==================== output_credit_tx
output_credit_tx/final_congestion.png
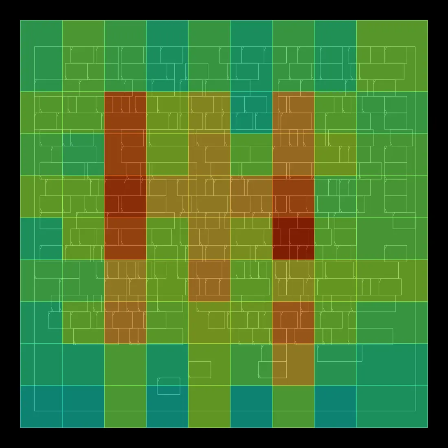
$ cat src/rtl/output_credit_tx_pkg.sv
// output_credit_tx_pkg: link flit types, per-VC packet state and label legality helpers
package output_credit_tx_pkg;
  localparam int VC_NUM = 2;
  localparam int VC_SIZE = (VC_NUM > 1) ? $clog2(VC_NUM) : 1;
  localparam int DATA_W = 14;
  typedef enum logic [1:0] {HEAD, BODY, TAIL, HEADTAIL} flit_label_t;
  typedef struct packed {
    flit_label_t label;
    logic [DATA_W-1:0] data;
  } flit_t;
  typedef enum logic [1:0] {IDLE, ACTIVE, DRAIN} vc_state_t;
  function automatic logic label_legal(vc_state_t s, flit_label_t l);
    return (s == IDLE) ? (l == HEAD || l == HEADTAIL) : (s == ACTIVE) ? (l == BODY || l == TAIL) : 1'b0;
  endfunction
  function automatic vc_state_t next_state(flit_label_t l);
    return (l == HEADTAIL || l == TAIL) ? DRAIN : ACTIVE;
  endfunction
endpackage

$ cat src/rtl/output_credit_tx_credit_counter.sv
// credit_counter: free-slot count of one downstream VC buffer
module credit_counter #(
  parameter int BUFFER_SIZE = 8,
  parameter int CW = $clog2(BUFFER_SIZE + 1)
) (
  input  logic          clk,
  input  logic          rst,
  input  logic          dec_i,
  input  logic          inc_i,
  output logic [CW-1:0] count_o,
  output logic          is_full_o,
  output logic          is_zero_o,
  output logic          overflow_o
);
  localparam logic [CW-1:0] FULL = CW'(BUFFER_SIZE);
  logic [CW-1:0] r_count;
  assign count_o = r_count;
  assign is_full_o = r_count == FULL;
  assign is_zero_o = r_count == '0;
  assign overflow_o = inc_i & is_full_o;
  // Net effect of a send and a return; a lone return at full saturates
  always_ff @(posedge clk)
    if (rst) r_count <= FULL;
    else if (dec_i & ~inc_i) r_count <= r_count - 1'b1;
    else if (inc_i & ~dec_i & ~is_full_o) r_count <= r_count + 1'b1;
endmodule

$ cat src/rtl/output_credit_tx.sv
// output_credit_tx: credit-gated link transmitter with per-VC packet tracking
module output_credit_tx #(
  parameter int BUFFER_SIZE = 8,
  parameter int VC_NUM = output_credit_tx_pkg::VC_NUM,
  parameter int VC_SIZE = (VC_NUM > 1) ? $clog2(VC_NUM) : 1
) (
  input  logic                        clk,
  input  logic                        rst,
  input  output_credit_tx_pkg::flit_t flit_i,
  input  logic [VC_SIZE-1:0]          vc_i,
  input  logic                        valid_i,
  output logic                        ready_o,
  output output_credit_tx_pkg::flit_t flit_o,
  output logic [VC_SIZE-1:0]          vc_o,
  output logic                        valid_o,
  input  logic                        credit_valid_i,
  input  logic [VC_SIZE-1:0]          credit_vc_i,
  output logic [VC_NUM-1:0]           has_credit_o,
  output logic [VC_NUM-1:0]           vc_free_o,
  output logic                        error_o
);
  import output_credit_tx_pkg::*;
  localparam int CW = $clog2(BUFFER_SIZE + 1);
  logic [VC_NUM-1:0] w_dec, w_inc, w_full, w_zero, w_ovf, w_drained;
  logic [CW-1:0] w_cnt [VC_NUM];
  vc_state_t r_state [VC_NUM];
  vc_state_t w_cur;
  logic w_vc_ok, w_legal, w_accept, w_fire;
  logic r_valid, r_err;
  flit_t r_flit;
  logic [VC_SIZE-1:0] r_vc;
  assign w_vc_ok = int'(vc_i) < VC_NUM;
  assign ready_o = w_vc_ok ? ~w_zero[vc_i] : 1'b0;
  assign w_cur = w_vc_ok ? r_state[vc_i] : DRAIN;
  assign w_legal = w_vc_ok & label_legal(w_cur, flit_i.label);
  assign w_accept = valid_i & ready_o;
  assign w_fire = w_accept & w_legal;
  for (genvar v = 0; v < VC_NUM; v++) begin : g_vc
    assign w_dec[v] = w_fire & (vc_i == VC_SIZE'(v));
    assign w_inc[v] = credit_valid_i & (credit_vc_i == VC_SIZE'(v));
    assign w_drained[v] = w_full[v] | ((w_cnt[v] == CW'(BUFFER_SIZE - 1)) & w_inc[v]);
    assign has_credit_o[v] = ~w_zero[v];
    assign vc_free_o[v] = r_state[v] == IDLE;
    credit_counter #(.BUFFER_SIZE(BUFFER_SIZE), .CW(CW)) u_cnt (
      .clk       (clk),
      .rst       (rst),
      .dec_i     (w_dec[v]),
      .inc_i     (w_inc[v]),
      .count_o   (w_cnt[v]),
      .is_full_o (w_full[v]),
      .is_zero_o (w_zero[v]),
      .overflow_o(w_ovf[v])
    );
  end
  // Per-VC packet state: advance on sent flits, release DRAIN as the last credit comes home
  always_ff @(posedge clk)
    for (int v = 0; v < VC_NUM; v++)
      if (rst) r_state[v] <= IDLE;
      else if (w_dec[v]) r_state[v] <= next_state(flit_i.label);
      else if (r_state[v] == DRAIN && w_drained[v]) r_state[v] <= IDLE;
  // Link register and one-cycle error pulse; flit/vc hold when nothing is sent
  always_ff @(posedge clk)
    if (rst) begin
      r_valid <= 1'b0;
      r_err <= 1'b0;
      r_flit <= '0;
      r_vc <= '0;
    end else begin
      r_valid <= w_fire;
      r_err <= (w_accept & ~w_legal) | (valid_i & ~w_vc_ok) | (|w_ovf);
      if (w_fire) begin
        r_flit <= flit_i;
        r_vc <= vc_i;
      end
    end
  assign valid_o = r_valid;
  assign error_o = r_err;
  assign flit_o = r_flit;
  assign vc_o = r_vc;
endmodule
$ cat config.mk
export PLATFORM = sky130hd
export DESIGN_NAME = output_credit_tx
export DESIGN_NICKNAME = d
export VERILOG_FILES = /design/src/rtl/output_credit_tx_pkg.sv /design/src/rtl/output_credit_tx_credit_counter.sv /design/src/rtl/output_credit_tx.sv
export SDC_FILE = /design/constraint.sdc
export NUM_CORES = 1
export LEC_CHECK = 0
export CAP_MARGIN = 20
export CORE_MARGIN = 2
export CORE_UTILIZATION = 40
export CTS_BUF_LIST = sky130_fd_sc_hd__clkbuf_4 sky130_fd_sc_hd__clkbuf_8 sky130_fd_sc_hd__clkbuf_16
export DETAILED_ROUTE_END_ITERATION = 8
export GPL_TIMING_DRIVEN = 1
export HOLD_SLACK_MARGIN = 0.03
export PLACE_DENSITY = 0.76
export SYNTH_ARGS = -nofsm -noshare
export SYNTH_HDL_FRONTEND = slang
export SYNTH_SLANG_ARGS = --single-unit
$ cat constraint.sdc
create_clock -name clk -period 2.7 [get_ports clk]
set_input_delay 0.27 -clock clk [delete_from_list [all_inputs] [get_ports clk]]
set_output_delay 0.27 -clock clk [all_outputs]
set_load 0.02 [all_outputs]
==> impl_metrics.tcl <==
# collected from the flow reports
set metrics [dict create \
    logic_area_um2 885 \
    fin_area_um2 2330 \
    drt-met1-wl_um 1630 \
    post-route-min-period_ns 2.56 \
    core_region_area_um2 3740 \
    tns_ns 0 \
    worstSkewPairLatency_ns 0.28 \
    ys_sh_xor_pct 4.43 \
    netSwitchingPower_uw 342 \
    fp_util_pct 42.2 \
    grt_use_total_pct 16.7 \
    preCtsSetupSlack_ns -0.247 \
    vias_per_cell 4.86 \
    cap_violations 0 \
    lay_top_cells "45 x clkdlybuf4s50_1, 31 x nor2_1, 27 x dfxtp_1" \
    power_frac_clock_pct 29.8 \
    outcome "finished clean" \
    pwr-share-comb_pct 27.1 \
    power_frac_seq_pct 43.1 \
    drtPass1Iterations 4 \
    io-pin-count 46 \
    wl_met3_um 211 \
    finalPower_uw 1220 \
    numPortBuffers 45 \
]
About output_credit_tx/final_congestion.png:
global-route met3 utilization: 5.41%
GR met1 Demand/Resource: 21.5%
Top Usage Layer GRT: met2


==================== simon_enc_core
[src/rtl/simon_enc_core.sv]
// Iterative Simon block cipher: one round per clock, round keys expanded on the fly
// from a sliding window of KW key words, valid/ready handshakes on both sides.

module simon_round #(
  parameter int WW = 16
) (
  input  logic [WW-1:0] x,
  input  logic [WW-1:0] y,
  input  logic [WW-1:0] k,
  output logic [WW-1:0] x_nxt,
  output logic [WW-1:0] y_nxt
);
  function automatic logic [WW-1:0] rotl(input logic [WW-1:0] v, input int s);
    return (v << s) | (v >> (WW - s));
  endfunction

  assign x_nxt = y ^ (rotl(x, 1) & rotl(x, 8)) ^ rotl(x, 2) ^ k;
  assign y_nxt = x;
endmodule

module simon_enc_core #(
  parameter int WW = 16,
  parameter int KW = 4
) (
  input  logic              clk_i,
  input  logic              rst_ni,
  input  logic              in_valid_i,
  output logic              in_ready_o,
  input  logic [2*WW-1:0]   pt_i,
  input  logic [KW*WW-1:0]  key_i,
  output logic              out_valid_o,
  input  logic              out_ready_i,
  output logic [2*WW-1:0]   ct_o,
  output logic              busy_o
);
  function automatic int sel_f(input int ww, input int kw, input bit want_j);
    int t, j;
    t = 0; j = -1;
    case ({ww[7:0], kw[3:0]})
      {8'd16, 4'd4}: begin t = 32; j = 0; end
      {8'd24, 4'd3}: begin t = 36; j = 0; end
      {8'd24, 4'd4}: begin t = 36; j = 1; end
      {8'd32, 4'd3}: begin t = 42; j = 2; end
      {8'd32, 4'd4}: begin t = 44; j = 3; end
      {8'd48, 4'd2}: begin t = 52; j = 2; end
      {8'd48, 4'd3}: begin t = 54; j = 3; end
      {8'd64, 4'd2}: begin t = 68; j = 2; end
      {8'd64, 4'd3}: begin t = 69; j = 3; end
      {8'd64, 4'd4}: begin t = 72; j = 4; end
      default:       begin t = 0;  j = -1; end
    endcase
    return want_j ? j : t;
  endfunction

  function automatic logic [WW-1:0] rotr(input logic [WW-1:0] v, input int s);
    return (v >> s) | (v << (WW - s));
  endfunction

  localparam bit LEGAL = (sel_f(WW, KW, 1'b0) != 0);
  localparam int T     = LEGAL ? sel_f(WW, KW, 1'b0) : 32;
  localparam int J     = LEGAL ? sel_f(WW, KW, 1'b1) : 0;
  localparam int CW    = $clog2(T);

  // Published z strings, leftmost character in bit 61 so z_J[i] = ZSEQ[61-i].
  localparam logic [61:0] Z0 = 62'b11111010001001010110000111001101111101000100101011000011100110;
  localparam logic [61:0] Z1 = 62'b10001110111110010011000010110101000111011111001001100001011010;
  localparam logic [61:0] Z2 = 62'b10101111011100000011010010011000101000010001111110010110110011;
  localparam logic [61:0] Z3 = 62'b11011011101011000110010111100000010010001010011100110100001111;
  localparam logic [61:0] Z4 = 62'b11010001111001101011011000000100001011100001100101001001111101;
  localparam logic [61:0] ZSEQ = (J == 0) ? Z0 : (J == 1) ? Z1 : (J == 2) ? Z2 :
                                 (J == 3) ? Z3 : Z4;

  if (!LEGAL) begin : g_illegal
    $error("simon_enc_core: unsupported WW/KW pair %0d/%0d", WW, KW);
  end

  typedef enum logic [1:0] {IDLE, RUN, DONE} state_t;

  state_t         state_p0, state_nxt;
  logic [WW-1:0]  x_p0, y_p0;
  logic [WW-1:0]  k_p0 [KW];
  logic [CW-1:0]  rnd_p0;
  logic [WW-1:0]  x_rnd, y_rnd, k_new, tmp;
  logic [5:0]     zpos;
  logic           accept, last;
  int             zi;

  simon_round #(.WW(WW)) u_round (
    .x     (x_p0),
    .y     (y_p0),
    .k     (k_p0[0]),
    .x_nxt (x_rnd),
    .y_nxt (y_rnd)
  );

  assign accept      = in_valid_i && (state_p0 == IDLE);
  assign last        = (rnd_p0 == CW'(T - 1));
  assign in_ready_o  = (state_p0 == IDLE);
  assign out_valid_o = (state_p0 == DONE);
  assign busy_o      = (state_p0 != IDLE);
  assign ct_o        = {x_p0, y_p0};

  always_comb begin
    state_nxt = state_p0;
    case (state_p0)
      IDLE:    if (accept) state_nxt = RUN;
      RUN:     if (last) state_nxt = DONE;
      DONE:    if (out_ready_i) state_nxt = IDLE;
      default: state_nxt = IDLE;
    endcase
  end

  // Key word for round i+KW, built while round i consumes k_p0[0].
  always_comb begin
    tmp = rotr(k_p0[KW-1], 3);
    if (KW == 4) tmp = tmp ^ k_p0[1];
    tmp = tmp ^ rotr(tmp, 1);
    zi = int'(rnd_p0);
    if (zi >= 62) zi = zi - 62;
    zpos  = 6'(61 - zi);
    k_new = ~k_p0[0] ^ tmp ^ {{(WW-1){1'b0}}, ZSEQ[zpos]} ^ WW'(3);
  end

  always_ff @(posedge clk_i or negedge rst_ni) begin
    if (!rst_ni) begin
      state_p0 <= IDLE;
      x_p0     <= '0;
      y_p0     <= '0;
      rnd_p0   <= '0;
      for (int j = 0; j < KW; j++) k_p0[j] <= '0;
    end else begin
      state_p0 <= state_nxt;
      if (accept) begin
        x_p0   <= pt_i[2*WW-1:WW];
        y_p0   <= pt_i[WW-1:0];
        rnd_p0 <= '0;
        for (int j = 0; j < KW; j++) k_p0[j] <= key_i[j*WW +: WW];
      end else if (state_p0 == RUN) begin
        x_p0 <= x_rnd;
        y_p0 <= y_rnd;
        for (int j = 0; j < KW-1; j++) k_p0[j] <= k_p0[j+1];
        k_p0[KW-1] <= k_new;
        if (!last) rnd_p0 <= rnd_p0 + CW'(1);
      end
    end
  end
endmodule

[config.mk]
export PLATFORM = sky130hd
export DESIGN_NAME = simon_enc_core
export DESIGN_NICKNAME = d
export VERILOG_FILES = /design/src/rtl/simon_enc_core.sv
export SDC_FILE = /design/constraint.sdc
export NUM_CORES = 1
export LEC_CHECK = 0
export ABC_AREA = 1
export CORE_MARGIN = 4
export CORE_UTILIZATION = 56
export CTS_CLUSTER_DIAMETER = 80
export CTS_CLUSTER_SIZE = 40
export DETAILED_ROUTE_END_ITERATION = 10
export PLACE_DENSITY = 0.89
export SLEW_MARGIN = 0
export SYNTH_ARGS = -nofsm -noshare
export SYNTH_HDL_FRONTEND = slang
export SYNTH_HIERARCHICAL = 1
export SYNTH_SLANG_ARGS = --single-unit
[constraint.sdc]
create_clock -name clk_i -period 5.1 [get_ports clk_i]
set_input_delay 1.275 -clock clk_i [delete_from_list [all_inputs] [get_ports clk_i]]
set_output_delay 1.275 -clock clk_i [all_outputs]
set_load 0.1 [all_outputs]
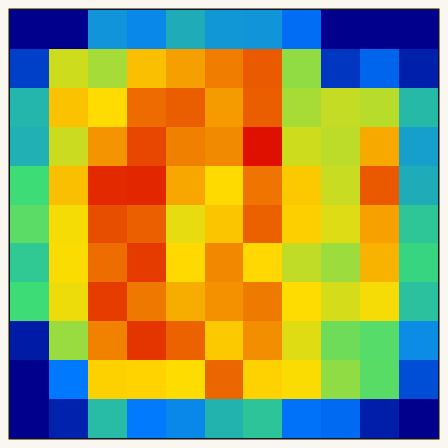
simon_enc_core/density.png
11 x 11 tiles, from dark blue (low) to red (high), 0 to 100% covered.
densest ninth of the die: centre
fullest tile: 98%
emptiest ninth of the die: upper right
mean over tiles: 59%
nearly empty tiles: 6.6%
FP Util: 58.0%
post-layout util: 72.6%

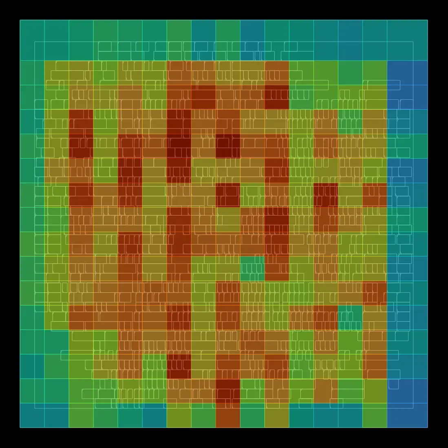
simon_enc_core/final_congestion.png
Top Usage Layer GRT: met2
global-route met3 utilization: 3.58%
GR met1 Demand/Resource: 37.6%
Total Routing Usage GR: 26.4%

==> impl_metrics.tcl <==
# collected from the flow reports
set metrics [dict create \
    outcome "finished clean" \
    hold_buffers 0 \
    critPathLaunchType "flip-flop" \
    lay_top_count "nand2_1" \
    simple_gate_share_pct 31.9 \
    r2r_start "state_p0[0]" \
    place_hpwl_um 12200 \
    crit_family "buffers and inverters" \
    yosys_most_used_dff "dfrtp_1" \
    cts.sinks 103 \
    path_max_fanout 10 \
    worstPathArrival_ns 2.18 \
    routed_wl_um 17400 \
    maxSlewHeadroom_pct 32.8 \
    largest_class "combinational gates" \
    synthesis.nets 1018 \
    logic_gates 653 \
    gp_congestion 0.906 \
    grt_overflow_total 0 \
    netlist-cell-type-count 27 \
    nWellTaps 140 \
    synth-seq-cells 103 \
    fp.dieH_um 115 \
    slowest_delay_ns 1.22 \
]

==================== tff_counter
File: config.mk
export PLATFORM = sky130hd
export DESIGN_NAME = tff_counter
export DESIGN_NICKNAME = d
export VERILOG_FILES = /design/src/rtl/tff_pkg.sv /design/src/rtl/tff_cell.sv /design/src/rtl/tff_counter.sv
export SDC_FILE = /design/constraint.sdc
export NUM_CORES = 1
export LEC_CHECK = 0
export CAP_MARGIN = 10
export CORE_MARGIN = 5
export CORE_UTILIZATION = 48
export CTS_CLUSTER_DIAMETER = 120
export CTS_CLUSTER_SIZE = 14
export DETAILED_ROUTE_END_ITERATION = 12
export PLACE_DENSITY = 0.82
export SLEW_MARGIN = 20
export SYNTH_ARGS = -nofsm -noshare
export SYNTH_HDL_FRONTEND = slang
export SYNTH_SLANG_ARGS = --single-unit
File: constraint.sdc
create_clock -name clk -period 4.2 [get_ports clk]
set_input_delay 0.84 -clock clk [delete_from_list [all_inputs] [get_ports clk]]
set_output_delay 0.84 -clock clk [all_outputs]
set_load 0.03 [all_outputs]
File: src/rtl/tff_pkg.sv
// Shared definitions for the T flip-flop counter family: direction constants,
// the MAX computation and the elaboration-time parameter legality check.
package tff_pkg;

  localparam logic TFF_DIR_UP = 1'b1;
  localparam logic TFF_DIR_DN = 1'b0;

  // Largest code the counter reaches; modulus 0 selects the full binary range.
  function automatic longint unsigned tff_max(int unsigned width, longint unsigned modulus);
    if (modulus == 0) begin
      return (width >= 64) ? '1 : ((64'd1 << width) - 64'd1);
    end
    return modulus - 64'd1;
  endfunction

  function automatic bit tff_params_ok(int unsigned width, longint unsigned modulus);
    longint unsigned span;
    span = (width >= 64) ? '1 : (64'd1 << width);
    return (width >= 1) && ((modulus == 0) || ((modulus >= 2) && (modulus <= span)));
  endfunction

endpackage

File: src/rtl/tff_cell.sv
// Single T flip-flop: synchronous active-low clear, then parallel load, then toggle.
module tff_cell (
  input  logic clk,
  input  logic clr_n,
  input  logic t_i,
  input  logic ld_i,
  input  logic ld_d_i,
  output logic q_o
);

  logic state_q;

  // NOTE: the clear is sampled only on the clock edge, so it sits inside the
  // edge-triggered block rather than in the sensitivity list; <= keeps every
  // cell updating from the same pre-edge values.
  always_ff @(posedge clk) begin
    if (!clr_n) begin
      state_q <= 1'b0;
    end else if (ld_i) begin
      state_q <= ld_d_i;
    end else if (t_i) begin
      state_q <= ~state_q;
    end
  end

  assign q_o = state_q;

endmodule

File: src/rtl/tff_counter.sv
// Width/modulus-configurable up/down counter built from tff_cell bits.
// Define TFF_COUNTER_SAT_EN to saturate at the limits instead of wrapping.
module tff_counter
  import tff_pkg::*;
#(
  parameter int unsigned WIDTH   = 8,
  parameter int unsigned MODULUS = 0
) (
  input  logic             clk,
  input  logic             clr_n,
  input  logic             en,
  input  logic             up,
  input  logic             load,
  input  logic [WIDTH-1:0] d,
  output logic [WIDTH-1:0] q,
  output logic             tc,
  output logic             wrap
);

  localparam logic [WIDTH-1:0] MAX = WIDTH'(tff_max(WIDTH, MODULUS));

  if (!tff_params_ok(WIDTH, MODULUS)) begin : g_bad_params
    $error("tff_counter: WIDTH must be >= 1 and MODULUS 0 or in 2..2**WIDTH");
  end

  logic [WIDTH-1:0] cnt_q;
  logic [WIDTH-1:0] t_d;
  logic [WIDTH-1:0] ld_val;
  logic             at_limit;
  logic             wrap_d;
  logic             wrap_q;

  assign at_limit = (up == TFF_DIR_UP) ? (cnt_q == MAX) : (cnt_q == '0);
  assign ld_val   = (d > MAX) ? MAX : d;

  always_comb begin
    // NOTE: blocking assignments here build the ripple chain bit by bit; each
    // t_d[i] is read after it was written earlier in the same pass.
    t_d    = '0;
    t_d[0] = en;
    for (int i = 1; i < WIDTH; i++) begin
      t_d[i] = t_d[i-1] & (cnt_q[i-1] ~^ up);
    end
    wrap_d = 1'b0;
    if (en && at_limit) begin
`ifdef TFF_COUNTER_SAT_EN
      t_d = '0;
`else
      // Toggle exactly the bits that differ from the wrap target (0 or MAX).
      t_d    = (up == TFF_DIR_UP) ? cnt_q : (cnt_q ^ MAX);
      wrap_d = !load;
`endif
    end
  end

  for (genvar i = 0; i < WIDTH; i++) begin : g_cell
    tff_cell u_cell (
      .clk    (clk),
      .clr_n  (clr_n),
      .t_i    (t_d[i]),
      .ld_i   (load),
      .ld_d_i (ld_val[i]),
      .q_o    (cnt_q[i])
    );
  end

  always_ff @(posedge clk) begin
    if (!clr_n) begin
      wrap_q <= 1'b0;
    end else begin
      wrap_q <= wrap_d;
    end
  end

  assign q    = cnt_q;
  assign tc   = at_limit;
  assign wrap = wrap_q;

endmodule

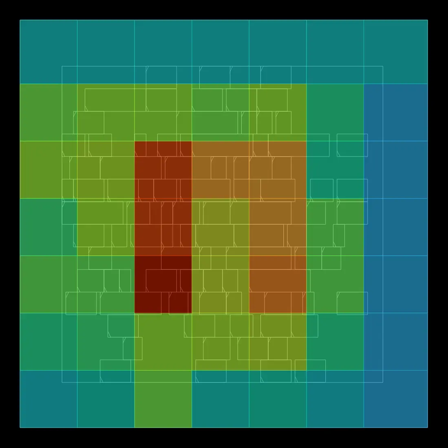
tff_counter/final_congestion.png
global-route met3 utilization: 5.81%
post-layout util: 59.5%
Total Routing Usage GR: 13.3%
WL/cell: 14.2 um
GR met1 Demand/Resource: 15.7%

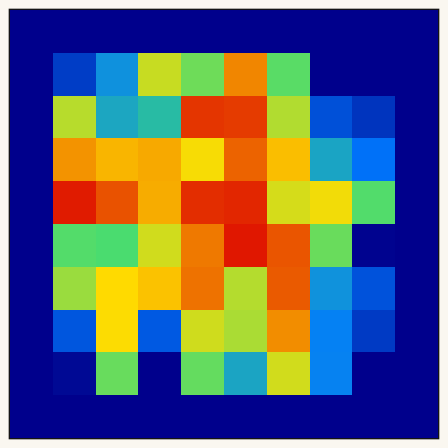
tff_counter/density.png
10 x 10 tiles, from dark blue (low) to red (high), 0 to 100% covered.
densest ninth of the die: centre
fullest tile: 97%
mean over tiles: 36%

==> impl_metrics.tcl <==
# collected from the flow reports
set metrics [dict create \
    crit_buf_inv 2 \
    numPortBuffers 22 \
    power_frac_seq_pct 42.7 \
    crit_top_cell "clkdlybuf4s50_1" \
    antenna_found_initial 0 \
    preCtsSetupSlack_ns 0.523 \
    reg2regPathDepth 4 \
    cp.required_ns 3.36 \
    drv_slew 0 \
    n_clock_buffer 4 \
    busiest_layer "met2" \
    final-setup-viol-count 0 \
    internal_power_uw 168 \
    p_sw_share_pct 32.3 \
    fp-row-count 14 \
    ys_sh_aoi_pct 20.8 \
    power_frac_clock_pct 26.5 \
    drt-met1-wl_um 690 \
    outcome "finished clean" \
    hold_depth 2 \
    die-area_um2 2410 \
    logic_area_um2 425 \
    ys_cells 79 \
    syn_area_per_cell_um2 9.28 \
    crit_chain "clkdlybuf4s50_1 -> and4_1 -> and3_1 -> or2_2 -> clkdlybuf4s50_1" \
    top_power_group "registers" \
    yosys-top-cells-count "9 x dfxtp_1, 8 x buf_4, 6 x o21ai_0, 4 x nor2_1, 4 x xnor2_1" \
    vias 632 \
    logic_gates 56 \
    synth_async_sr_flop_share_pct 0 \
]

==================== delay_tap_ctrl
delay_tap_ctrl/final_congestion.png
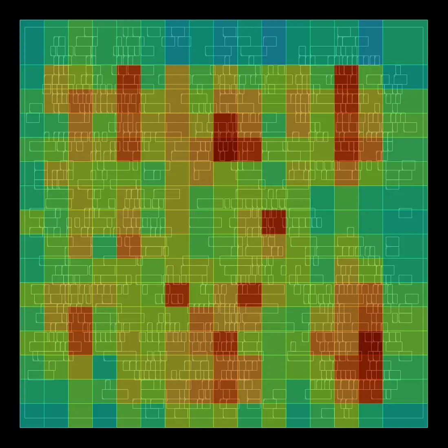
$ cat src/rtl/delay_tap_pkg.sv
// Shared types and helpers for the multi-channel delay tap controller.
// Optional feature macro: DELAY_TAP_WAIT_EDGE_EN (adds PEND state / EDGE qualifier).
package delay_tap_pkg;

    typedef enum logic [1:0] {
        IDLE   = 2'd0,
        SETTLE = 2'd1,
        PEND   = 2'd2
    } state_t;

    localparam int CNT_W = 8;

    // Saturated next tap: never wraps past 0 or max.
    function automatic logic [31:0] tap_step(
        input logic [31:0] tap,
        input logic        dir,
        input logic [31:0] max
    );
        logic [31:0] nxt;
        nxt = tap;
        if (!dir && tap != max)
            nxt = tap + 32'd1;
        else if (dir && tap != 32'd0)
            nxt = tap - 32'd1;
        return nxt;
    endfunction

    // Saturation flag: sitting at the end the last move pointed towards.
    function automatic logic sat_flag(
        input logic [31:0] tap,
        input logic        dir,
        input logic [31:0] max
    );
        return (tap == max && !dir) || (tap == 32'd0 && dir);
    endfunction

endpackage

$ cat src/rtl/delay_tap_chan.sv
// One delay channel: move-edge detect, saturating tap counter, settle timer.
// Optional feature macro: DELAY_TAP_WAIT_EDGE_EN (step deferred to qual falling edge).
module delay_tap_chan
    import delay_tap_pkg::*;
#(
    parameter int TAP_WIDTH = 7,
    parameter int DEL_VALUE = 0,
    parameter int MOVE_GAP  = 4
) (
    input  logic                 clk,
    input  logic                 rst_n,
    input  logic                 load_n,
    input  logic                 move,
    input  logic                 direction,
`ifdef DELAY_TAP_WAIT_EDGE_EN
    input  logic                 qual,
`endif
    output logic [TAP_WIDTH-1:0] tap,
    output logic                 cflag,
    output logic                 busy
);

    localparam logic [TAP_WIDTH-1:0] TAP_MAX  = {TAP_WIDTH{1'b1}};
    localparam logic [TAP_WIDTH-1:0] TAP_INIT = TAP_WIDTH'(DEL_VALUE);
    localparam logic [CNT_W-1:0]     GAP_LD   = CNT_W'(MOVE_GAP - 1);
    localparam logic                 INIT_FLG =
        (TAP_INIT == TAP_MAX);

    state_t               state;
    logic [CNT_W-1:0]     cnt;
    logic                 move_q;
    logic                 dir_q;
    logic                 move_ev;
    logic                 qual_fall;
    logic [TAP_WIDTH-1:0] tap_now;
    logic [TAP_WIDTH-1:0] tap_pend;

    assign move_ev = move_q && !move;

`ifdef DELAY_TAP_WAIT_EDGE_EN
    logic edge_q;

    // Registered copy of the qualifier for falling-edge detection.
    always_ff @(posedge clk) begin
        if (!rst_n)
            edge_q <= 1'b0;
        else
            edge_q <= qual;
    end

    assign qual_fall = edge_q && !qual;
`else
    assign qual_fall = 1'b0;
`endif

    assign tap_now = TAP_WIDTH'(
        tap_step(32'(tap), direction, 32'(TAP_MAX)));
    assign tap_pend = TAP_WIDTH'(
        tap_step(32'(tap), dir_q, 32'(TAP_MAX)));

    // Channel FSM: load beats move; moves ignored while busy.
    always_ff @(posedge clk) begin
        if (!rst_n) begin
            tap    <= TAP_INIT;
            dir_q  <= 1'b0;
            move_q <= 1'b0;
            busy   <= 1'b0;
            cnt    <= '0;
            state  <= IDLE;
            cflag  <= INIT_FLG;
        end else begin
            move_q <= move;
            if (!load_n) begin
                tap   <= TAP_INIT;
                dir_q <= 1'b0;
                busy  <= 1'b0;
                cnt   <= '0;
                state <= IDLE;
                cflag <= INIT_FLG;
            end else begin
                case (state)
                    IDLE: begin
                        if (move_ev) begin
                            dir_q <= direction;
                            busy  <= 1'b1;
`ifdef DELAY_TAP_WAIT_EDGE_EN
                            state <= PEND;
                            cflag <= sat_flag(32'(tap),
                                direction, 32'(TAP_MAX));
`else
                            tap   <= tap_now;
                            cnt   <= GAP_LD;
                            state <= SETTLE;
                            cflag <= sat_flag(32'(tap_now),
                                direction, 32'(TAP_MAX));
`endif
                        end
                    end
                    PEND: begin
                        if (qual_fall) begin
                            tap   <= tap_pend;
                            cnt   <= GAP_LD;
                            state <= SETTLE;
                            cflag <= sat_flag(32'(tap_pend),
                                dir_q, 32'(TAP_MAX));
                        end
                    end
                    SETTLE: begin
                        if (cnt == '0) begin
                            state <= IDLE;
                            busy  <= 1'b0;
                        end else begin
                            cnt <= cnt - 1'b1;
                        end
                    end
                    default: begin
                        state <= IDLE;
                        busy  <= 1'b0;
                    end
                endcase
            end
        end
    end

endmodule

$ cat src/rtl/delay_tap_ctrl.sv
// Multi-channel delay-line tap controller; one delay_tap_chan per channel.
// Optional feature macro: DELAY_TAP_WAIT_EDGE_EN (adds EDGE qualifier port).
module delay_tap_ctrl
    import delay_tap_pkg::*;
#(
    parameter int CHANNELS  = 4,
    parameter int TAP_WIDTH = 7,
    parameter int DEL_VALUE = 0,
    parameter int MOVE_GAP  = 4
) (
    input  logic                          SCLK,
    input  logic                          RSTN,
    input  logic [CHANNELS-1:0]           LOADN,
    input  logic [CHANNELS-1:0]           MOVE,
    input  logic [CHANNELS-1:0]           DIRECTION,
`ifdef DELAY_TAP_WAIT_EDGE_EN
    input  logic [CHANNELS-1:0]           EDGE,
`endif
    output logic [CHANNELS*TAP_WIDTH-1:0] TAP,
    output logic [CHANNELS-1:0]           CFLAG,
    output logic [CHANNELS-1:0]           BUSY
);

    // Independent per-channel controllers.
    for (genvar i = 0; i < CHANNELS; i++) begin : g_chan
        delay_tap_chan #(
            .TAP_WIDTH (TAP_WIDTH),
            .DEL_VALUE (DEL_VALUE),
            .MOVE_GAP  (MOVE_GAP)
        ) u_chan (
            .clk       (SCLK),
            .rst_n     (RSTN),
            .load_n    (LOADN[i]),
            .move      (MOVE[i]),
            .direction (DIRECTION[i]),
`ifdef DELAY_TAP_WAIT_EDGE_EN
            .qual      (EDGE[i]),
`endif
            .tap       (TAP[i*TAP_WIDTH +: TAP_WIDTH]),
            .cflag     (CFLAG[i]),
            .busy      (BUSY[i])
        );
    end

endmodule

$ cat config.mk
export PLATFORM = sky130hd
export DESIGN_NAME = delay_tap_ctrl
export DESIGN_NICKNAME = d
export VERILOG_FILES = /design/src/rtl/delay_tap_pkg.sv /design/src/rtl/delay_tap_chan.sv /design/src/rtl/delay_tap_ctrl.sv
export SDC_FILE = /design/constraint.sdc
export NUM_CORES = 1
export LEC_CHECK = 0
export ABC_AREA = 1
export CORE_UTILIZATION = 40
export DETAILED_ROUTE_END_ITERATION = 10
export PLACE_DENSITY_LB_ADDON = 0.1
export SKIP_CTS_REPAIR_TIMING = 1
export SLEW_MARGIN = 20
export SYNTH_ARGS = -nofsm -noshare
export SYNTH_HDL_FRONTEND = slang
export SYNTH_HIERARCHICAL = 1
export SYNTH_SLANG_ARGS = --single-unit
$ cat constraint.sdc
create_clock -name SCLK -period 3.4 [get_ports SCLK]
set_input_delay 0.68 -clock SCLK [delete_from_list [all_inputs] [get_ports SCLK]]
set_output_delay 0.68 -clock SCLK [all_outputs]
set_load 0.05 [all_outputs]
==> impl_metrics.tcl <==
# collected from the flow reports
set metrics [dict create \
    n_clock_buffer 12 \
    power_frac_seq_pct 39.6 \
    place_hpwl_um 9150 \
    crit_path_end "TAP[4]" \
    max_freq_ghz 0.411 \
    worstSkewPairLatency_ns 0.33 \
    path_max_fanout 9 \
    regArea_um2 1440 \
    logic_area_um2 3070 \
    outcome "finished clean" \
    fp.dieH_um 116 \
    synth_async_sr_flop_share_pct 0 \
    yosys-stat-area_um2 5230 \
    utilization_pct 47.8 \
    post_dp_cell_area_um2 5740 \
    crit_buf_inv 1 \
    edf_count 0 \
    yosys_most_used_dff "dfxtp_1" \
    worst_slew_pin_slew_ns 0.610 \
    power_leakage_uw 0.00311 \
    fp-row-count 41 \
    syn_inst 812 \
    vias 5047 \
    cp.required_ns 2.72 \
    n_antenna_cell 0 \
    dp_cells 1013 \
    buffer_area_share_pct 8.09 \
]
About delay_tap_ctrl/final_congestion.png:
WL/cell: 11.5 um
global-route met3 utilization: 3.22%
GR met1 Demand/Resource: 23.2%
Total Routing Usage GR: 18.7%


==================== rv16_fu_dispatch
## config.mk

```make
export PLATFORM = sky130hd
export DESIGN_NAME = rv16_fu_dispatch
export DESIGN_NICKNAME = d
export VERILOG_FILES = /design/src/rtl/rv16_fu_dispatch.sv
export SDC_FILE = /design/constraint.sdc
export NUM_CORES = 1
export LEC_CHECK = 0
export CAP_MARGIN = 40
export CORE_MARGIN = 3
export CORE_UTILIZATION = 45
export DETAILED_ROUTE_END_ITERATION = 10
export PLACE_DENSITY = 0.7
export SLEW_MARGIN = 20
export SYNTH_ARGS = -nofsm -noshare
export SYNTH_HDL_FRONTEND = slang
export SYNTH_SLANG_ARGS = --single-unit
export TNS_END_PERCENT = 5
```

## constraint.sdc

```tcl
create_clock -name clk -period 5.1 [get_ports clk]
set_input_delay 1.275 -clock clk [delete_from_list [all_inputs] [get_ports clk]]
set_output_delay 1.275 -clock clk [all_outputs]
set_load 0.01 [all_outputs]
```

## src/rtl/rv16_fu_dispatch.sv

```systemverilog
// rv16_fu_dispatch: in-order FIFO dispatch to the rs1/rs2 FU demuxes.
// Stalls on busy MUL/DIV and drops illegal opcodes with a sticky flag.
module rv16_fu_dispatch #(
  parameter int DATA    = 4,
  parameter int DEPTH   = 2,
  parameter int MUL_LAT = 3,
  parameter int DIV_LAT = 6
) (
  input  logic            clk,
  input  logic            rst_n,
  input  logic            in_valid,
  output logic            in_ready,
  input  logic [3:0]      in_opcode,
  input  logic [DATA-1:0] in_rs1,
  input  logic [DATA-1:0] in_rs2,
  output logic [3:0]      fu_opcode,
  output logic [DATA-1:0] fu_rs1,
  output logic [DATA-1:0] fu_rs2,
  output logic            fu_issue,
  output logic [6:0]      fu_busy,
  output logic            illegal_op,
  input  logic            clr_err
);

  localparam int AW = (DEPTH > 1) ? $clog2(DEPTH) : 1;
  localparam int CW = $clog2(DEPTH + 1);
  localparam int MW = $clog2(MUL_LAT + 1);
  localparam int DW = $clog2(DIV_LAT + 1);

  localparam logic [3:0] OP_MUL  = 4'd2;
  localparam logic [3:0] OP_DIV  = 4'd3;
  localparam logic [3:0] OP_IDLE = 4'hF;

  typedef struct packed {
    logic [3:0]      op;
    logic [DATA-1:0] rs1;
    logic [DATA-1:0] rs2;
  } op_t;

  op_t            mem [DEPTH];
  op_t            head;
  logic [AW-1:0]  wr_ptr;
  logic [AW-1:0]  rd_ptr;
  logic [CW-1:0]  count;
  logic [MW-1:0]  mul_cnt;
  logic [DW-1:0]  div_cnt;

  logic head_vld;
  logic is_ill;
  logic can_go;
  logic push;
  logic pop;
  logic issue;
  logic drop;

  assign in_ready = (count != CW'(DEPTH));
  assign push     = in_valid && in_ready;
  assign head     = mem[rd_ptr];
  assign head_vld = (count != '0);

  // Unit may take a new op once its counter is on its final cycle.
  always_comb begin
    is_ill = 1'b0;
    can_go = 1'b0;
    unique case (1'b1)
      (head.op >= 4'd7):    is_ill = 1'b1;
      (head.op == OP_MUL):  can_go = (mul_cnt <= MW'(1));
      (head.op == OP_DIV):  can_go = (div_cnt <= DW'(1));
      default:              can_go = 1'b1;
    endcase
  end

  assign issue = head_vld && can_go;
  assign drop  = head_vld && is_ill;
  assign pop   = issue || drop;

  always_ff @(posedge clk) begin
    if (push) mem[wr_ptr] <= '{op: in_opcode, rs1: in_rs1, rs2: in_rs2};
  end

  always_ff @(posedge clk or negedge rst_n) begin
    if (!rst_n) begin
      wr_ptr <= '0;
      rd_ptr <= '0;
      count  <= '0;
    end else begin
      if (push) wr_ptr <= wr_ptr + 1'b1;
      if (pop)  rd_ptr <= rd_ptr + 1'b1;
      if (push && !pop)      count <= count + 1'b1;
      else if (pop && !push) count <= count - 1'b1;
    end
  end

  always_ff @(posedge clk or negedge rst_n) begin
    if (!rst_n) begin
      mul_cnt <= '0;
      div_cnt <= '0;
    end else begin
      if (issue && head.op == OP_MUL) mul_cnt <= MW'(MUL_LAT);
      else if (mul_cnt != '0)         mul_cnt <= mul_cnt - 1'b1;
      if (issue && head.op == OP_DIV) div_cnt <= DW'(DIV_LAT);
      else if (div_cnt != '0)         div_cnt <= div_cnt - 1'b1;
    end
  end

  always_ff @(posedge clk or negedge rst_n) begin
    if (!rst_n) begin
      fu_issue  <= 1'b0;
      fu_opcode <= OP_IDLE;
      fu_rs1    <= '0;
      fu_rs2    <= '0;
    end else if (issue) begin
      fu_issue  <= 1'b1;
      fu_opcode <= head.op;
      fu_rs1    <= head.rs1;
      fu_rs2    <= head.rs2;
    end else begin
      fu_issue  <= 1'b0;
      fu_opcode <= OP_IDLE;
      fu_rs1    <= '0;
      fu_rs2    <= '0;
    end
  end

  always_ff @(posedge clk or negedge rst_n) begin
    if (!rst_n)       illegal_op <= 1'b0;
    else if (drop)    illegal_op <= 1'b1;
    else if (clr_err) illegal_op <= 1'b0;
  end

  assign fu_busy = {3'b000, div_cnt != '0, mul_cnt != '0, 2'b00};

endmodule
```

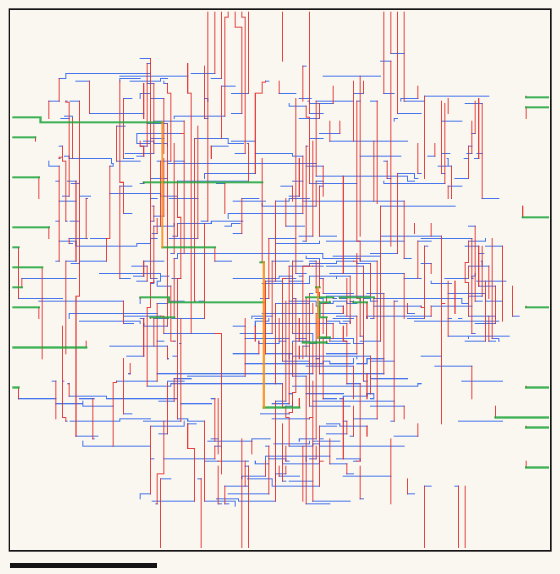
rv16_fu_dispatch/metal_stack.png
The bar under the picture is 20 um long.
[red] met2 | wire length: 2070 um
[blue] met1 | wire length: 1420 um
[orange] met4 | wire length: 43.5 um
[green] met3 | wire length: 149 um

==> impl_metrics.tcl <==
# collected from the flow reports
set metrics [dict create \
    worstSkewPairLatency_ns 0.30 \
    pwr-share-comb_pct 44.2 \
    hold_depth 1 \
    yosys_most_used_dff "edfxtp_1" \
    reg2regPathDepth 8 \
    n_antenna_cell 0 \
    power_frac_seq_pct 41.6 \
    clock_path_buffers 2 \
    final-setup-viol-count 0 \
    grt_max_degree 18 \
    preCtsSetupSlack_ns 2.21 \
    cts.sinks 47 \
    path_max_fanout 4 \
    crit_family "buffers and inverters" \
    logic_gates 86 \
    utilization_pct 59.9 \
    wl_met3_um 148 \
    vias_per_cell 5.32 \
    maxSlewHeadroom_pct 58.1 \
    netSwitchingPower_uw 539 \
    htreeDepth 2 \
    outcome "finished clean" \
    cts_buffers 5 \
    io-pin-count 38 \
    postRouteAntennaNets 0 \
    r2r_start "rd_ptr" \
    cap_violations 0 \
    antenna_found_initial 0 \
]

==================== vlsu_meta_buffer
vlsu_meta_buffer/clock_map.png
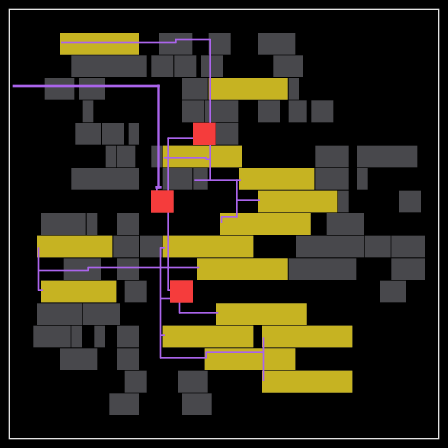
vlsu_meta_buffer/final_congestion.png
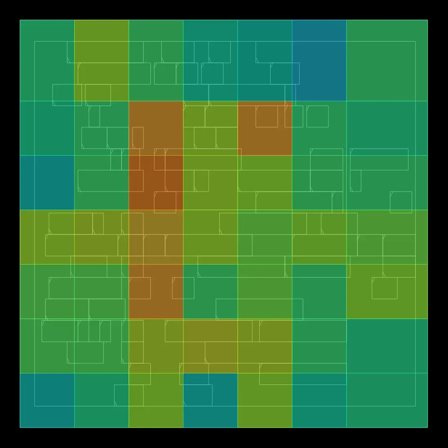
$ cat src/rtl/vlsu_meta_buffer.sv
// +------------------------------------------------------------------------+
// | vlsu_meta_buffer: circular FIFO of (meta_glb, meta_seglv) pairs.       |
// | Rev 1.0                                                                |
// +------------------------------------------------------------------------+
`default_nettype none

module vlsu_meta_buffer #(
  parameter int unsigned DEPTH      = 4,
  parameter type         meta_glb_t   = logic,
  parameter type         meta_seglv_t = logic,
  localparam int unsigned CNT_W     = $clog2(DEPTH + 1)
) (
  input  logic              clk_i,
  input  logic              rst_ni,
  input  logic              enq_valid_i,
  output logic              enq_ready_o,
  input  meta_glb_t         enq_glb_i,
  input  meta_seglv_t       enq_seglv_i,
  output logic              deq_valid_o,
  input  logic              deq_ready_i,
  output meta_glb_t         deq_glb_o,
  output meta_seglv_t       deq_seglv_o,
  output logic [CNT_W-1:0]  count_o,
  output logic              empty_o
);

  localparam int unsigned c_ptr_w = (DEPTH > 1) ? $clog2(DEPTH) : 1;
  localparam int unsigned c_glb_w = $bits(meta_glb_t);
  localparam int unsigned c_seg_w = $bits(meta_seglv_t);
  localparam int unsigned c_ent_w = c_glb_w + c_seg_w;

  logic [c_ent_w-1:0] r_mem [DEPTH];
  logic [c_ptr_w-1:0] r_wr_ptr;
  logic [c_ptr_w-1:0] r_rd_ptr;
  logic [CNT_W-1:0]   r_count;

  logic               w_enq_fire;
  logic               w_deq_fire;
  logic [c_ptr_w-1:0] w_wr_ptr_nxt;
  logic [c_ptr_w-1:0] w_rd_ptr_nxt;
  logic [c_ent_w-1:0] w_head;

  // Readiness depends only on the registered count, so a full buffer refuses
  // an enqueue even while the head is being popped in the same cycle.
  assign enq_ready_o = (r_count != CNT_W'(DEPTH));
  assign deq_valid_o = (r_count != '0);
  assign empty_o     = (r_count == '0);
  assign count_o     = r_count;

  assign w_enq_fire  = enq_valid_i & enq_ready_o;
  assign w_deq_fire  = deq_valid_o & deq_ready_i;

  assign w_wr_ptr_nxt = (r_wr_ptr == c_ptr_w'(DEPTH - 1)) ? '0 : r_wr_ptr + c_ptr_w'(1);
  assign w_rd_ptr_nxt = (r_rd_ptr == c_ptr_w'(DEPTH - 1)) ? '0 : r_rd_ptr + c_ptr_w'(1);

  // Storage is never reset; masking the head while empty keeps stale or
  // uninitialised contents off the outputs.
  assign w_head      = deq_valid_o ? r_mem[r_rd_ptr] : '0;
  assign deq_glb_o   = w_head[c_seg_w +: c_glb_w];
  assign deq_seglv_o = w_head[0 +: c_seg_w];

  always_ff @(posedge clk_i) begin
    if (w_enq_fire) begin
      r_mem[r_wr_ptr] <= {enq_glb_i, enq_seglv_i};
    end
  end

  always_ff @(posedge clk_i or negedge rst_ni) begin
    if (!rst_ni) begin
      r_wr_ptr <= '0;
      r_rd_ptr <= '0;
      r_count  <= '0;
    end else begin
      if (w_enq_fire) begin
        r_wr_ptr <= w_wr_ptr_nxt;
      end
      if (w_deq_fire) begin
        r_rd_ptr <= w_rd_ptr_nxt;
      end
      case ({w_enq_fire, w_deq_fire})
        2'b10:   r_count <= r_count + CNT_W'(1);
        2'b01:   r_count <= r_count - CNT_W'(1);
        default: r_count <= r_count;
      endcase
    end
  end

  a_count_bound : assert property (@(posedge clk_i) disable iff (!rst_ni)
    32'(r_count) <= DEPTH);
  a_no_enq_full : assert property (@(posedge clk_i) disable iff (!rst_ni)
    w_enq_fire |-> (32'(r_count) != DEPTH));
  a_no_deq_empty : assert property (@(posedge clk_i) disable iff (!rst_ni)
    w_deq_fire |-> (r_count != '0));
  a_ptr_relation : assert property (@(posedge clk_i) disable iff (!rst_ni)
    ((32'(r_rd_ptr) + 32'(r_count)) % DEPTH) == 32'(r_wr_ptr));

endmodule

`default_nettype wire

$ cat config.mk
export PLATFORM = sky130hd
export DESIGN_NAME = vlsu_meta_buffer
export DESIGN_NICKNAME = d
export VERILOG_FILES = /design/src/rtl/vlsu_meta_buffer.sv
export SDC_FILE = /design/constraint.sdc
export NUM_CORES = 1
export LEC_CHECK = 0
export CAP_MARGIN = 20
export CORE_MARGIN = 1.5
export CORE_UTILIZATION = 32
export CTS_CLUSTER_DIAMETER = 40
export CTS_CLUSTER_SIZE = 28
export DETAILED_ROUTE_END_ITERATION = 10
export MAX_ROUTING_LAYER = met4
export PLACE_DENSITY_LB_ADDON = 0.1
export SYNTH_ARGS = -nofsm -noshare
export SYNTH_HDL_FRONTEND = slang
export SYNTH_SLANG_ARGS = --single-unit
$ cat constraint.sdc
create_clock -name clk_i -period 2 [get_ports clk_i]
set_input_delay 0.4 -clock clk_i [delete_from_list [all_inputs] [get_ports clk_i]]
set_output_delay 0.4 -clock clk_i [all_outputs]
set_load 0.05 [all_outputs]
==> impl_metrics.tcl <==
# collected from the flow reports
set metrics [dict create \
    outcome "finished clean" \
    p_seq_uw 528 \
    rrSetupSlack_ns 0.02 \
    wl_per_cell_um 10.9 \
    cp.required_ns 2.20 \
    powerComb_uw 1150 \
    grt_overflow_total 0 \
    routed_wl_um 1170 \
    stdcell_count 107 \
    sh_seq_area_pct 39.7 \
    r2r_end "count_o[2]" \
    wl_met3_um 28 \
    logic_area_um2 340 \
    postRouteAntennaNets 0 \
    fp.dieH_um 51.7 \
    clk_pin_slew_worst_paths_ns 0.09 \
    yosys-top-cells-count "8 x edfxtp_1, 8 x inv_1, 7 x dfrtp_1, 6 x ha_1, 4 x and3_2" \
    crit_family "simple AND/OR/NAND/NOR gates" \
    syn_area_per_cell_um2 14.3 \
    peakVddDrop_v 0.00114 \
    crit_top_cell "xor2_1" \
    regArea_um2 420 \
    simple_gate_share_pct 11.1 \
    p_sw_share_pct 41.5 \
    ys_top_logic_family "multiplexers" \
    power_frac_seq_pct 28.6 \
]
About vlsu_meta_buffer/clock_map.png:
[purple] clock wires | length: 177 um
[red] cells driving clock nets | count: 3
[yellow] flip-flops | count: 15
routed clock nets: 4
clock share of power: 9.0%
Worst-Skew Late Latency: 0.27 ns
Clock group: 166 uW

About vlsu_meta_buffer/final_congestion.png:
Total Routing Usage GR: 11.2%
M2 GR Usage: 17.5%
Top Usage Layer GRT: met2
post-layout util: 47.4%


==================== relobi_a_arbiter
relobi_a_arbiter/density.png
12 x 11 tiles, from dark blue (low) to red (high), 0 to 100% covered.
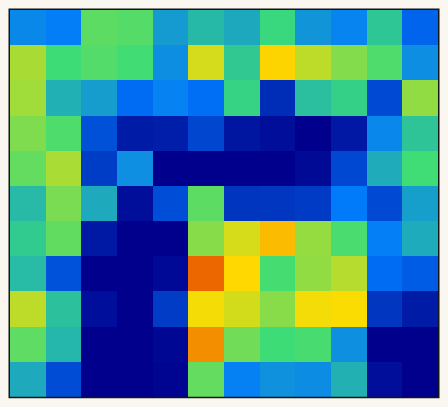
relobi_a_arbiter/gate_families.png
The bar under the picture is 20 um long.
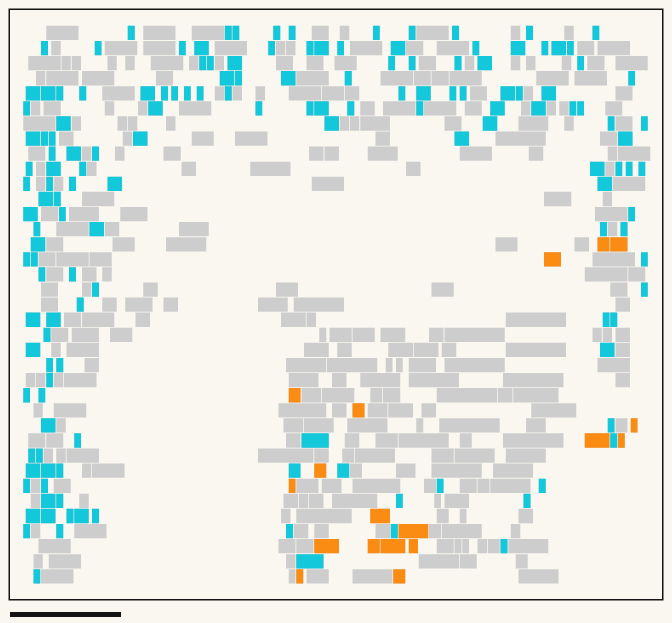
relobi_a_arbiter/clock_map.png
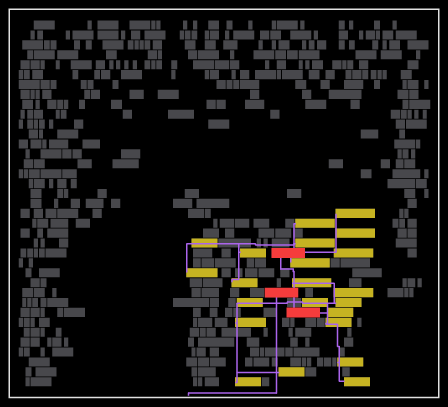
File: config.mk
export PLATFORM = sky130hd
export DESIGN_NAME = relobi_a_arbiter
export DESIGN_NICKNAME = d
export VERILOG_FILES = /design/src/rtl/relobi_a_arbiter.sv
export SDC_FILE = /design/constraint.sdc
export NUM_CORES = 1
export LEC_CHECK = 0
export CAP_MARGIN = 10
export CORE_ASPECT_RATIO = 0.9
export CORE_MARGIN = 2
export CORE_UTILIZATION = 25
export CTS_CLUSTER_DIAMETER = 100
export DETAILED_ROUTE_END_ITERATION = 10
export DONT_BUFFER_PORTS = 1
export GPL_TIMING_DRIVEN = 0
export PLACE_DENSITY = 0.47
export SETUP_SLACK_MARGIN = 0.3
export SLEW_MARGIN = 5
export SYNTH_ARGS = -nofsm -noshare
export SYNTH_HDL_FRONTEND = slang
export SYNTH_SLANG_ARGS = --single-unit
File: constraint.sdc
create_clock -name clk_i -period 3.4 [get_ports clk_i]
set_input_delay 0.51 -clock clk_i [delete_from_list [all_inputs] [get_ports clk_i]]
set_output_delay 0.51 -clock clk_i [all_outputs]
set_load 0.05 [all_outputs]
File: src/rtl/relobi_a_arbiter.sv
// Round-robin arbiter from N managers onto one subordinate, with an in-order ID FIFO to route responses.
// Optional macro RELOBI_A_ARB_ECC_CHECK_EN re-encodes the forwarded field and flags check-bit mismatches.
module relobi_a_arbiter #(
    parameter int unsigned NumMgr        = 4,
    parameter int unsigned OtherWidth    = 41,
    parameter int unsigned OtherEccWidth = 7,
    parameter int unsigned MaxTrans      = 4
) (
    input  logic                              clk_i,
    input  logic                              rst_ni,
    input  logic [NumMgr-1:0]                 mgr_req_i,
    output logic [NumMgr-1:0]                 mgr_gnt_o,
    input  logic [NumMgr*OtherWidth-1:0]      mgr_other_i,
    input  logic [NumMgr*OtherEccWidth-1:0]   mgr_other_ecc_i,
    output logic                              sbr_req_o,
    input  logic                              sbr_gnt_i,
    output logic [OtherWidth-1:0]             sbr_other_o,
    output logic [OtherEccWidth-1:0]          sbr_other_ecc_o,
    input  logic                              sbr_rvalid_i,
    output logic [NumMgr-1:0]                 mgr_rvalid_o,
    output logic                              fault_o
);

    localparam int unsigned IdxW = $clog2(NumMgr);
    localparam int unsigned PtrW = $clog2(MaxTrans);
    localparam int unsigned CntW = $clog2(MaxTrans) + 1;

    logic [IdxW-1:0] r_prio;
    logic [IdxW-1:0] r_sel;
    logic            r_lock;
    logic [IdxW-1:0] r_fifo [MaxTrans];
    logic [PtrW-1:0] r_wptr;
    logic [PtrW-1:0] r_rptr;
    logic [CntW-1:0] r_cnt;

    logic [IdxW-1:0] w_rr_sel;
    logic            w_rr_found;
    logic [IdxW-1:0] w_sel;
    logic            w_hold;
    logic            w_drop;
    logic            w_full;
    logic            w_empty;
    logic            w_pop;
    logic            w_stray;
    logic            w_hs;
    logic            w_ecc_err;

    function automatic logic [IdxW-1:0] wrap_add(input logic [IdxW-1:0] base, input int unsigned off);
        int unsigned s;
        s = 32'(base) + off;
        if (s >= NumMgr) s = s - NumMgr;
        return IdxW'(s);
    endfunction

    // First requester at or after the priority pointer
    always_comb begin
        w_rr_sel   = r_prio;
        w_rr_found = 1'b0;
        for (int unsigned i = 0; i < NumMgr; i++) begin
            if (!w_rr_found && mgr_req_i[wrap_add(r_prio, i)]) begin
                w_rr_sel   = wrap_add(r_prio, i);
                w_rr_found = 1'b1;
            end
        end
    end

    assign w_hold  = r_lock & mgr_req_i[r_sel];
    assign w_drop  = r_lock & ~mgr_req_i[r_sel];
    assign w_sel   = w_hold ? r_sel : w_rr_sel;

    assign w_full  = (r_cnt == CntW'(MaxTrans));
    assign w_empty = (r_cnt == '0);
    assign w_pop   = rst_ni & sbr_rvalid_i & ~w_empty;
    assign w_stray = sbr_rvalid_i & w_empty;

    // A pop in the same cycle frees the slot, so a full FIFO may still take a handshake
    assign sbr_req_o = rst_ni & (|mgr_req_i) & (~w_full | sbr_rvalid_i);
    assign w_hs      = sbr_req_o & sbr_gnt_i;

    always_comb begin
        mgr_gnt_o       = '0;
        mgr_rvalid_o    = '0;
        sbr_other_o     = '0;
        sbr_other_ecc_o = '0;
        for (int unsigned i = 0; i < NumMgr; i++) begin
            if (w_sel == IdxW'(i)) begin
                mgr_gnt_o[i]    = w_hs;
                sbr_other_o     = mgr_other_i[i*OtherWidth +: OtherWidth];
                sbr_other_ecc_o = mgr_other_ecc_i[i*OtherEccWidth +: OtherEccWidth];
            end
            if (r_fifo[r_rptr] == IdxW'(i)) mgr_rvalid_o[i] = w_pop;
        end
    end

`ifdef RELOBI_A_ARB_ECC_CHECK_EN
    localparam int unsigned DatIdxW = (OtherWidth > 1) ? $clog2(OtherWidth) : 1;

    // Hsiao code: odd-weight columns (weight >= 3), lowest weight first, ascending value
    function automatic logic [OtherEccWidth-1:0] hsiao_enc(input logic [OtherWidth-1:0] d);
        logic [OtherEccWidth-1:0] c;
        int unsigned              col;
        c   = '0;
        col = 0;
        for (int w = 3; w <= int'(OtherEccWidth); w += 2) begin
            for (int v = 1; v < (1 << OtherEccWidth); v++) begin
                if ($countones(OtherEccWidth'(v)) == w && col < OtherWidth) begin
                    if (d[DatIdxW'(col)]) c = c ^ OtherEccWidth'(v);
                    col = col + 1;
                end
            end
        end
        return c;
    endfunction

    assign w_ecc_err = sbr_req_o & (hsiao_enc(sbr_other_o) != sbr_other_ecc_o);
`else
    assign w_ecc_err = 1'b0;
`endif

    assign fault_o = rst_ni & (w_stray | w_drop | w_ecc_err);

    always_ff @(posedge clk_i) begin
        if (!rst_ni) begin
            r_prio <= '0;
            r_sel  <= '0;
            r_lock <= 1'b0;
            r_wptr <= '0;
            r_rptr <= '0;
            r_cnt  <= '0;
        end else begin
            r_lock <= sbr_req_o & ~sbr_gnt_i;
            r_sel  <= w_sel;
            if (w_hs) begin
                r_prio <= wrap_add(w_sel, 1);
                r_wptr <= r_wptr + PtrW'(1);
            end
            if (w_pop) r_rptr <= r_rptr + PtrW'(1);
            case ({w_hs, w_pop})
                2'b10:   r_cnt <= r_cnt + CntW'(1);
                2'b01:   r_cnt <= r_cnt - CntW'(1);
                default: r_cnt <= r_cnt;
            endcase
        end
    end

    // ID storage needs no reset; the count and pointers qualify every read
    always_ff @(posedge clk_i) begin
        if (rst_ni && w_hs) r_fifo[r_wptr] <= w_sel;
    end

endmodule

==> impl_metrics.tcl <==
# collected from the flow reports
set metrics [dict create \
    ys_sh_aoi_pct 29.2 \
    synthesis.area_um2 2900 \
    postRouteAntennaNets 0 \
    wl_per_cell_um 21.0 \
    slowest_stage "o31ai_4" \
    buffer_area_share_pct 12.6 \
    logic_gates 375 \
    outcome "finished clean" \
    power_frac_clock_pct 9.8 \
    synth_async_sr_flop_share_pct 0 \
    fill_cells 1205 \
    reg2regPathDepth 10 \
    fin_skew_ns 0.00266 \
    power.density_nw_per_um2 621 \
    finalPower_uw 2700 \
    fp-row-count 37 \
    fin_area_um2 4350 \
    regMostFlops "r_fifo" \
    finalCritPeriodShare_pct 92.5 \
    yosysWarnings 0 \
    cts_buffers 3 \
    cp.required_ns 2.89 \
]
Notes on relobi_a_arbiter/density.png above:
fullest tile: 88%
mean over tiles: 33%
emptiest ninth of the die: lower left
nearly empty tiles: 15%
tiles over 75% full: 3.8%
post-layout util: 38.2%
FP Util: 25.4%
core area: 11400 um2

Notes on relobi_a_arbiter/gate_families.png above:
[cyan] NAND gates | cells: 153 | where: widely spread
[orange] NOR gates | cells: 18
fraction of area in multi-input gates: 68.0%
most numerous logic cell after layout: nand2_1
Final Non-Filler Cells: 618

Notes on relobi_a_arbiter/clock_map.png above:
[red] cells driving clock nets | count: 3
[purple] clock wires | length: 270 um
[yellow] flip-flops | count: 22
routed clock nets: 4


==================== instruction_fetch_unit_flat
instruction_fetch_unit_flat/final_congestion.png
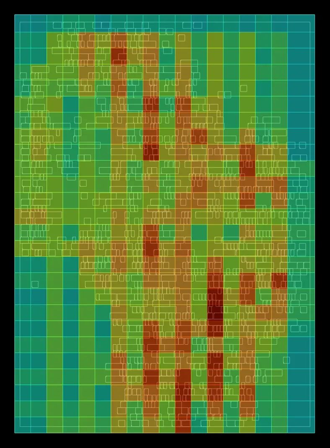
instruction_fetch_unit_flat/density.png
13 x 18 tiles, from dark blue (low) to red (high), 0 to 100% covered.
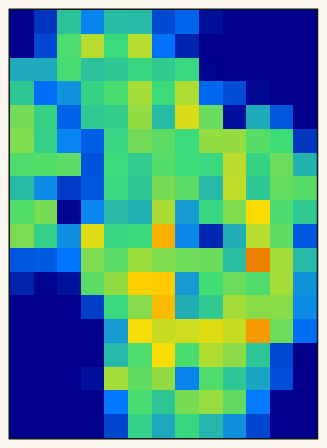
**config.mk**
```make
export PLATFORM = sky130hd
export DESIGN_NAME = instruction_fetch_unit_flat
export DESIGN_NICKNAME = d
export VERILOG_FILES = /design/src/rtl/instruction_fetch_unit_pkg.sv /design/src/rtl/instruction_fetch_unit_if.sv /design/src/rtl/fetch_timeout_counter.sv /design/src/rtl/instruction_fetch_unit.sv /design/src/flat_wrapper.sv
export SDC_FILE = /design/constraint.sdc
export NUM_CORES = 1
export LEC_CHECK = 0
export ABC_AREA = 1
export CAP_MARGIN = 20
export CORE_AREA = 2 2 127 178
export CTS_CLUSTER_SIZE = 28
export DETAILED_ROUTE_END_ITERATION = 8
export DIE_AREA = 0 0 129 180
export GPL_ROUTABILITY_DRIVEN = 0
export SLEW_MARGIN = 20
export SYNTH_ARGS = -nofsm -noshare
export SYNTH_HDL_FRONTEND = slang
export SYNTH_HIERARCHICAL = 1
export SYNTH_SLANG_ARGS = --single-unit
```
**constraint.sdc**
```tcl
create_clock -name clk -period 3.1 [get_ports clk]
set_clock_uncertainty 0.2 [all_clocks]
set_input_delay 0.31 -clock clk [delete_from_list [all_inputs] [get_ports clk]]
set_output_delay 0.31 -clock clk [all_outputs]
set_load 0.1 [all_outputs]
```
**src/rtl/instruction_fetch_unit_pkg.sv**
```systemverilog
// Shared fetch-stage definitions: FSM state encoding and fault cause codes.
// The trap unit decodes faultCause against these constants.
package instruction_fetch_unit_pkg;

    typedef enum logic [1:0] {
        FETCH_IDLE    = 2'd0,
        FETCH_REQUEST = 2'd1,
        FETCH_HOLD    = 2'd2,
        FETCH_DISCARD = 2'd3
    } fetch_state_t;

    localparam logic [1:0] FAULT_CAUSE_NONE       = 2'd0;
    localparam logic [1:0] FAULT_CAUSE_MISALIGNED = 2'd1;
    localparam logic [1:0] FAULT_CAUSE_BUS_ERROR  = 2'd2;
    localparam logic [1:0] FAULT_CAUSE_TIMEOUT    = 2'd3;

    function automatic logic is_misaligned(input logic [1:0] low_bits);
        return low_bits != 2'b00;
    endfunction

endpackage

```
**src/rtl/instruction_fetch_unit_if.sv**
```systemverilog
// Instruction bus between the fetch unit (master) and instruction memory (slave).
interface instruction_fetch_unit_if #(
    parameter int ADDRESS_WIDTH = 32
);
    logic [ADDRESS_WIDTH-1:0] mem_address;
    logic                     mem_request;
    logic [31:0]              mem_readData;
    logic                     mem_ack;
    logic                     mem_error;

    modport master (
        output mem_address, mem_request,
        input  mem_readData, mem_ack, mem_error
    );

    modport slave (
        input  mem_address, mem_request,
        output mem_readData, mem_ack, mem_error
    );
endinterface

```
**src/rtl/fetch_timeout_counter.sv**
```systemverilog
// Counts cycles an instruction-bus request has been outstanding; expired marks the
// last cycle the request may stay unacknowledged.
module fetch_timeout_counter #(
    parameter int TIMEOUT_CYCLES = 16
) (
    input  logic clk,
    input  logic rst,
    input  logic clear,
    input  logic enable,
    output logic expired
);
    localparam int CW = $clog2(TIMEOUT_CYCLES + 1);

    logic [CW-1:0] count;

    always_ff @(posedge clk) begin
        if (rst || clear)
            count <= '0;
        else if (enable && count != CW'(TIMEOUT_CYCLES))
            count <= count + 1'b1;
    end

    // Count is 0 in the first cycle the request is high, so TIMEOUT_CYCLES-1 is the last one.
    assign expired = count >= CW'(TIMEOUT_CYCLES - 1);
endmodule

```
**src/rtl/instruction_fetch_unit.sv**
```systemverilog
// Fetch stage: one word read per fetch address, result held for execute until consumed,
// with misaligned/bus-error/timeout faults and flush of stale results or in-flight reads.
module instruction_fetch_unit
    import instruction_fetch_unit_pkg::*;
#(
    parameter int ADDRESS_WIDTH  = 32,
    parameter int TIMEOUT_CYCLES = 16
) (
    input  logic                     clk,
    input  logic                     rst,
    input  logic [ADDRESS_WIDTH-1:0] fetchAddress,
    input  logic                     fetchRequest,
    input  logic                     flush,
    input  logic                     instructionConsume,
    output logic [31:0]              instruction,
    output logic [ADDRESS_WIDTH-1:0] instructionAddress,
    output logic                     instructionValid,
    output logic                     fetchFault,
    output logic [1:0]               faultCause,
    instruction_fetch_unit_if.master bus
);
    fetch_state_t             state, state_next;
    logic [31:0]              instruction_next;
    logic [ADDRESS_WIDTH-1:0] instruction_address_next;
    logic                     valid_next, fault_next;
    logic [1:0]               cause_next;
    logic [ADDRESS_WIDTH-1:0] mem_address_next;
    logic                     mem_request_next;
    logic                     pending_valid, pending_valid_next;
    logic [ADDRESS_WIDTH-1:0] pending_address, pending_address_next;
    logic                     cand_valid;
    logic [ADDRESS_WIDTH-1:0] cand_address;
    logic                     issue, tmo_clear, tmo_expired;

    fetch_timeout_counter #(.TIMEOUT_CYCLES(TIMEOUT_CYCLES)) u_timeout (
        .clk     (clk),
        .rst     (rst),
        .clear   (tmo_clear),
        .enable  (bus.mem_request),
        .expired (tmo_expired)
    );

    // A same-cycle fetchRequest beats the pending slot; flush kills an older pending address.
    assign cand_valid   = fetchRequest | (pending_valid & ~flush);
    assign cand_address = fetchRequest ? fetchAddress : pending_address;

    always_comb begin
        state_next               = state;
        instruction_next         = instruction;
        instruction_address_next = instructionAddress;
        valid_next               = instructionValid;
        fault_next               = fetchFault;
        cause_next               = faultCause;
        mem_address_next         = bus.mem_address;
        mem_request_next         = bus.mem_request;
        pending_valid_next       = pending_valid;
        pending_address_next     = pending_address;
        issue                    = 1'b0;
        tmo_clear                = 1'b0;

        if (fetchRequest) begin
            pending_valid_next   = 1'b1;
            pending_address_next = fetchAddress;
        end else if (flush) begin
            pending_valid_next   = 1'b0;
        end

        case (state)
            FETCH_IDLE: issue = cand_valid;
            FETCH_REQUEST: begin
                if (flush) begin
                    // An ack or timeout in the flush cycle ends the transfer as discarded.
                    if (bus.mem_ack || tmo_expired) begin
                        mem_request_next = 1'b0;
                        state_next       = FETCH_IDLE;
                        issue            = cand_valid;
                    end else begin
                        state_next       = FETCH_DISCARD;
                    end
                end else if (bus.mem_ack) begin
                    mem_request_next         = 1'b0;
                    state_next               = FETCH_HOLD;
                    instruction_address_next = bus.mem_address;
                    if (bus.mem_error) begin
                        fault_next = 1'b1;
                        cause_next = FAULT_CAUSE_BUS_ERROR;
                    end else begin
                        instruction_next = bus.mem_readData;
                        valid_next       = 1'b1;
                    end
                end else if (tmo_expired) begin
                    mem_request_next         = 1'b0;
                    state_next               = FETCH_HOLD;
                    instruction_address_next = bus.mem_address;
                    fault_next               = 1'b1;
                    cause_next               = FAULT_CAUSE_TIMEOUT;
                end
            end
            FETCH_HOLD: begin
                if (flush || instructionConsume) begin
                    valid_next = 1'b0;
                    fault_next = 1'b0;
                    cause_next = FAULT_CAUSE_NONE;
                    state_next = FETCH_IDLE;
                    issue      = cand_valid;
                end
            end
            FETCH_DISCARD: begin
                if (bus.mem_ack || tmo_expired) begin
                    mem_request_next = 1'b0;
                    state_next       = FETCH_IDLE;
                    issue            = cand_valid;
                end
            end
            default: state_next = FETCH_IDLE;
        endcase

        // Start the next fetch with no idle cycle in between.
        if (issue) begin
            pending_valid_next = 1'b0;
            if (is_misaligned(cand_address[1:0])) begin
                state_next               = FETCH_HOLD;
                instruction_address_next = cand_address;
                valid_next               = 1'b0;
                fault_next               = 1'b1;
                cause_next               = FAULT_CAUSE_MISALIGNED;
            end else begin
                state_next       = FETCH_REQUEST;
                mem_address_next = cand_address;
                mem_request_next = 1'b1;
                tmo_clear        = 1'b1;
            end
        end
    end

    always_ff @(posedge clk) begin
        if (rst) begin
            state              <= FETCH_IDLE;
            instruction        <= '0;
            instructionAddress <= '0;
            instructionValid   <= 1'b0;
            fetchFault         <= 1'b0;
            faultCause         <= FAULT_CAUSE_NONE;
            bus.mem_address    <= '0;
            bus.mem_request    <= 1'b0;
            pending_valid      <= 1'b0;
            pending_address    <= '0;
        end else begin
            state              <= state_next;
            instruction        <= instruction_next;
            instructionAddress <= instruction_address_next;
            instructionValid   <= valid_next;
            fetchFault         <= fault_next;
            faultCause         <= cause_next;
            bus.mem_address    <= mem_address_next;
            bus.mem_request    <= mem_request_next;
            pending_valid      <= pending_valid_next;
            pending_address    <= pending_address_next;
        end
    end
endmodule

```
**src/flat_wrapper.sv**
```systemverilog
// flat-port wrapper written by rule: the top's interface ports become plain ports
module instruction_fetch_unit_flat import instruction_fetch_unit_pkg::*;
#(
    parameter int ADDRESS_WIDTH  = 32,
    parameter int TIMEOUT_CYCLES = 16
)
  (clk, rst, fetchAddress, fetchRequest, flush, instructionConsume, instruction, instructionAddress, instructionValid, fetchFault, faultCause, bus_mem_address, bus_mem_request, bus_mem_readData, bus_mem_ack, bus_mem_error);
  instruction_fetch_unit_if #(.ADDRESS_WIDTH(ADDRESS_WIDTH)) bus_i ();
  input  logic clk;
  input  logic rst;
  input  logic [ADDRESS_WIDTH-1:0] fetchAddress;
  input  logic fetchRequest;
  input  logic flush;
  input  logic instructionConsume;
  output logic [31:0] instruction;
  output logic [ADDRESS_WIDTH-1:0] instructionAddress;
  output logic instructionValid;
  output logic fetchFault;
  output logic [1:0] faultCause;
  output wire logic [$bits(bus_i.mem_address)-1:0] bus_mem_address;
  output wire logic [$bits(bus_i.mem_request)-1:0] bus_mem_request;
  input wire logic [$bits(bus_i.mem_readData)-1:0] bus_mem_readData;
  input wire logic [$bits(bus_i.mem_ack)-1:0] bus_mem_ack;
  input wire logic [$bits(bus_i.mem_error)-1:0] bus_mem_error;
  assign bus_mem_address = bus_i.mem_address;
  assign bus_mem_request = bus_i.mem_request;
  assign bus_i.mem_readData = bus_mem_readData;
  assign bus_i.mem_ack = bus_mem_ack;
  assign bus_i.mem_error = bus_mem_error;
  instruction_fetch_unit #(.ADDRESS_WIDTH(ADDRESS_WIDTH), .TIMEOUT_CYCLES(TIMEOUT_CYCLES)) u_core (.clk(clk), .rst(rst), .fetchAddress(fetchAddress), .fetchRequest(fetchRequest), .flush(flush), .instructionConsume(instructionConsume), .instruction(instruction), .instructionAddress(instructionAddress), .instructionValid(instructionValid), .fetchFault(fetchFault), .faultCause(faultCause), .bus(bus_i));
endmodule
```
==> impl_metrics.tcl <==
# collected from the flow reports
set metrics [dict create \
    outcome "finished clean" \
    place_hpwl_um 13100 \
    fp.dieH_um 180 \
    n_all_buffers 191 \
    p_seq_uw 2320 \
    nNonClkInverters 140 \
    warnings 30 \
    grt_use_met2_pct 29.3 \
    max_freq_ghz 0.364 \
    cp.required_ns 3.21 \
    finalCritPeriodShare_pct 88.7 \
    dp_cells 1350 \
    cts.sinks 141 \
    die-area_um2 23200 \
    cap_violations 0 \
    clock_power_uw 1920 \
    logic_area_um2 2730 \
    whs_endpoint "u_core/bus.mem_address[0]" \
    wl_met2_um 9570 \
    numPortBuffers 171 \
    routed.top_layer "met4" \
    drtPass1Iterations 6 \
    grt_max_degree 42 \
    drt-met1-wl_um 7500 \
    path_max_fanout 28 \
    grt_use_total_pct 16.2 \
    comb_area_share_pct 31.6 \
    crit_family "simple AND/OR/NAND/NOR gates" \
    clkCellAreaFrac_pct 6.48 \
    seq_cell_count 141 \
]
## Picture notes: instruction_fetch_unit_flat/final_congestion.png
WL/cell: 13.5 um
global-route met3 utilization: 4.94%
GR met1 Demand/Resource: 17.8%

## Picture notes: instruction_fetch_unit_flat/density.png
emptiest ninth of the die: lower left
nearly empty tiles: 21%
fullest tile: 86%


==================== servo_pwm_multi
File: src/rtl/servo_pwm_multi.sv
// Multi-channel servo PWM: one shared period counter, per-channel clamped pulse
// widths and enables that only take effect at period boundaries.

module servo_pwm_lane #(
    parameter int CNT_W         = 32,
    parameter int DEFAULT_PULSE = 75000
) (
    input  logic             clk,
    input  logic             reset,
    input  logic             boundary,
    input  logic             wr_hit,
    input  logic [CNT_W-1:0] wr_width,
    input  logic             en_req,
    input  logic [CNT_W-1:0] cnt,
    output logic             pwm
);
    localparam logic [CNT_W-1:0] DEF_W = CNT_W'(DEFAULT_PULSE);

    logic [CNT_W-1:0] pend;
    logic [CNT_W-1:0] act;
    logic             en_act;

    // act/en_act are frozen for a whole period; a write landing on the boundary
    // cycle bypasses pend so it still makes the very next period.
    always_ff @(posedge clk or negedge reset) begin
        if (!reset) begin
            pend   <= DEF_W;
            act    <= DEF_W;
            en_act <= 1'b0;
            pwm    <= 1'b0;
        end else begin
            if (wr_hit)
                pend <= wr_width;
            if (boundary) begin
                act    <= wr_hit ? wr_width : pend;
                en_act <= en_req;
            end
            pwm <= en_act && (cnt < act);
        end
    end
endmodule

module servo_pwm_multi #(
    parameter int CHANNELS      = 4,
    parameter int CNT_W         = 32,
    parameter int PERIOD        = 1000000,
    parameter int MIN_PULSE     = 50000,
    parameter int MAX_PULSE     = 125000,
    parameter int DEFAULT_PULSE = 75000,
    parameter int AW            = (CHANNELS > 1) ? $clog2(CHANNELS) : 1
) (
    input  logic                clk,
    input  logic                reset,
    input  logic                wr_en,
    input  logic [AW-1:0]       wr_addr,
    input  logic [CNT_W-1:0]    wr_data,
    input  logic [CHANNELS-1:0] ch_en,
    output logic [CHANNELS-1:0] pwm_out,
    output logic                period_start,
    output logic                wr_clamped,
    output logic                wr_err,
    output logic                ledres
);
    localparam logic [CNT_W-1:0] LAST  = CNT_W'(PERIOD - 1);
    localparam logic [CNT_W-1:0] MIN_W = CNT_W'(MIN_PULSE);
    localparam logic [CNT_W-1:0] MAX_W = CNT_W'(MAX_PULSE);
    localparam logic [AW:0]      NCH   = (AW+1)'(CHANNELS);

    logic [CNT_W-1:0]    cnt;
    logic                boundary;
    logic                addr_ok;
    logic                below;
    logic                above;
    logic [CNT_W-1:0]    wr_width;
    logic [CHANNELS-1:0] wr_hit;

    assign boundary = (cnt == LAST);
    assign addr_ok  = ({1'b0, wr_addr} < NCH);
    assign below    = (wr_data < MIN_W);
    assign above    = (wr_data > MAX_W);
    assign wr_width = below ? MIN_W : (above ? MAX_W : wr_data);

    always_comb begin
        wr_hit = '0;
        for (int i = 0; i < CHANNELS; i++)
            wr_hit[i] = wr_en && addr_ok && (wr_addr == AW'(i));
    end

    // period_start is registered from cnt==0 so it lines up with the
    // registered rising edge of every pwm_out.
    always_ff @(posedge clk or negedge reset) begin
        if (!reset) begin
            cnt          <= '0;
            period_start <= 1'b0;
            wr_clamped   <= 1'b0;
            wr_err       <= 1'b0;
            ledres       <= 1'b1;
        end else begin
            cnt          <= boundary ? '0 : cnt + 1'b1;
            period_start <= (cnt == '0);
            wr_clamped   <= wr_en && addr_ok && (below || above);
            wr_err       <= wr_en && !addr_ok;
            ledres       <= 1'b0;
        end
    end

    for (genvar g = 0; g < CHANNELS; g++) begin : g_lane
        servo_pwm_lane #(
            .CNT_W        (CNT_W),
            .DEFAULT_PULSE(DEFAULT_PULSE)
        ) u_lane (
            .clk     (clk),
            .reset   (reset),
            .boundary(boundary),
            .wr_hit  (wr_hit[g]),
            .wr_width(wr_width),
            .en_req  (ch_en[g]),
            .cnt     (cnt),
            .pwm     (pwm_out[g])
        );
    end
endmodule

File: config.mk
export PLATFORM = sky130hd
export DESIGN_NAME = servo_pwm_multi
export DESIGN_NICKNAME = d
export VERILOG_FILES = /design/src/rtl/servo_pwm_multi.sv
export SDC_FILE = /design/constraint.sdc
export NUM_CORES = 1
export LEC_CHECK = 0
export CORE_MARGIN = 2
export CORE_UTILIZATION = 45
export CTS_BUF_LIST = sky130_fd_sc_hd__clkbuf_8
export CTS_CLUSTER_SIZE = 25
export DETAILED_ROUTE_END_ITERATION = 12
export PLACE_DENSITY_LB_ADDON = 0.05
export SLEW_MARGIN = 30
export SYNTH_ARGS = -nofsm -noshare
export SYNTH_HDL_FRONTEND = slang
export SYNTH_SLANG_ARGS = --single-unit
File: constraint.sdc
create_clock -name clk -period 2.95 [get_ports clk]
set_input_delay 0.59 -clock clk [delete_from_list [all_inputs] [get_ports clk]]
set_output_delay 0.59 -clock clk [all_outputs]
set_load 0.01 [all_outputs]
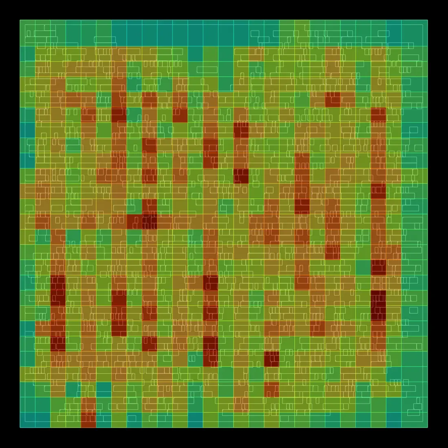
servo_pwm_multi/final_congestion.png
Top Usage Layer GRT: met2
GR met1 Demand/Resource: 30.2%
WL/cell: 17.6 um

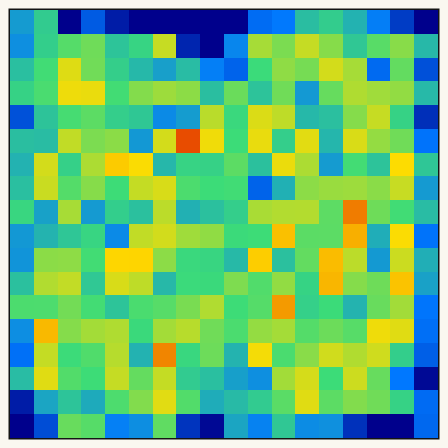
servo_pwm_multi/density.png
18 x 18 tiles, from dark blue (low) to red (high), 0 to 100% covered.
nearly empty tiles: 4.0%
tiles over 75% full: 4.3%
mean over tiles: 49%
fullest tile: 91%
core area: 32300 um2
FP Util: 45.3%

==> impl_metrics.tcl <==
# collected from the flow reports
set metrics [dict create \
    n_clock_buffer 63 \
    synth-seq-cells 299 \
    finalCritPeriodShare_pct 86.9 \
    grt_pass1_wl_um 59500 \
    top_cells_by_area "dfrtp_1 40%, dfstp_2 12%, ha_1 11%" \
    simple_gate_share_pct 17.3 \
    ctsResizeCount 0 \
    outcome "finished clean" \
    routed_wl_um 36600 \
    yosys.area.top_type "dfrtp_1" \
    crit_path_end "g_lane[2].u_lane.act[6]" \
    grt_pass1_vias 10900 \
    rsz0062_at_grt "no" \
    lay_top_count "dfrtp_1" \
    grt_max_degree 87 \
    edf_count 0 \
    peakVddDrop_v 0.000284 \
    fp.dieH_um 184 \
    hold_violations 0 \
    place_hpwl_um 25400 \
    mux_area_share_pct 2.13 \
    power_frac_clock_pct 45.3 \
    r2r_start "cnt[15]" \
    power.density_nw_per_um2 474 \
    cts_buffers 52 \
    ys_sh_aoi_pct 10.9 \
    p_seq_uw 4140 \
    syn_inst 1472 \
    ys_sh_xor_pct 1.74 \
    synth_async_sr_flop_share_pct 100 \
]

==================== register_free_list_multi_port
register_free_list_multi_port/metal_stack.png
The bar under the picture is 50 um long.
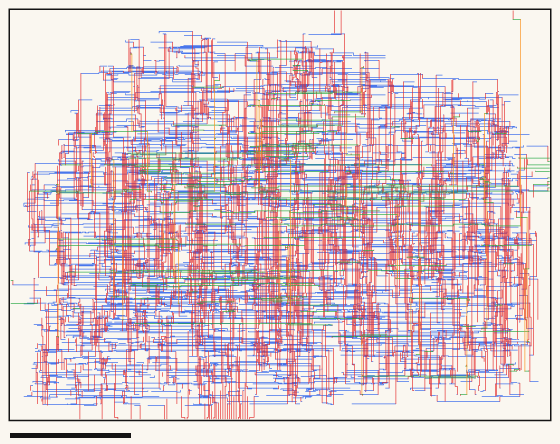
register_free_list_multi_port/density.png
22 x 17 tiles, from dark blue (low) to red (high), 0 to 100% covered.
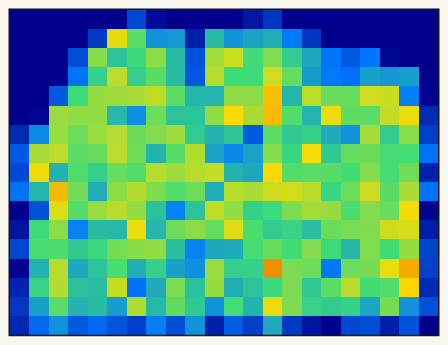
==> config.mk <==
export PLATFORM = sky130hd
export DESIGN_NAME = register_free_list_multi_port
export DESIGN_NICKNAME = d
export VERILOG_FILES = /design/src/rtl/register_free_list_multi_port_pkg.sv /design/src/rtl/register_free_list_multi_port_compactor.sv /design/src/rtl/register_free_list_multi_port.sv
export SDC_FILE = /design/constraint.sdc
export NUM_CORES = 1
export LEC_CHECK = 0
export CELL_PAD_IN_SITES_DETAIL_PLACEMENT = 1
export CELL_PAD_IN_SITES_GLOBAL_PLACEMENT = 1
export CORE_ASPECT_RATIO = 0.75
export CORE_MARGIN = 4
export CORE_UTILIZATION = 40
export DETAILED_ROUTE_END_ITERATION = 12
export GPL_ROUTABILITY_DRIVEN = 0
export PLACE_DENSITY = 0.65
export SLEW_MARGIN = 10
export SYNTH_ARGS = -nofsm -noshare
export SYNTH_HDL_FRONTEND = slang
export SYNTH_SLANG_ARGS = --single-unit
==> constraint.sdc <==
create_clock -name clk -period 4.45 [get_ports clk]
set_input_delay 0.89 -clock clk [delete_from_list [all_inputs] [get_ports clk]]
set_output_delay 0.89 -clock clk [all_outputs]
set_load 0.1 [all_outputs]
==> src/rtl/register_free_list_multi_port_pkg.sv <==
// Shared configuration for the physical register free list.
// Optional feature macro: REGISTER_FREE_LIST_BYPASS_EN (same-cycle free-to-alloc forwarding).
package register_free_list_multi_port_pkg;

  localparam int unsigned NUM_PHYS_REGS = 64;
  localparam int unsigned NUM_ARCH_REGS = 32;
  localparam int unsigned PHYS_ADDR_W   = $clog2(NUM_PHYS_REGS);

  typedef logic [PHYS_ADDR_W-1:0] phys_addr_t;

  typedef enum logic [0:0] {
    StInit,
    StRun
  } free_list_state_t;

endpackage

==> src/rtl/register_free_list_multi_port_compactor.sv <==
// Prefix-rank of the free_valid vector: each valid port gets its compacted slot offset,
// and the total number of valid ports is reported as the push count.
module register_free_list_multi_port_compactor #(
  parameter int unsigned FREE_PORTS = 2,
  localparam int unsigned RANK_W    = $clog2(FREE_PORTS + 1)
) (
  input  logic [FREE_PORTS-1:0]        valid_i,
  output logic [FREE_PORTS*RANK_W-1:0] rank_o,
  output logic [RANK_W-1:0]            push_cnt_o
);

  // Running count of valid ports below each port
  always_comb begin
    logic [RANK_W-1:0] acc;
    acc    = '0;
    rank_o = '0;
    for (int p = 0; p < int'(FREE_PORTS); p++) begin
      rank_o[p*RANK_W +: RANK_W] = acc;
      acc = acc + RANK_W'(valid_i[p]);
    end
    push_cnt_o = acc;
  end

endmodule

==> src/rtl/register_free_list_multi_port.sv <==
// Circular free list of physical register IDs with multi-port allocate/free and rollback.
// Self-initialises after rst with every non-architectural ID.
// Optional feature macro: REGISTER_FREE_LIST_BYPASS_EN forwards same-cycle frees to allocators.
module register_free_list_multi_port
  import register_free_list_multi_port_pkg::*;
#(
  parameter int unsigned ALLOC_PORTS  = 2,
  parameter int unsigned FREE_PORTS   = 2,
  parameter int unsigned MAX_ROLLBACK = 8,
  localparam int unsigned NUM_FREE    = NUM_PHYS_REGS - NUM_ARCH_REGS,
  localparam int unsigned DEPTH       = 2 ** $clog2(NUM_FREE),
  localparam int unsigned IDX_W       = $clog2(DEPTH),
  localparam int unsigned CNT_W       = IDX_W + 1,
  localparam int unsigned RB_W        = $clog2(MAX_ROLLBACK + 1)
) (
  input  logic                               clk,
  input  logic                               rst,
  output logic                               ready,
  input  logic [ALLOC_PORTS-1:0]             alloc_req,
  output logic [ALLOC_PORTS-1:0]             alloc_valid,
  output logic [ALLOC_PORTS*PHYS_ADDR_W-1:0] alloc_id,
  input  logic [FREE_PORTS-1:0]              free_valid,
  input  logic [FREE_PORTS*PHYS_ADDR_W-1:0]  free_id,
  input  logic                               rollback,
  input  logic [RB_W-1:0]                    rollback_count,
  output logic [CNT_W-1:0]                   free_count,
  output logic                               empty
);

  localparam int unsigned RANK_W = $clog2(FREE_PORTS + 1);

  free_list_state_t  state_q, state_d;
  logic [IDX_W-1:0]  init_ctr_q, init_ctr_d;
  logic [IDX_W-1:0]  read_idx_q, read_idx_d;
  logic [IDX_W-1:0]  write_idx_q, write_idx_d;
  logic [CNT_W-1:0]  free_count_q, free_count_d;
  phys_addr_t        ram_q [DEPTH];

  logic [FREE_PORTS-1:0] wr_en;
  logic [IDX_W-1:0]      wr_idx  [FREE_PORTS];
  phys_addr_t            wr_data [FREE_PORTS];

  logic [FREE_PORTS*RANK_W-1:0] rank;
  logic [RANK_W-1:0]            pushes;

  register_free_list_multi_port_compactor #(
    .FREE_PORTS (FREE_PORTS)
  ) u_compactor (
    .valid_i    (free_valid),
    .rank_o     (rank),
    .push_cnt_o (pushes)
  );

  assign ready      = (state_q == StRun);
  assign free_count = free_count_q;
  assign empty      = (free_count_q == '0);

  // Init sequencing, allocation offers, free compaction and pointer/count updates
  always_comb begin
    int unsigned fc, psh, rb, avail, pops, byp, rk;
    state_d      = state_q;
    init_ctr_d   = init_ctr_q;
    read_idx_d   = read_idx_q;
    write_idx_d  = write_idx_q;
    free_count_d = free_count_q;
    wr_en        = '0;
    for (int p = 0; p < int'(FREE_PORTS); p++) begin
      wr_idx[p]  = '0;
      wr_data[p] = '0;
    end
    alloc_valid = '0;
    alloc_id    = '0;
    fc    = 32'(free_count_q);
    psh   = 32'(pushes);
    rb    = rollback ? 32'(rollback_count) : 0;
    avail = fc;
    pops  = 0;
    byp   = 0;
    rk    = 0;

    unique case (state_q)
      StInit: begin
        wr_en[0]   = 1'b1;
        wr_idx[0]  = init_ctr_q;
        wr_data[0] = PHYS_ADDR_W'(NUM_ARCH_REGS + 32'(init_ctr_q));
        init_ctr_d = init_ctr_q + 1'b1;
        if (32'(init_ctr_q) == NUM_FREE - 1) begin
          state_d      = StRun;
          read_idx_d   = '0;
          write_idx_d  = IDX_W'(NUM_FREE % DEPTH);
          free_count_d = CNT_W'(NUM_FREE);
        end
      end

      StRun: begin
`ifdef REGISTER_FREE_LIST_BYPASS_EN
        avail = fc + psh;
`endif
        for (int i = 0; i < int'(ALLOC_PORTS); i++) begin
          alloc_id[i*PHYS_ADDR_W +: PHYS_ADDR_W] = ram_q[read_idx_q + IDX_W'(i)];
          alloc_valid[i] = !rollback && (avail > unsigned'(i));
`ifdef REGISTER_FREE_LIST_BYPASS_EN
          // Ports beyond the stored entries take frees in compacted order
          if (unsigned'(i) >= fc) begin
            for (int p = 0; p < int'(FREE_PORTS); p++) begin
              if (free_valid[p] && (32'(rank[p*RANK_W +: RANK_W]) == unsigned'(i) - fc)) begin
                alloc_id[i*PHYS_ADDR_W +: PHYS_ADDR_W] = free_id[p*PHYS_ADDR_W +: PHYS_ADDR_W];
              end
            end
          end
`endif
          if (alloc_req[i] && alloc_valid[i]) pops = pops + 1;
        end
`ifdef REGISTER_FREE_LIST_BYPASS_EN
        byp = (pops > fc) ? pops - fc : 0;
`endif
        // Frees consumed by the bypass never touch the RAM
        for (int p = 0; p < int'(FREE_PORTS); p++) begin
          rk = 32'(rank[p*RANK_W +: RANK_W]);
          if (free_valid[p] && rk >= byp) begin
            wr_en[p]   = 1'b1;
            wr_idx[p]  = write_idx_q + IDX_W'(rk - byp);
            wr_data[p] = free_id[p*PHYS_ADDR_W +: PHYS_ADDR_W];
          end
        end
        write_idx_d  = write_idx_q + IDX_W'(psh - byp);
        read_idx_d   = read_idx_q + IDX_W'(pops - byp) - IDX_W'(rb);
        free_count_d = CNT_W'(fc + psh + rb - pops);
      end

      default: state_d = StInit;
    endcase
  end

  // Control state with synchronous reset
  always_ff @(posedge clk) begin
    if (rst) begin
      state_q      <= StInit;
      init_ctr_q   <= '0;
      read_idx_q   <= '0;
      write_idx_q  <= '0;
      free_count_q <= '0;
    end else begin
      state_q      <= state_d;
      init_ctr_q   <= init_ctr_d;
      read_idx_q   <= read_idx_d;
      write_idx_q  <= write_idx_d;
      free_count_q <= free_count_d;
    end
  end

  // LUT RAM storage, one write port per free port, no reset
  always_ff @(posedge clk) begin
    for (int p = 0; p < int'(FREE_PORTS); p++) begin
      if (wr_en[p]) ram_q[wr_idx[p]] <= wr_data[p];
    end
  end

  logic overfill;
  assign overfill = ready && (pushes != '0) &&
                    ((32'(free_count_q) + 32'(pushes) + (rollback ? 32'(rollback_count) : 0))
                     > DEPTH);

  // Caller contract checks
  a_req_prefix: assert property (@(posedge clk) disable iff (rst)
    ((alloc_req & (alloc_req + ALLOC_PORTS'(1))) == '0));
  a_no_overfill: assert property (@(posedge clk) disable iff (rst) !overfill);
  a_rb_count: assert property (@(posedge clk) disable iff (rst)
    (32'(rollback_count) <= MAX_ROLLBACK));

endmodule

==> impl_metrics.tcl <==
# collected from the flow reports
set metrics [dict create \
    wl_met2_um 19800 \
    busiest_layer "met2" \
    seq_cell_count 219 \
    internal_power_uw 3500 \
    power_leakage_uw 0.00596 \
    power.density_nw_per_um2 290 \
    ys_top_logic_family "multiplexers" \
    rrSetupSlack_ns 0.45 \
    synthesis.nets 1051 \
    fp_util_pct 40.9 \
    synth.most_common_cell "edfxtp_1" \
    grt_use_total_pct 23.6 \
    logic_area_um2 6940 \
    place_hpwl_um 31900 \
    fin_area_um2 15700 \
    cp-startpoint "read_idx_q[1]" \
    sh_seq_area_pct 40.2 \
    mux_area_share_pct 32.3 \
    numPortBuffers 44 \
    buffer_area_share_pct 6.40 \
    final-setup-viol-count 0 \
    fp.dieW_um 222 \
    stdcell_count 1516 \
    outcome "finished clean" \
    reg2regPathDepth 20 \
    fin_skew_ns 0.0122 \
    yosys-stat-area_um2 13800 \
    netSwitchingPower_uw 1070 \
    htreeDepth 1 \
]
## Picture notes: register_free_list_multi_port/metal_stack.png
[blue] met1 | wire length: 20.5 mm
[green] met3 | wire length: 3300 um
[red] met2 | wire length: 19800 um
[orange] met4 | wire length: 1150 um
via count: 9297
Routed WL: 44700 um
WL/cell: 29.5 um

## Picture notes: register_free_list_multi_port/density.png
fullest tile: 84%
nearly empty tiles: 13%
mean over tiles: 40%
tiles over 75% full: 2.1%


==================== packet_post_process_flat
===== config.mk =====
export PLATFORM = sky130hd
export DESIGN_NAME = packet_post_process_flat
export DESIGN_NICKNAME = d
export VERILOG_FILES = /design/src/rtl/packet_post_process_if.sv /design/src/rtl/packet_post_process.sv /design/src/flat_wrapper.sv
export SDC_FILE = /design/constraint.sdc
export NUM_CORES = 1
export LEC_CHECK = 0
export CAP_MARGIN = 20
export CORE_AREA = 2 2 342 344
export CTS_CLUSTER_SIZE = 40
export DETAILED_ROUTE_END_ITERATION = 16
export DIE_AREA = 0 0 344 346
export HOLD_SLACK_MARGIN = 0.02
export SYNTH_ARGS = -nofsm -noshare
export SYNTH_HDL_FRONTEND = slang
export SYNTH_SLANG_ARGS = --single-unit

===== constraint.sdc =====
create_clock -name clk -period 1.79 [get_ports clk]
set_clock_uncertainty 0.1 [all_clocks]
set_input_delay 0.358 -clock clk [delete_from_list [all_inputs] [get_ports clk]]
set_output_delay 0.358 -clock clk [all_outputs]
set_load 0.02 [all_outputs]

===== src/rtl/packet_post_process_if.sv =====
// Bundle of the raw-FIFO pop port, verdict handshake, egress AXI-Stream and counter strobes
// of the packet egress stage. The slave modport is the post-processor's view.
interface packet_post_process_if #(
    parameter int DATA_WIDTH = 256,
    parameter int USER_WIDTH = 128,
    parameter int ID_WIDTH   = 2,
    parameter int AXI_WIDTH  = 32
);
    localparam int STRB_WIDTH = DATA_WIDTH / 8;
    localparam int WORD_WIDTH = 1 + ID_WIDTH + USER_WIDTH + STRB_WIDTH + DATA_WIDTH;

    logic [WORD_WIDTH-1:0]   post_fi_raw_fifo_data;
    logic                    post_fi_raw_fifo_empty;
    logic                    post_fo_raw_fifo_rd_en;
    logic                    post_fi_verdict_valid;
    logic                    post_fi_verdict_drop;
    logic [ID_WIDTH-1:0]     post_fi_verdict_id;
    logic                    post_fo_verdict_ready;
    logic [DATA_WIDTH-1:0]   post_fo_m_data;
    logic [STRB_WIDTH-1:0]   post_fo_m_strobe;
    logic [USER_WIDTH-1:0]   post_fo_m_user;
    logic                    post_fo_m_valid;
    logic                    post_fo_m_last;
    logic                    post_fi_m_ready;
    logic                    pkt_out;
    logic [AXI_WIDTH/2-1:0]  byte_out;
    logic                    pkt_drop;
    logic                    id_err;

    modport slave (
        input  post_fi_raw_fifo_data, post_fi_raw_fifo_empty,
        input  post_fi_verdict_valid, post_fi_verdict_drop, post_fi_verdict_id,
        input  post_fi_m_ready,
        output post_fo_raw_fifo_rd_en, post_fo_verdict_ready,
        output post_fo_m_data, post_fo_m_strobe, post_fo_m_user, post_fo_m_valid, post_fo_m_last,
        output pkt_out, byte_out, pkt_drop, id_err
    );

    modport master (
        output post_fi_raw_fifo_data, post_fi_raw_fifo_empty,
        output post_fi_verdict_valid, post_fi_verdict_drop, post_fi_verdict_id,
        output post_fi_m_ready,
        input  post_fo_raw_fifo_rd_en, post_fo_verdict_ready,
        input  post_fo_m_data, post_fo_m_strobe, post_fo_m_user, post_fo_m_valid, post_fo_m_last,
        input  pkt_out, byte_out, pkt_drop, id_err
    );
endinterface


===== src/rtl/packet_post_process.sv =====
// Egress stage of the raw-packet FIFO: waits for a per-packet verdict, then forwards the
// packet through a one-deep AXI-Stream output register or discards it, with counter strobes.
module packet_post_process #(
    parameter int DATA_WIDTH = 256,
    parameter int USER_WIDTH = 128,
    parameter int ID_WIDTH   = 2,
    parameter int AXI_WIDTH  = 32
) (
    input  logic                 clk,
    input  logic                 rst,
    packet_post_process_if.slave bus
);
    localparam int STRB_WIDTH = DATA_WIDTH / 8;
    localparam int WORD_WIDTH = 1 + ID_WIDTH + USER_WIDTH + STRB_WIDTH + DATA_WIDTH;
    localparam int BYTE_WIDTH = AXI_WIDTH / 2;

    typedef enum logic [1:0] {IDLE, FWD, DROP} state_t;

    state_t                 state_q, state_d;
    logic [DATA_WIDTH-1:0]  m_data_q;
    logic [STRB_WIDTH-1:0]  m_strobe_q;
    logic [USER_WIDTH-1:0]  m_user_q;
    logic                   m_valid_q;
    logic                   m_last_q;
    logic                   m_first_q;
    logic                   first_q;
    logic                   pkt_out_q;
    logic [BYTE_WIDTH-1:0]  byte_out_q;
    logic                   pkt_drop_q;
    logic                   id_err_q;

    logic                   verdict_ready;
    logic                   rd_en;
    logic                   drop_done;
    logic                   id_mismatch;
    logic                   out_free;
    logic                   fwd_pop;
    logic                   beat_taken;

    logic                   head_last;
    logic [ID_WIDTH-1:0]    head_id;
    logic [USER_WIDTH-1:0]  head_user;
    logic [STRB_WIDTH-1:0]  head_strobe;
    logic [DATA_WIDTH-1:0]  head_data;

    assign head_last   = bus.post_fi_raw_fifo_data[WORD_WIDTH-1];
    assign head_id     = bus.post_fi_raw_fifo_data[WORD_WIDTH-2 -: ID_WIDTH];
    assign head_user   = bus.post_fi_raw_fifo_data[DATA_WIDTH+STRB_WIDTH +: USER_WIDTH];
    assign head_strobe = bus.post_fi_raw_fifo_data[DATA_WIDTH +: STRB_WIDTH];
    assign head_data   = bus.post_fi_raw_fifo_data[DATA_WIDTH-1:0];

    assign out_free   = !m_valid_q || bus.post_fi_m_ready;
    assign beat_taken = m_valid_q && bus.post_fi_m_ready;
    assign fwd_pop    = (state_q == FWD) && rd_en;

    always_comb begin
        state_d       = state_q;
        verdict_ready = 1'b0;
        rd_en         = 1'b0;
        drop_done     = 1'b0;
        id_mismatch   = 1'b0;
        case (state_q)
            IDLE: begin
                verdict_ready = !bus.post_fi_raw_fifo_empty;
                if (verdict_ready && bus.post_fi_verdict_valid) begin
                    // ID width is the wrap modulus, so a plain equality compare handles 3 -> 0
                    if (bus.post_fi_verdict_id != head_id) begin
                        state_d     = DROP;
                        id_mismatch = 1'b1;
                    end else if (bus.post_fi_verdict_drop) begin
                        state_d = DROP;
                    end else begin
                        state_d = FWD;
                    end
                end
            end
            FWD: begin
                rd_en = out_free && !bus.post_fi_raw_fifo_empty;
                if (rd_en && head_last) state_d = IDLE;
            end
            DROP: begin
                rd_en = !bus.post_fi_raw_fifo_empty;
                if (rd_en && head_last) begin
                    state_d   = IDLE;
                    drop_done = 1'b1;
                end
            end
            default: state_d = IDLE;
        endcase
    end

    always_ff @(posedge clk) begin
        if (rst) begin
            state_q    <= IDLE;
            m_data_q   <= '0;
            m_strobe_q <= '0;
            m_user_q   <= '0;
            m_valid_q  <= 1'b0;
            m_last_q   <= 1'b0;
            m_first_q  <= 1'b0;
            first_q    <= 1'b0;
            pkt_out_q  <= 1'b0;
            byte_out_q <= '0;
            pkt_drop_q <= 1'b0;
            id_err_q   <= 1'b0;
        end else begin
            state_q <= state_d;
            if (fwd_pop) begin
                m_data_q   <= head_data;
                m_strobe_q <= head_strobe;
                m_user_q   <= head_user;
                m_last_q   <= head_last;
                m_valid_q  <= 1'b1;
                m_first_q  <= first_q;
            end else if (bus.post_fi_m_ready) begin
                m_valid_q <= 1'b0;
            end
            // first_q marks that the next forwarded pop opens a new packet
            if (state_q == IDLE && state_d == FWD) begin
                first_q <= 1'b1;
            end else if (fwd_pop) begin
                first_q <= 1'b0;
            end
            pkt_out_q  <= beat_taken && m_first_q;
            byte_out_q <= (beat_taken && m_first_q) ? m_user_q[BYTE_WIDTH-1:0] : '0;
            pkt_drop_q <= drop_done;
            id_err_q   <= id_mismatch;
        end
    end

    assign bus.post_fo_raw_fifo_rd_en = rd_en;
    assign bus.post_fo_verdict_ready  = verdict_ready;
    assign bus.post_fo_m_data         = m_data_q;
    assign bus.post_fo_m_strobe       = m_strobe_q;
    assign bus.post_fo_m_user         = m_user_q;
    assign bus.post_fo_m_valid        = m_valid_q;
    assign bus.post_fo_m_last         = m_last_q;
    assign bus.pkt_out                = pkt_out_q;
    assign bus.byte_out               = byte_out_q;
    assign bus.pkt_drop               = pkt_drop_q;
    assign bus.id_err                 = id_err_q;
endmodule

===== src/flat_wrapper.sv =====
// flat-port wrapper written by rule: the top's interface ports become plain ports
module packet_post_process_flat 
#(
    parameter int DATA_WIDTH = 256,
    parameter int USER_WIDTH = 128,
    parameter int ID_WIDTH   = 2,
    parameter int AXI_WIDTH  = 32
)
  (clk, rst, bus_post_fi_raw_fifo_data, bus_post_fi_raw_fifo_empty, bus_post_fi_verdict_valid, bus_post_fi_verdict_drop, bus_post_fi_verdict_id, bus_post_fi_m_ready, bus_post_fo_raw_fifo_rd_en, bus_post_fo_verdict_ready, bus_post_fo_m_data, bus_post_fo_m_strobe, bus_post_fo_m_user, bus_post_fo_m_valid, bus_post_fo_m_last, bus_pkt_out, bus_byte_out, bus_pkt_drop, bus_id_err);
  packet_post_process_if #(.DATA_WIDTH(DATA_WIDTH), .USER_WIDTH(USER_WIDTH), .ID_WIDTH(ID_WIDTH), .AXI_WIDTH(AXI_WIDTH)) bus_i ();
  input  logic clk;
  input  logic rst;
  input wire logic [$bits(bus_i.post_fi_raw_fifo_data)-1:0] bus_post_fi_raw_fifo_data;
  input wire logic [$bits(bus_i.post_fi_raw_fifo_empty)-1:0] bus_post_fi_raw_fifo_empty;
  input wire logic [$bits(bus_i.post_fi_verdict_valid)-1:0] bus_post_fi_verdict_valid;
  input wire logic [$bits(bus_i.post_fi_verdict_drop)-1:0] bus_post_fi_verdict_drop;
  input wire logic [$bits(bus_i.post_fi_verdict_id)-1:0] bus_post_fi_verdict_id;
  input wire logic [$bits(bus_i.post_fi_m_ready)-1:0] bus_post_fi_m_ready;
  output wire logic [$bits(bus_i.post_fo_raw_fifo_rd_en)-1:0] bus_post_fo_raw_fifo_rd_en;
  output wire logic [$bits(bus_i.post_fo_verdict_ready)-1:0] bus_post_fo_verdict_ready;
  output wire logic [$bits(bus_i.post_fo_m_data)-1:0] bus_post_fo_m_data;
  output wire logic [$bits(bus_i.post_fo_m_strobe)-1:0] bus_post_fo_m_strobe;
  output wire logic [$bits(bus_i.post_fo_m_user)-1:0] bus_post_fo_m_user;
  output wire logic [$bits(bus_i.post_fo_m_valid)-1:0] bus_post_fo_m_valid;
  output wire logic [$bits(bus_i.post_fo_m_last)-1:0] bus_post_fo_m_last;
  output wire logic [$bits(bus_i.pkt_out)-1:0] bus_pkt_out;
  output wire logic [$bits(bus_i.byte_out)-1:0] bus_byte_out;
  output wire logic [$bits(bus_i.pkt_drop)-1:0] bus_pkt_drop;
  output wire logic [$bits(bus_i.id_err)-1:0] bus_id_err;
  assign bus_i.post_fi_raw_fifo_data = bus_post_fi_raw_fifo_data;
  assign bus_i.post_fi_raw_fifo_empty = bus_post_fi_raw_fifo_empty;
  assign bus_i.post_fi_verdict_valid = bus_post_fi_verdict_valid;
  assign bus_i.post_fi_verdict_drop = bus_post_fi_verdict_drop;
  assign bus_i.post_fi_verdict_id = bus_post_fi_verdict_id;
  assign bus_i.post_fi_m_ready = bus_post_fi_m_ready;
  assign bus_post_fo_raw_fifo_rd_en = bus_i.post_fo_raw_fifo_rd_en;
  assign bus_post_fo_verdict_ready = bus_i.post_fo_verdict_ready;
  assign bus_post_fo_m_data = bus_i.post_fo_m_data;
  assign bus_post_fo_m_strobe = bus_i.post_fo_m_strobe;
  assign bus_post_fo_m_user = bus_i.post_fo_m_user;
  assign bus_post_fo_m_valid = bus_i.post_fo_m_valid;
  assign bus_post_fo_m_last = bus_i.post_fo_m_last;
  assign bus_pkt_out = bus_i.pkt_out;
  assign bus_byte_out = bus_i.byte_out;
  assign bus_pkt_drop = bus_i.pkt_drop;
  assign bus_id_err = bus_i.id_err;
  packet_post_process #(.DATA_WIDTH(DATA_WIDTH), .USER_WIDTH(USER_WIDTH), .ID_WIDTH(ID_WIDTH), .AXI_WIDTH(AXI_WIDTH)) u_core (.clk(clk), .rst(rst), .bus(bus_i));
endmodule

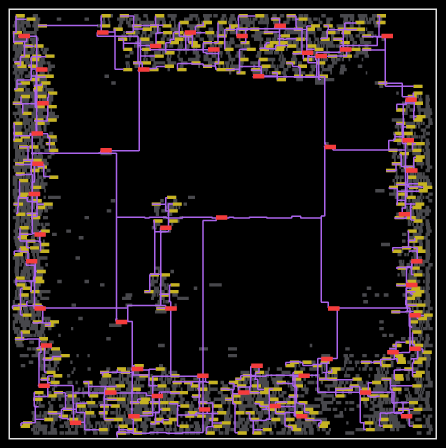
packet_post_process_flat/clock_map.png
[red] cells driving clock nets | count: 54
[purple] clock wires | length: 7220 um
[yellow] flip-flops | count: 441
routed clock nets: 55

==> impl_metrics.tcl <==
# collected from the flow reports
set metrics [dict create \
    outcome "finished with violations" \
    vias_per_cell 3.81 \
    violations "setup timing" \
    final-setup-viol-count 424 \
    top_cell_area_share_pct 58.5 \
    place_hpwl_um 58700 \
    seq_area_frac_synth_pct 58.5 \
    fp.dieW_um 344 \
    worst_slew_pin_slew_ns 0.626 \
    cp.depth 7 \
    logic_area_um2 6890 \
    reg2regPathDepth 13 \
    fin_ws_ns -0.564 \
    n_all_buffers 1030 \
    cap_violations 0 \
    synth.cellmix.adderShare_pct 0.332 \
    postCtsSetupBuffers 16 \
    synth-seq-cells 441 \
    crit_chain "inv_4 -> ha_4 -> buf_6 -> a21oi_4 -> nor3b_4 -> buf_4 -> buf_12" \
    syn_to_final_growth_pct 102 \
]

==================== code_sequencer
code_sequencer/clock_map.png
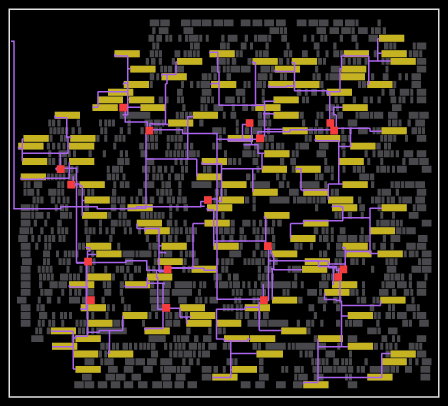
code_sequencer/metal_stack.png
The bar under the picture is 50 um long.
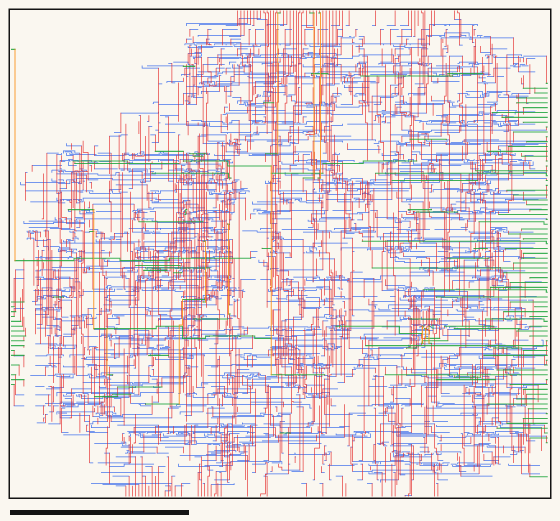
`src/rtl/hfswr_tx_pkg.sv`:
```
// Shared TX-chain definitions: sequencer state encoding
// and full-scale amplitude helpers.
package hfswr_tx_pkg;

  typedef enum logic {
    ST_IDLE = 1'b0,
    ST_RUN  = 1'b1
  } seq_st_t;

  function automatic logic signed [63:0] pos_fs(input int w);
    return (64'sd1 <<< (w - 1)) - 64'sd1;
  endfunction

  function automatic logic signed [63:0] neg_fs(input int w);
    return -(64'sd1 <<< (w - 1));
  endfunction

endpackage

```
`src/rtl/chip_timer.sv`:
```
// Loadable down-counter that times one chip;
// reloads itself at each chip boundary while enabled.
module chip_timer #(
  parameter int CHIP_CNT_W = 16
) (
  input  logic                  clk,
  input  logic                  rst,
  input  logic                  load,
  input  logic [CHIP_CNT_W-1:0] len,
  input  logic                  en,
  output logic                  chip_stb,
  output logic                  chip_last
);

  logic [CHIP_CNT_W-1:0] cnt;
  logic [CHIP_CNT_W-1:0] rld;
  logic [CHIP_CNT_W-1:0] len_m1;

  // a zero length behaves as a one-clock chip
  assign len_m1 = (len == '0) ? '0 : len - CHIP_CNT_W'(1);
  assign chip_last = (cnt == '0);

  always_ff @(posedge clk or negedge rst) begin
    if (!rst) begin
      cnt      <= '0;
      rld      <= '0;
      chip_stb <= 1'b0;
    end else begin
      chip_stb <= 1'b0;
      if (load) begin
        cnt      <= len_m1;
        rld      <= len_m1;
        chip_stb <= 1'b1;
      end else if (en) begin
        if (chip_last) begin
          cnt      <= rld;
          chip_stb <= 1'b1;
        end else begin
          cnt <= cnt - CHIP_CNT_W'(1);
        end
      end
    end
  end

endmodule

```
`src/rtl/code_sequencer.sv`:
```
// Plays binary phase code A/B chip by chip as signed
// full-scale amplitude, with optional per-pulse A/B alternation.
module code_sequencer
  import hfswr_tx_pkg::*;
#(
  parameter  int DATA_W       = 16,
  parameter  int CODE_LEN_MAX = 64,
  parameter  int CHIP_CNT_W   = 16,
  localparam int LEN_W        = $clog2(CODE_LEN_MAX + 1)
) (
  input  logic                     clk,
  input  logic                     rst,
  input  logic                     start,
  input  logic                     abort,
  input  logic [CODE_LEN_MAX-1:0]  code_a,
  input  logic [CODE_LEN_MAX-1:0]  code_b,
  input  logic [LEN_W-1:0]         code_len,
  input  logic [CHIP_CNT_W-1:0]    chip_len,
  input  logic                     alt_en,
  input  logic                     invert,
  output logic signed [DATA_W-1:0] code_out,
  output logic                     active,
  output logic                     chip_stb,
  output logic                     done,
  output logic                     code_sel,
  output logic                     cfg_err
);

  localparam logic signed [DATA_W-1:0] POS = DATA_W'(pos_fs(DATA_W));
  localparam logic signed [DATA_W-1:0] NEG = DATA_W'(neg_fs(DATA_W));

  seq_st_t                 st;
  logic [CODE_LEN_MAX-1:0] sh;
  logic [CODE_LEN_MAX-1:0] word;
  logic [LEN_W-1:0]        idx;
  logic [LEN_W-1:0]        n_m1;
  logic                    inv;
  logic                    len_ok;
  logic                    go;
  logic                    run;
  logic                    last_idx;
  logic                    fin;
  logic                    chip_last;

  function automatic logic signed [DATA_W-1:0] amp(
    input logic b,
    input logic i
  );
    return (b ^ i) ? POS : NEG;
  endfunction

  assign word     = code_sel ? code_b : code_a;
  assign len_ok   = (code_len != '0) &&
                    (code_len <= LEN_W'(CODE_LEN_MAX));
  assign run      = (st == ST_RUN);
  assign go       = !run && start && len_ok;
  assign last_idx = (idx == n_m1);
  assign fin      = run && !abort && chip_last && last_idx;

  chip_timer #(
    .CHIP_CNT_W (CHIP_CNT_W)
  ) u_timer (
    .clk       (clk),
    .rst       (rst),
    .load      (go),
    .len       (chip_len),
    .en        (run && !abort && !fin),
    .chip_stb  (chip_stb),
    .chip_last (chip_last)
  );

  always_ff @(posedge clk or negedge rst) begin
    if (!rst) begin
      st       <= ST_IDLE;
      sh       <= '0;
      idx      <= '0;
      n_m1     <= '0;
      inv      <= 1'b0;
      code_out <= '0;
      active   <= 1'b0;
      done     <= 1'b0;
      code_sel <= 1'b0;
      cfg_err  <= 1'b0;
    end else begin
      done    <= 1'b0;
      cfg_err <= 1'b0;
      unique case (st)
        ST_IDLE: begin
          if (start && len_ok) begin
            st       <= ST_RUN;
            sh       <= word >> 1;
            idx      <= '0;
            n_m1     <= code_len - LEN_W'(1);
            inv      <= invert;
            code_out <= amp(word[0], invert);
            active   <= 1'b1;
          end else if (start) begin
            cfg_err <= 1'b1;
          end
        end
        ST_RUN: begin
          priority case (1'b1)
            abort: begin
              st       <= ST_IDLE;
              code_out <= '0;
              active   <= 1'b0;
            end
            fin: begin
              st       <= ST_IDLE;
              code_out <= '0;
              active   <= 1'b0;
              done     <= 1'b1;
              code_sel <= alt_en & ~code_sel;
            end
            chip_last: begin
              idx      <= idx + LEN_W'(1);
              sh       <= sh >> 1;
              code_out <= amp(sh[0], inv);
            end
            default: ;
          endcase
        end
      endcase
    end
  end

endmodule

```
`config.mk`:
```
export PLATFORM = sky130hd
export DESIGN_NAME = code_sequencer
export DESIGN_NICKNAME = d
export VERILOG_FILES = /design/src/rtl/hfswr_tx_pkg.sv /design/src/rtl/chip_timer.sv /design/src/rtl/code_sequencer.sv
export SDC_FILE = /design/constraint.sdc
export NUM_CORES = 1
export LEC_CHECK = 0
export ABC_AREA = 1
export CAP_MARGIN = 0
export CORE_ASPECT_RATIO = 0.9
export CORE_MARGIN = 2
export CORE_UTILIZATION = 39
export CTS_BUF_LIST = sky130_fd_sc_hd__clkbuf_4
export CTS_CLUSTER_SIZE = 40
export DETAILED_ROUTE_END_ITERATION = 6
export GPL_TIMING_DRIVEN = 1
export SYNTH_ARGS = -nofsm -noshare
export SYNTH_HDL_FRONTEND = slang
export SYNTH_SLANG_ARGS = --single-unit
```
`constraint.sdc`:
```
create_clock -name clk -period 2.25 [get_ports clk]
set_input_delay 0.225 -clock clk [delete_from_list [all_inputs] [get_ports clk]]
set_output_delay 0.225 -clock clk [all_outputs]
set_load 0.005 [all_outputs]
```
==> impl_metrics.tcl <==
# collected from the flow reports
set metrics [dict create \
    place_hpwl_um 15200 \
    fin_ws_ns 0.106 \
    power.density_nw_per_um2 791 \
    slowest_delay_ns 0.56 \
    rsz0062_at_grt "no" \
    worst_slew_pin_slew_ns 0.566 \
    cts_tree "built" \
    outcome "finished clean" \
    n_all_buffers 197 \
    p_seq_uw 3140 \
    ys_top_logic_family "simple AND/OR/NAND/NOR gates" \
    ys_cells 1151 \
    seq_cell_count 118 \
    drc_errors 0 \
    seq_area_frac_synth_pct 38.8 \
    cp-startpoint "code_sel" \
    cts.sinks 118 \
    r2r_start "u_timer.cnt[0]" \
    whs_ns 0.151 \
    worstSetupPathType "reg2out" \
    clkCellAreaFrac_pct 3.12 \
    post-route-min-period_ns 2.14 \
    yosys_most_used_dff "dfrtp_1" \
    path_max_fanout 60 \
    crit_path_end "code_sel" \
    mux_area_share_pct 0.132 \
    finalCritPeriodShare_pct 95.3 \
]
About code_sequencer/clock_map.png:
[red] cells driving clock nets | count: 17
[yellow] flip-flops | count: 118
[purple] clock wires | length: 1750 um
routed clock nets: 18

About code_sequencer/metal_stack.png:
[red] met2 | wire length: 9950 um
[green] met3 | wire length: 1530 um
[blue] met1 | wire length: 10600 um
[orange] met4 | wire length: 380 um


==================== display_buffer
display_buffer/final_congestion.png
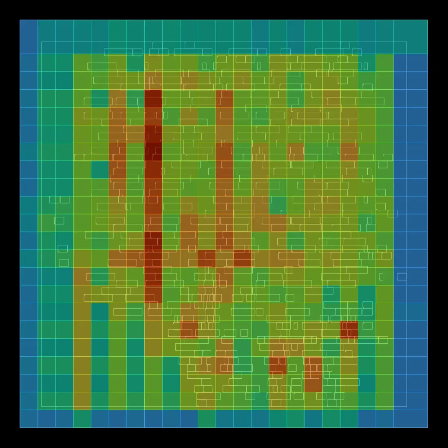
display_buffer/metal_stack.png
The bar under the picture is 50 um long.
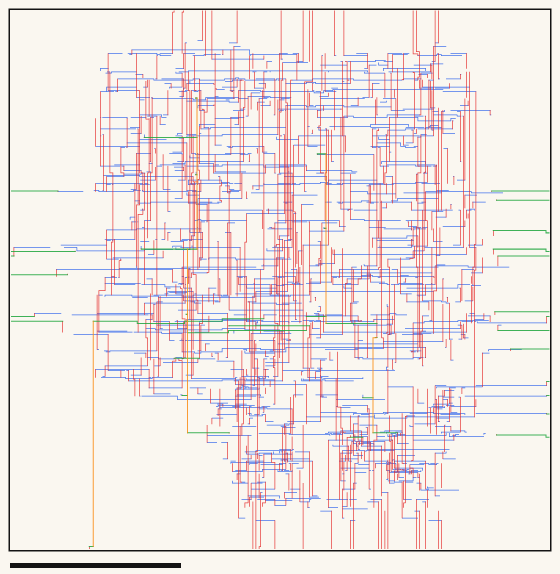
display_buffer/density.png
16 x 16 tiles, from dark blue (low) to red (high), 0 to 100% covered.
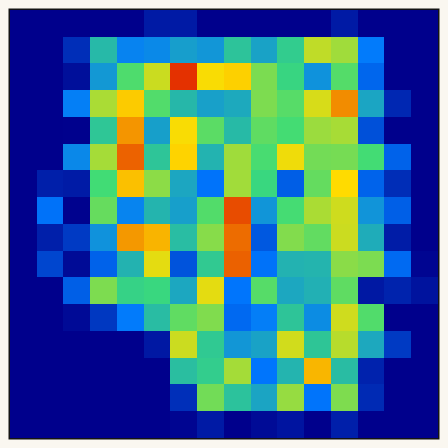
$ cat src/rtl/display_buffer.sv
// Display-path output stage: edge-detects register-file display strobes, buffers values in a
// first-word-fall-through FIFO and drains them to the display driver over valid/ready.
module display_buffer #(
    parameter int unsigned DATA_W = 16,
    parameter int unsigned DEPTH  = 8,
    parameter int unsigned ADDR_W = 3
) (
    input  logic              clk,
    input  logic              reset,
    input  logic              display_availiable,
    input  logic [DATA_W-1:0] value,
    input  logic              done,
    output logic              out_valid,
    input  logic              out_ready,
    output logic [DATA_W-1:0] out_data,
    output logic [ADDR_W:0]   count,
    output logic              full,
    output logic              overflow,
    output logic [7:0]        drop_count,
    output logic              all_drained
);

    typedef enum logic [1:0] {
        StRun      = 2'd0,
        StDrain    = 2'd1,
        StFinished = 2'd2
    } state_e;

    state_e            state_q, state_d;
    logic [ADDR_W-1:0] wr_ptr_q, wr_ptr_d;
    logic [ADDR_W-1:0] rd_ptr_q, rd_ptr_d;
    logic [ADDR_W:0]   count_q, count_d;
    logic              avail_q;
    logic              overflow_q, overflow_d;
    logic [7:0]        drop_count_q, drop_count_d;
    logic [DATA_W-1:0] mem_q [DEPTH];

    logic empty, full_w, push_req, push_en, push, pop, drop;

    always_comb begin
        empty    = (count_q == '0);
        full_w   = (count_q == (ADDR_W + 1)'(DEPTH));
        pop      = ~empty & out_ready;
        push_req = display_availiable & ~avail_q;
        push_en  = (state_q == StRun);
        // A pop on the same edge frees the slot, so a push at full is still accepted.
        push     = push_req & push_en & (~full_w | pop);
        drop     = push_req & push_en & full_w & ~pop;
    end

    always_comb begin
        wr_ptr_d     = wr_ptr_q;
        rd_ptr_d     = rd_ptr_q;
        count_d      = count_q;
        overflow_d   = overflow_q;
        drop_count_d = drop_count_q;
        state_d      = state_q;

        if (push) wr_ptr_d = wr_ptr_q + ADDR_W'(1);
        if (pop)  rd_ptr_d = rd_ptr_q + ADDR_W'(1);

        case ({push, pop})
            2'b10:   count_d = count_q + (ADDR_W + 1)'(1);
            2'b01:   count_d = count_q - (ADDR_W + 1)'(1);
            default: count_d = count_q;
        endcase

        if (drop) begin
            overflow_d = 1'b1;
            if (drop_count_q != 8'hFF) drop_count_d = drop_count_q + 8'd1;
        end

        case (state_q)
            StRun:      if (done) state_d = StDrain;
            StDrain:    if (empty) state_d = StFinished;
            StFinished: state_d = StFinished;
            default:    state_d = StRun;
        endcase
    end

    always_ff @(posedge clk or posedge reset) begin
        if (reset) begin
            state_q      <= StRun;
            wr_ptr_q     <= '0;
            rd_ptr_q     <= '0;
            count_q      <= '0;
            avail_q      <= 1'b0;
            overflow_q   <= 1'b0;
            drop_count_q <= '0;
        end else begin
            state_q      <= state_d;
            wr_ptr_q     <= wr_ptr_d;
            rd_ptr_q     <= rd_ptr_d;
            count_q      <= count_d;
            avail_q      <= display_availiable;
            overflow_q   <= overflow_d;
            drop_count_q <= drop_count_d;
        end
    end

    // Storage is left unreset; its contents are never visible while the FIFO is empty.
    always_ff @(posedge clk) begin
        if (push) mem_q[wr_ptr_q] <= value;
    end

    always_comb begin
        out_valid   = ~empty;
        out_data    = empty ? '0 : mem_q[rd_ptr_q];
        count       = count_q;
        full        = full_w;
        overflow    = overflow_q;
        drop_count  = drop_count_q;
        all_drained = (state_q == StFinished);
    end

endmodule
$ cat config.mk
export PLATFORM = sky130hd
export DESIGN_NAME = display_buffer
export DESIGN_NICKNAME = d
export VERILOG_FILES = /design/src/rtl/display_buffer.sv
export SDC_FILE = /design/constraint.sdc
export NUM_CORES = 1
export LEC_CHECK = 0
export CORE_MARGIN = 8
export CORE_UTILIZATION = 30
export CTS_BUF_LIST = sky130_fd_sc_hd__clkbuf_16
export DETAILED_ROUTE_END_ITERATION = 7
export PLACE_DENSITY = 0.47
export SYNTH_ARGS = -nofsm -noshare
export SYNTH_HDL_FRONTEND = slang
export SYNTH_SLANG_ARGS = --single-unit
$ cat constraint.sdc
create_clock -name clk -period 5 [get_ports clk]
set_clock_uncertainty 0.15 [all_clocks]
set_input_delay 1.5 -clock clk [delete_from_list [all_inputs] [get_ports clk]]
set_output_delay 1.5 -clock clk [all_outputs]
set_load 0.005 [all_outputs]
==> impl_metrics.tcl <==
# collected from the flow reports
set metrics [dict create \
    outcome "finished clean" \
    mux_area_share_pct 15.9 \
    clkCellAreaFrac_pct 7.66 \
    logic_gates 142 \
    yosys_most_used_dff "edfxtp_1" \
    internal_power_uw 2890 \
    cts.sinks 150 \
    fin_area_um2 7540 \
    synth.cellmix.adderShare_pct 2.07 \
    worstPathArrival_ns 2.72 \
    routed_wl_um 12400 \
    io-pin-count 53 \
    peakVddDrop_v 0.000280 \
    power_frac_clock_pct 30.9 \
    logic_area_um2 1580 \
    top_cells_by_area "edfxtp_1 63%, mux4_2 12%, dfrtp_1 9.1%" \
    cp.depth 5 \
]
Notes on display_buffer/final_congestion.png above:
Top Usage Layer GRT: met2
Total Routing Usage GR: 10.8%

Notes on display_buffer/metal_stack.png above:
[orange] met4 | wire length: 242 um
[green] met3 | wire length: 416 um
[blue] met1 | wire length: 5430 um
[red] met2 | wire length: 6270 um

Notes on display_buffer/density.png above:
tiles over 75% full: 5.9%
mean over tiles: 29%
fullest tile: 94%
emptiest ninth of the die: lower left
densest ninth of the die: centre



==> notes/layouts.md <==
Pictures saved along the way, in no particular order.

Cell density map.
Plate I
7 x 7 tiles, from dark blue (low) to red (high), 0 to 100% covered.
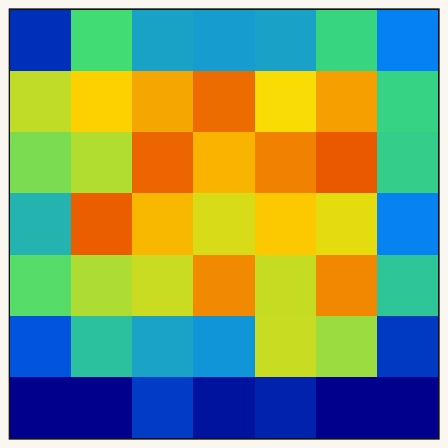
Plate II
15 x 14 tiles, from dark blue (low) to red (high), 0 to 100% covered.
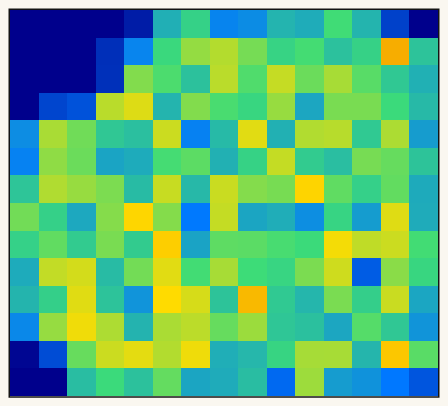
Plate III
10 x 10 tiles, from dark blue (low) to red (high), 0 to 100% covered.
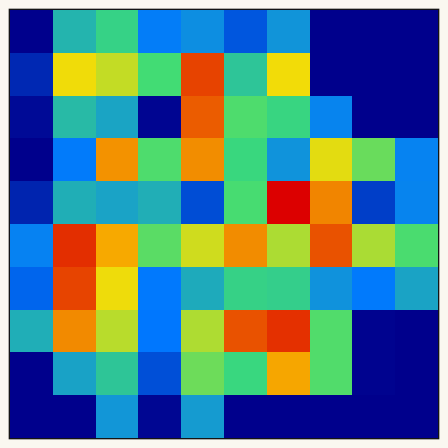
Plate IV
7 x 7 tiles, from dark blue (low) to red (high), 0 to 100% covered.
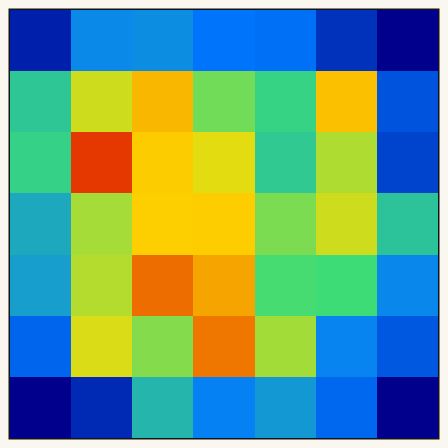
Plate V
12 x 12 tiles, from dark blue (low) to red (high), 0 to 100% covered.
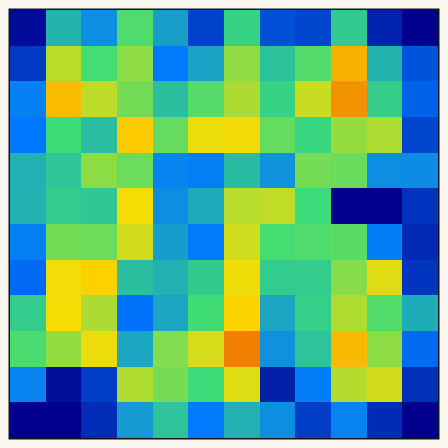
Plate VI
34 x 35 tiles, from dark blue (low) to red (high), 0 to 100% covered.
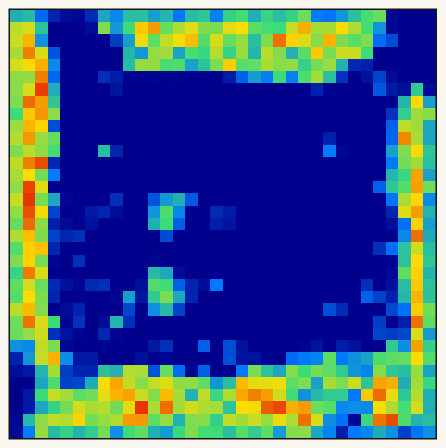
Of these, lowest utilization: Plate VI
Plate VI is packet_post_process_flat.
Plate I is output_credit_tx.
Plate II is code_sequencer.
Plate III is vlsu_meta_buffer.
Plate IV is rv16_fu_dispatch.
Plate V is delay_tap_ctrl.

Key to Plate VI:
emptiest ninth of the die: centre
nearly empty tiles: 49%
tiles over 75% full: 6.4%
mean over tiles: 24%
fullest tile: 94%


==> notes/layouts.md <==
Pictures saved along the way, in no particular order.

Metal layers overlaid.
image #1
The bar under the picture is 100 um long.
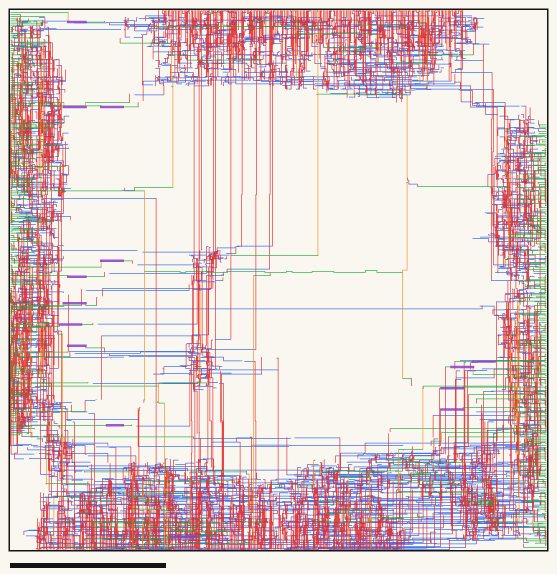
image #2
The bar under the picture is 20 um long.
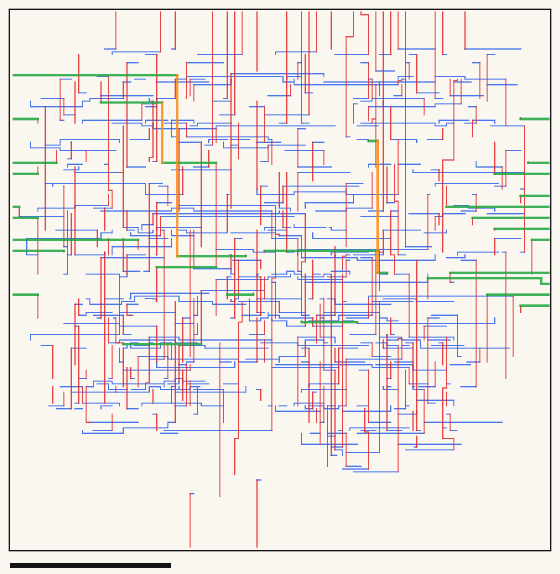
image #3
The bar under the picture is 20 um long.
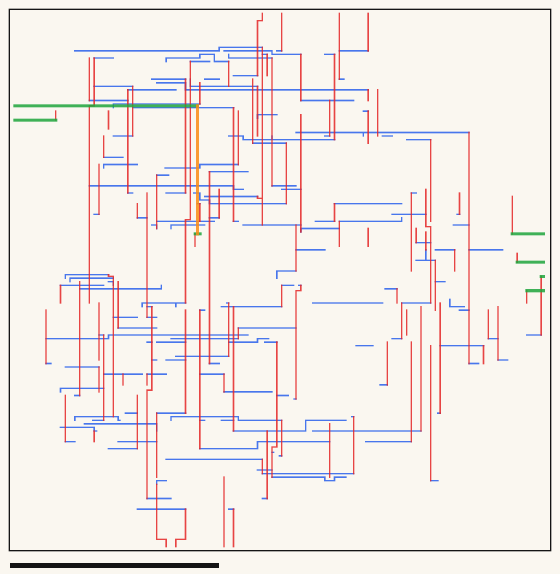
image #4
The bar under the picture is 10 um long.
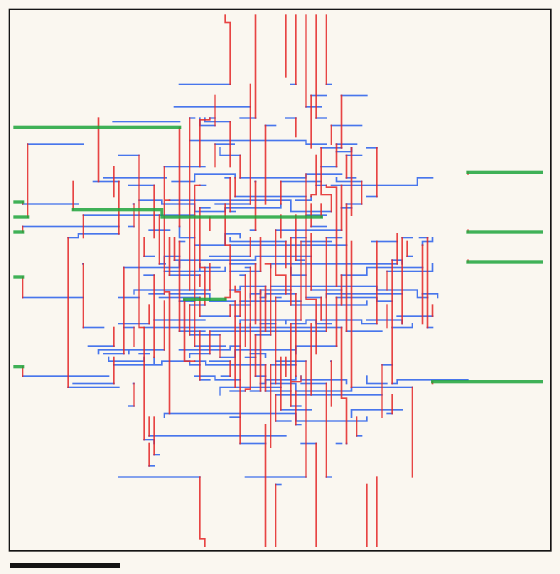
image #5
The bar under the picture is 20 um long.
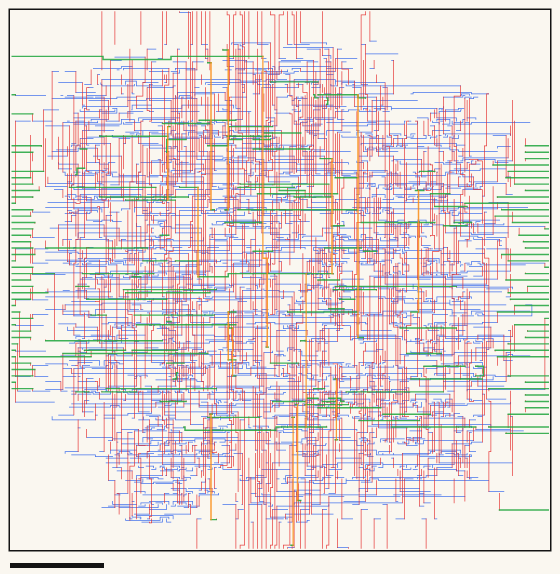
image #6
The bar under the picture is 50 um long.
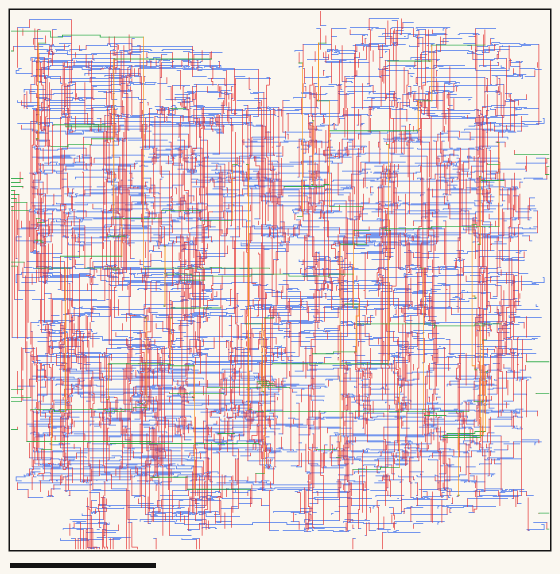
The one with the most wire is image #1.
The one with the largest die is image #1.
- image #1 = packet_post_process_flat
- image #5 = simon_enc_core
- image #2 = output_credit_tx
- image #4 = tff_counter
- image #3 = vlsu_meta_buffer
- image #6 = servo_pwm_multi

Power and IR drop assume default switching activity.
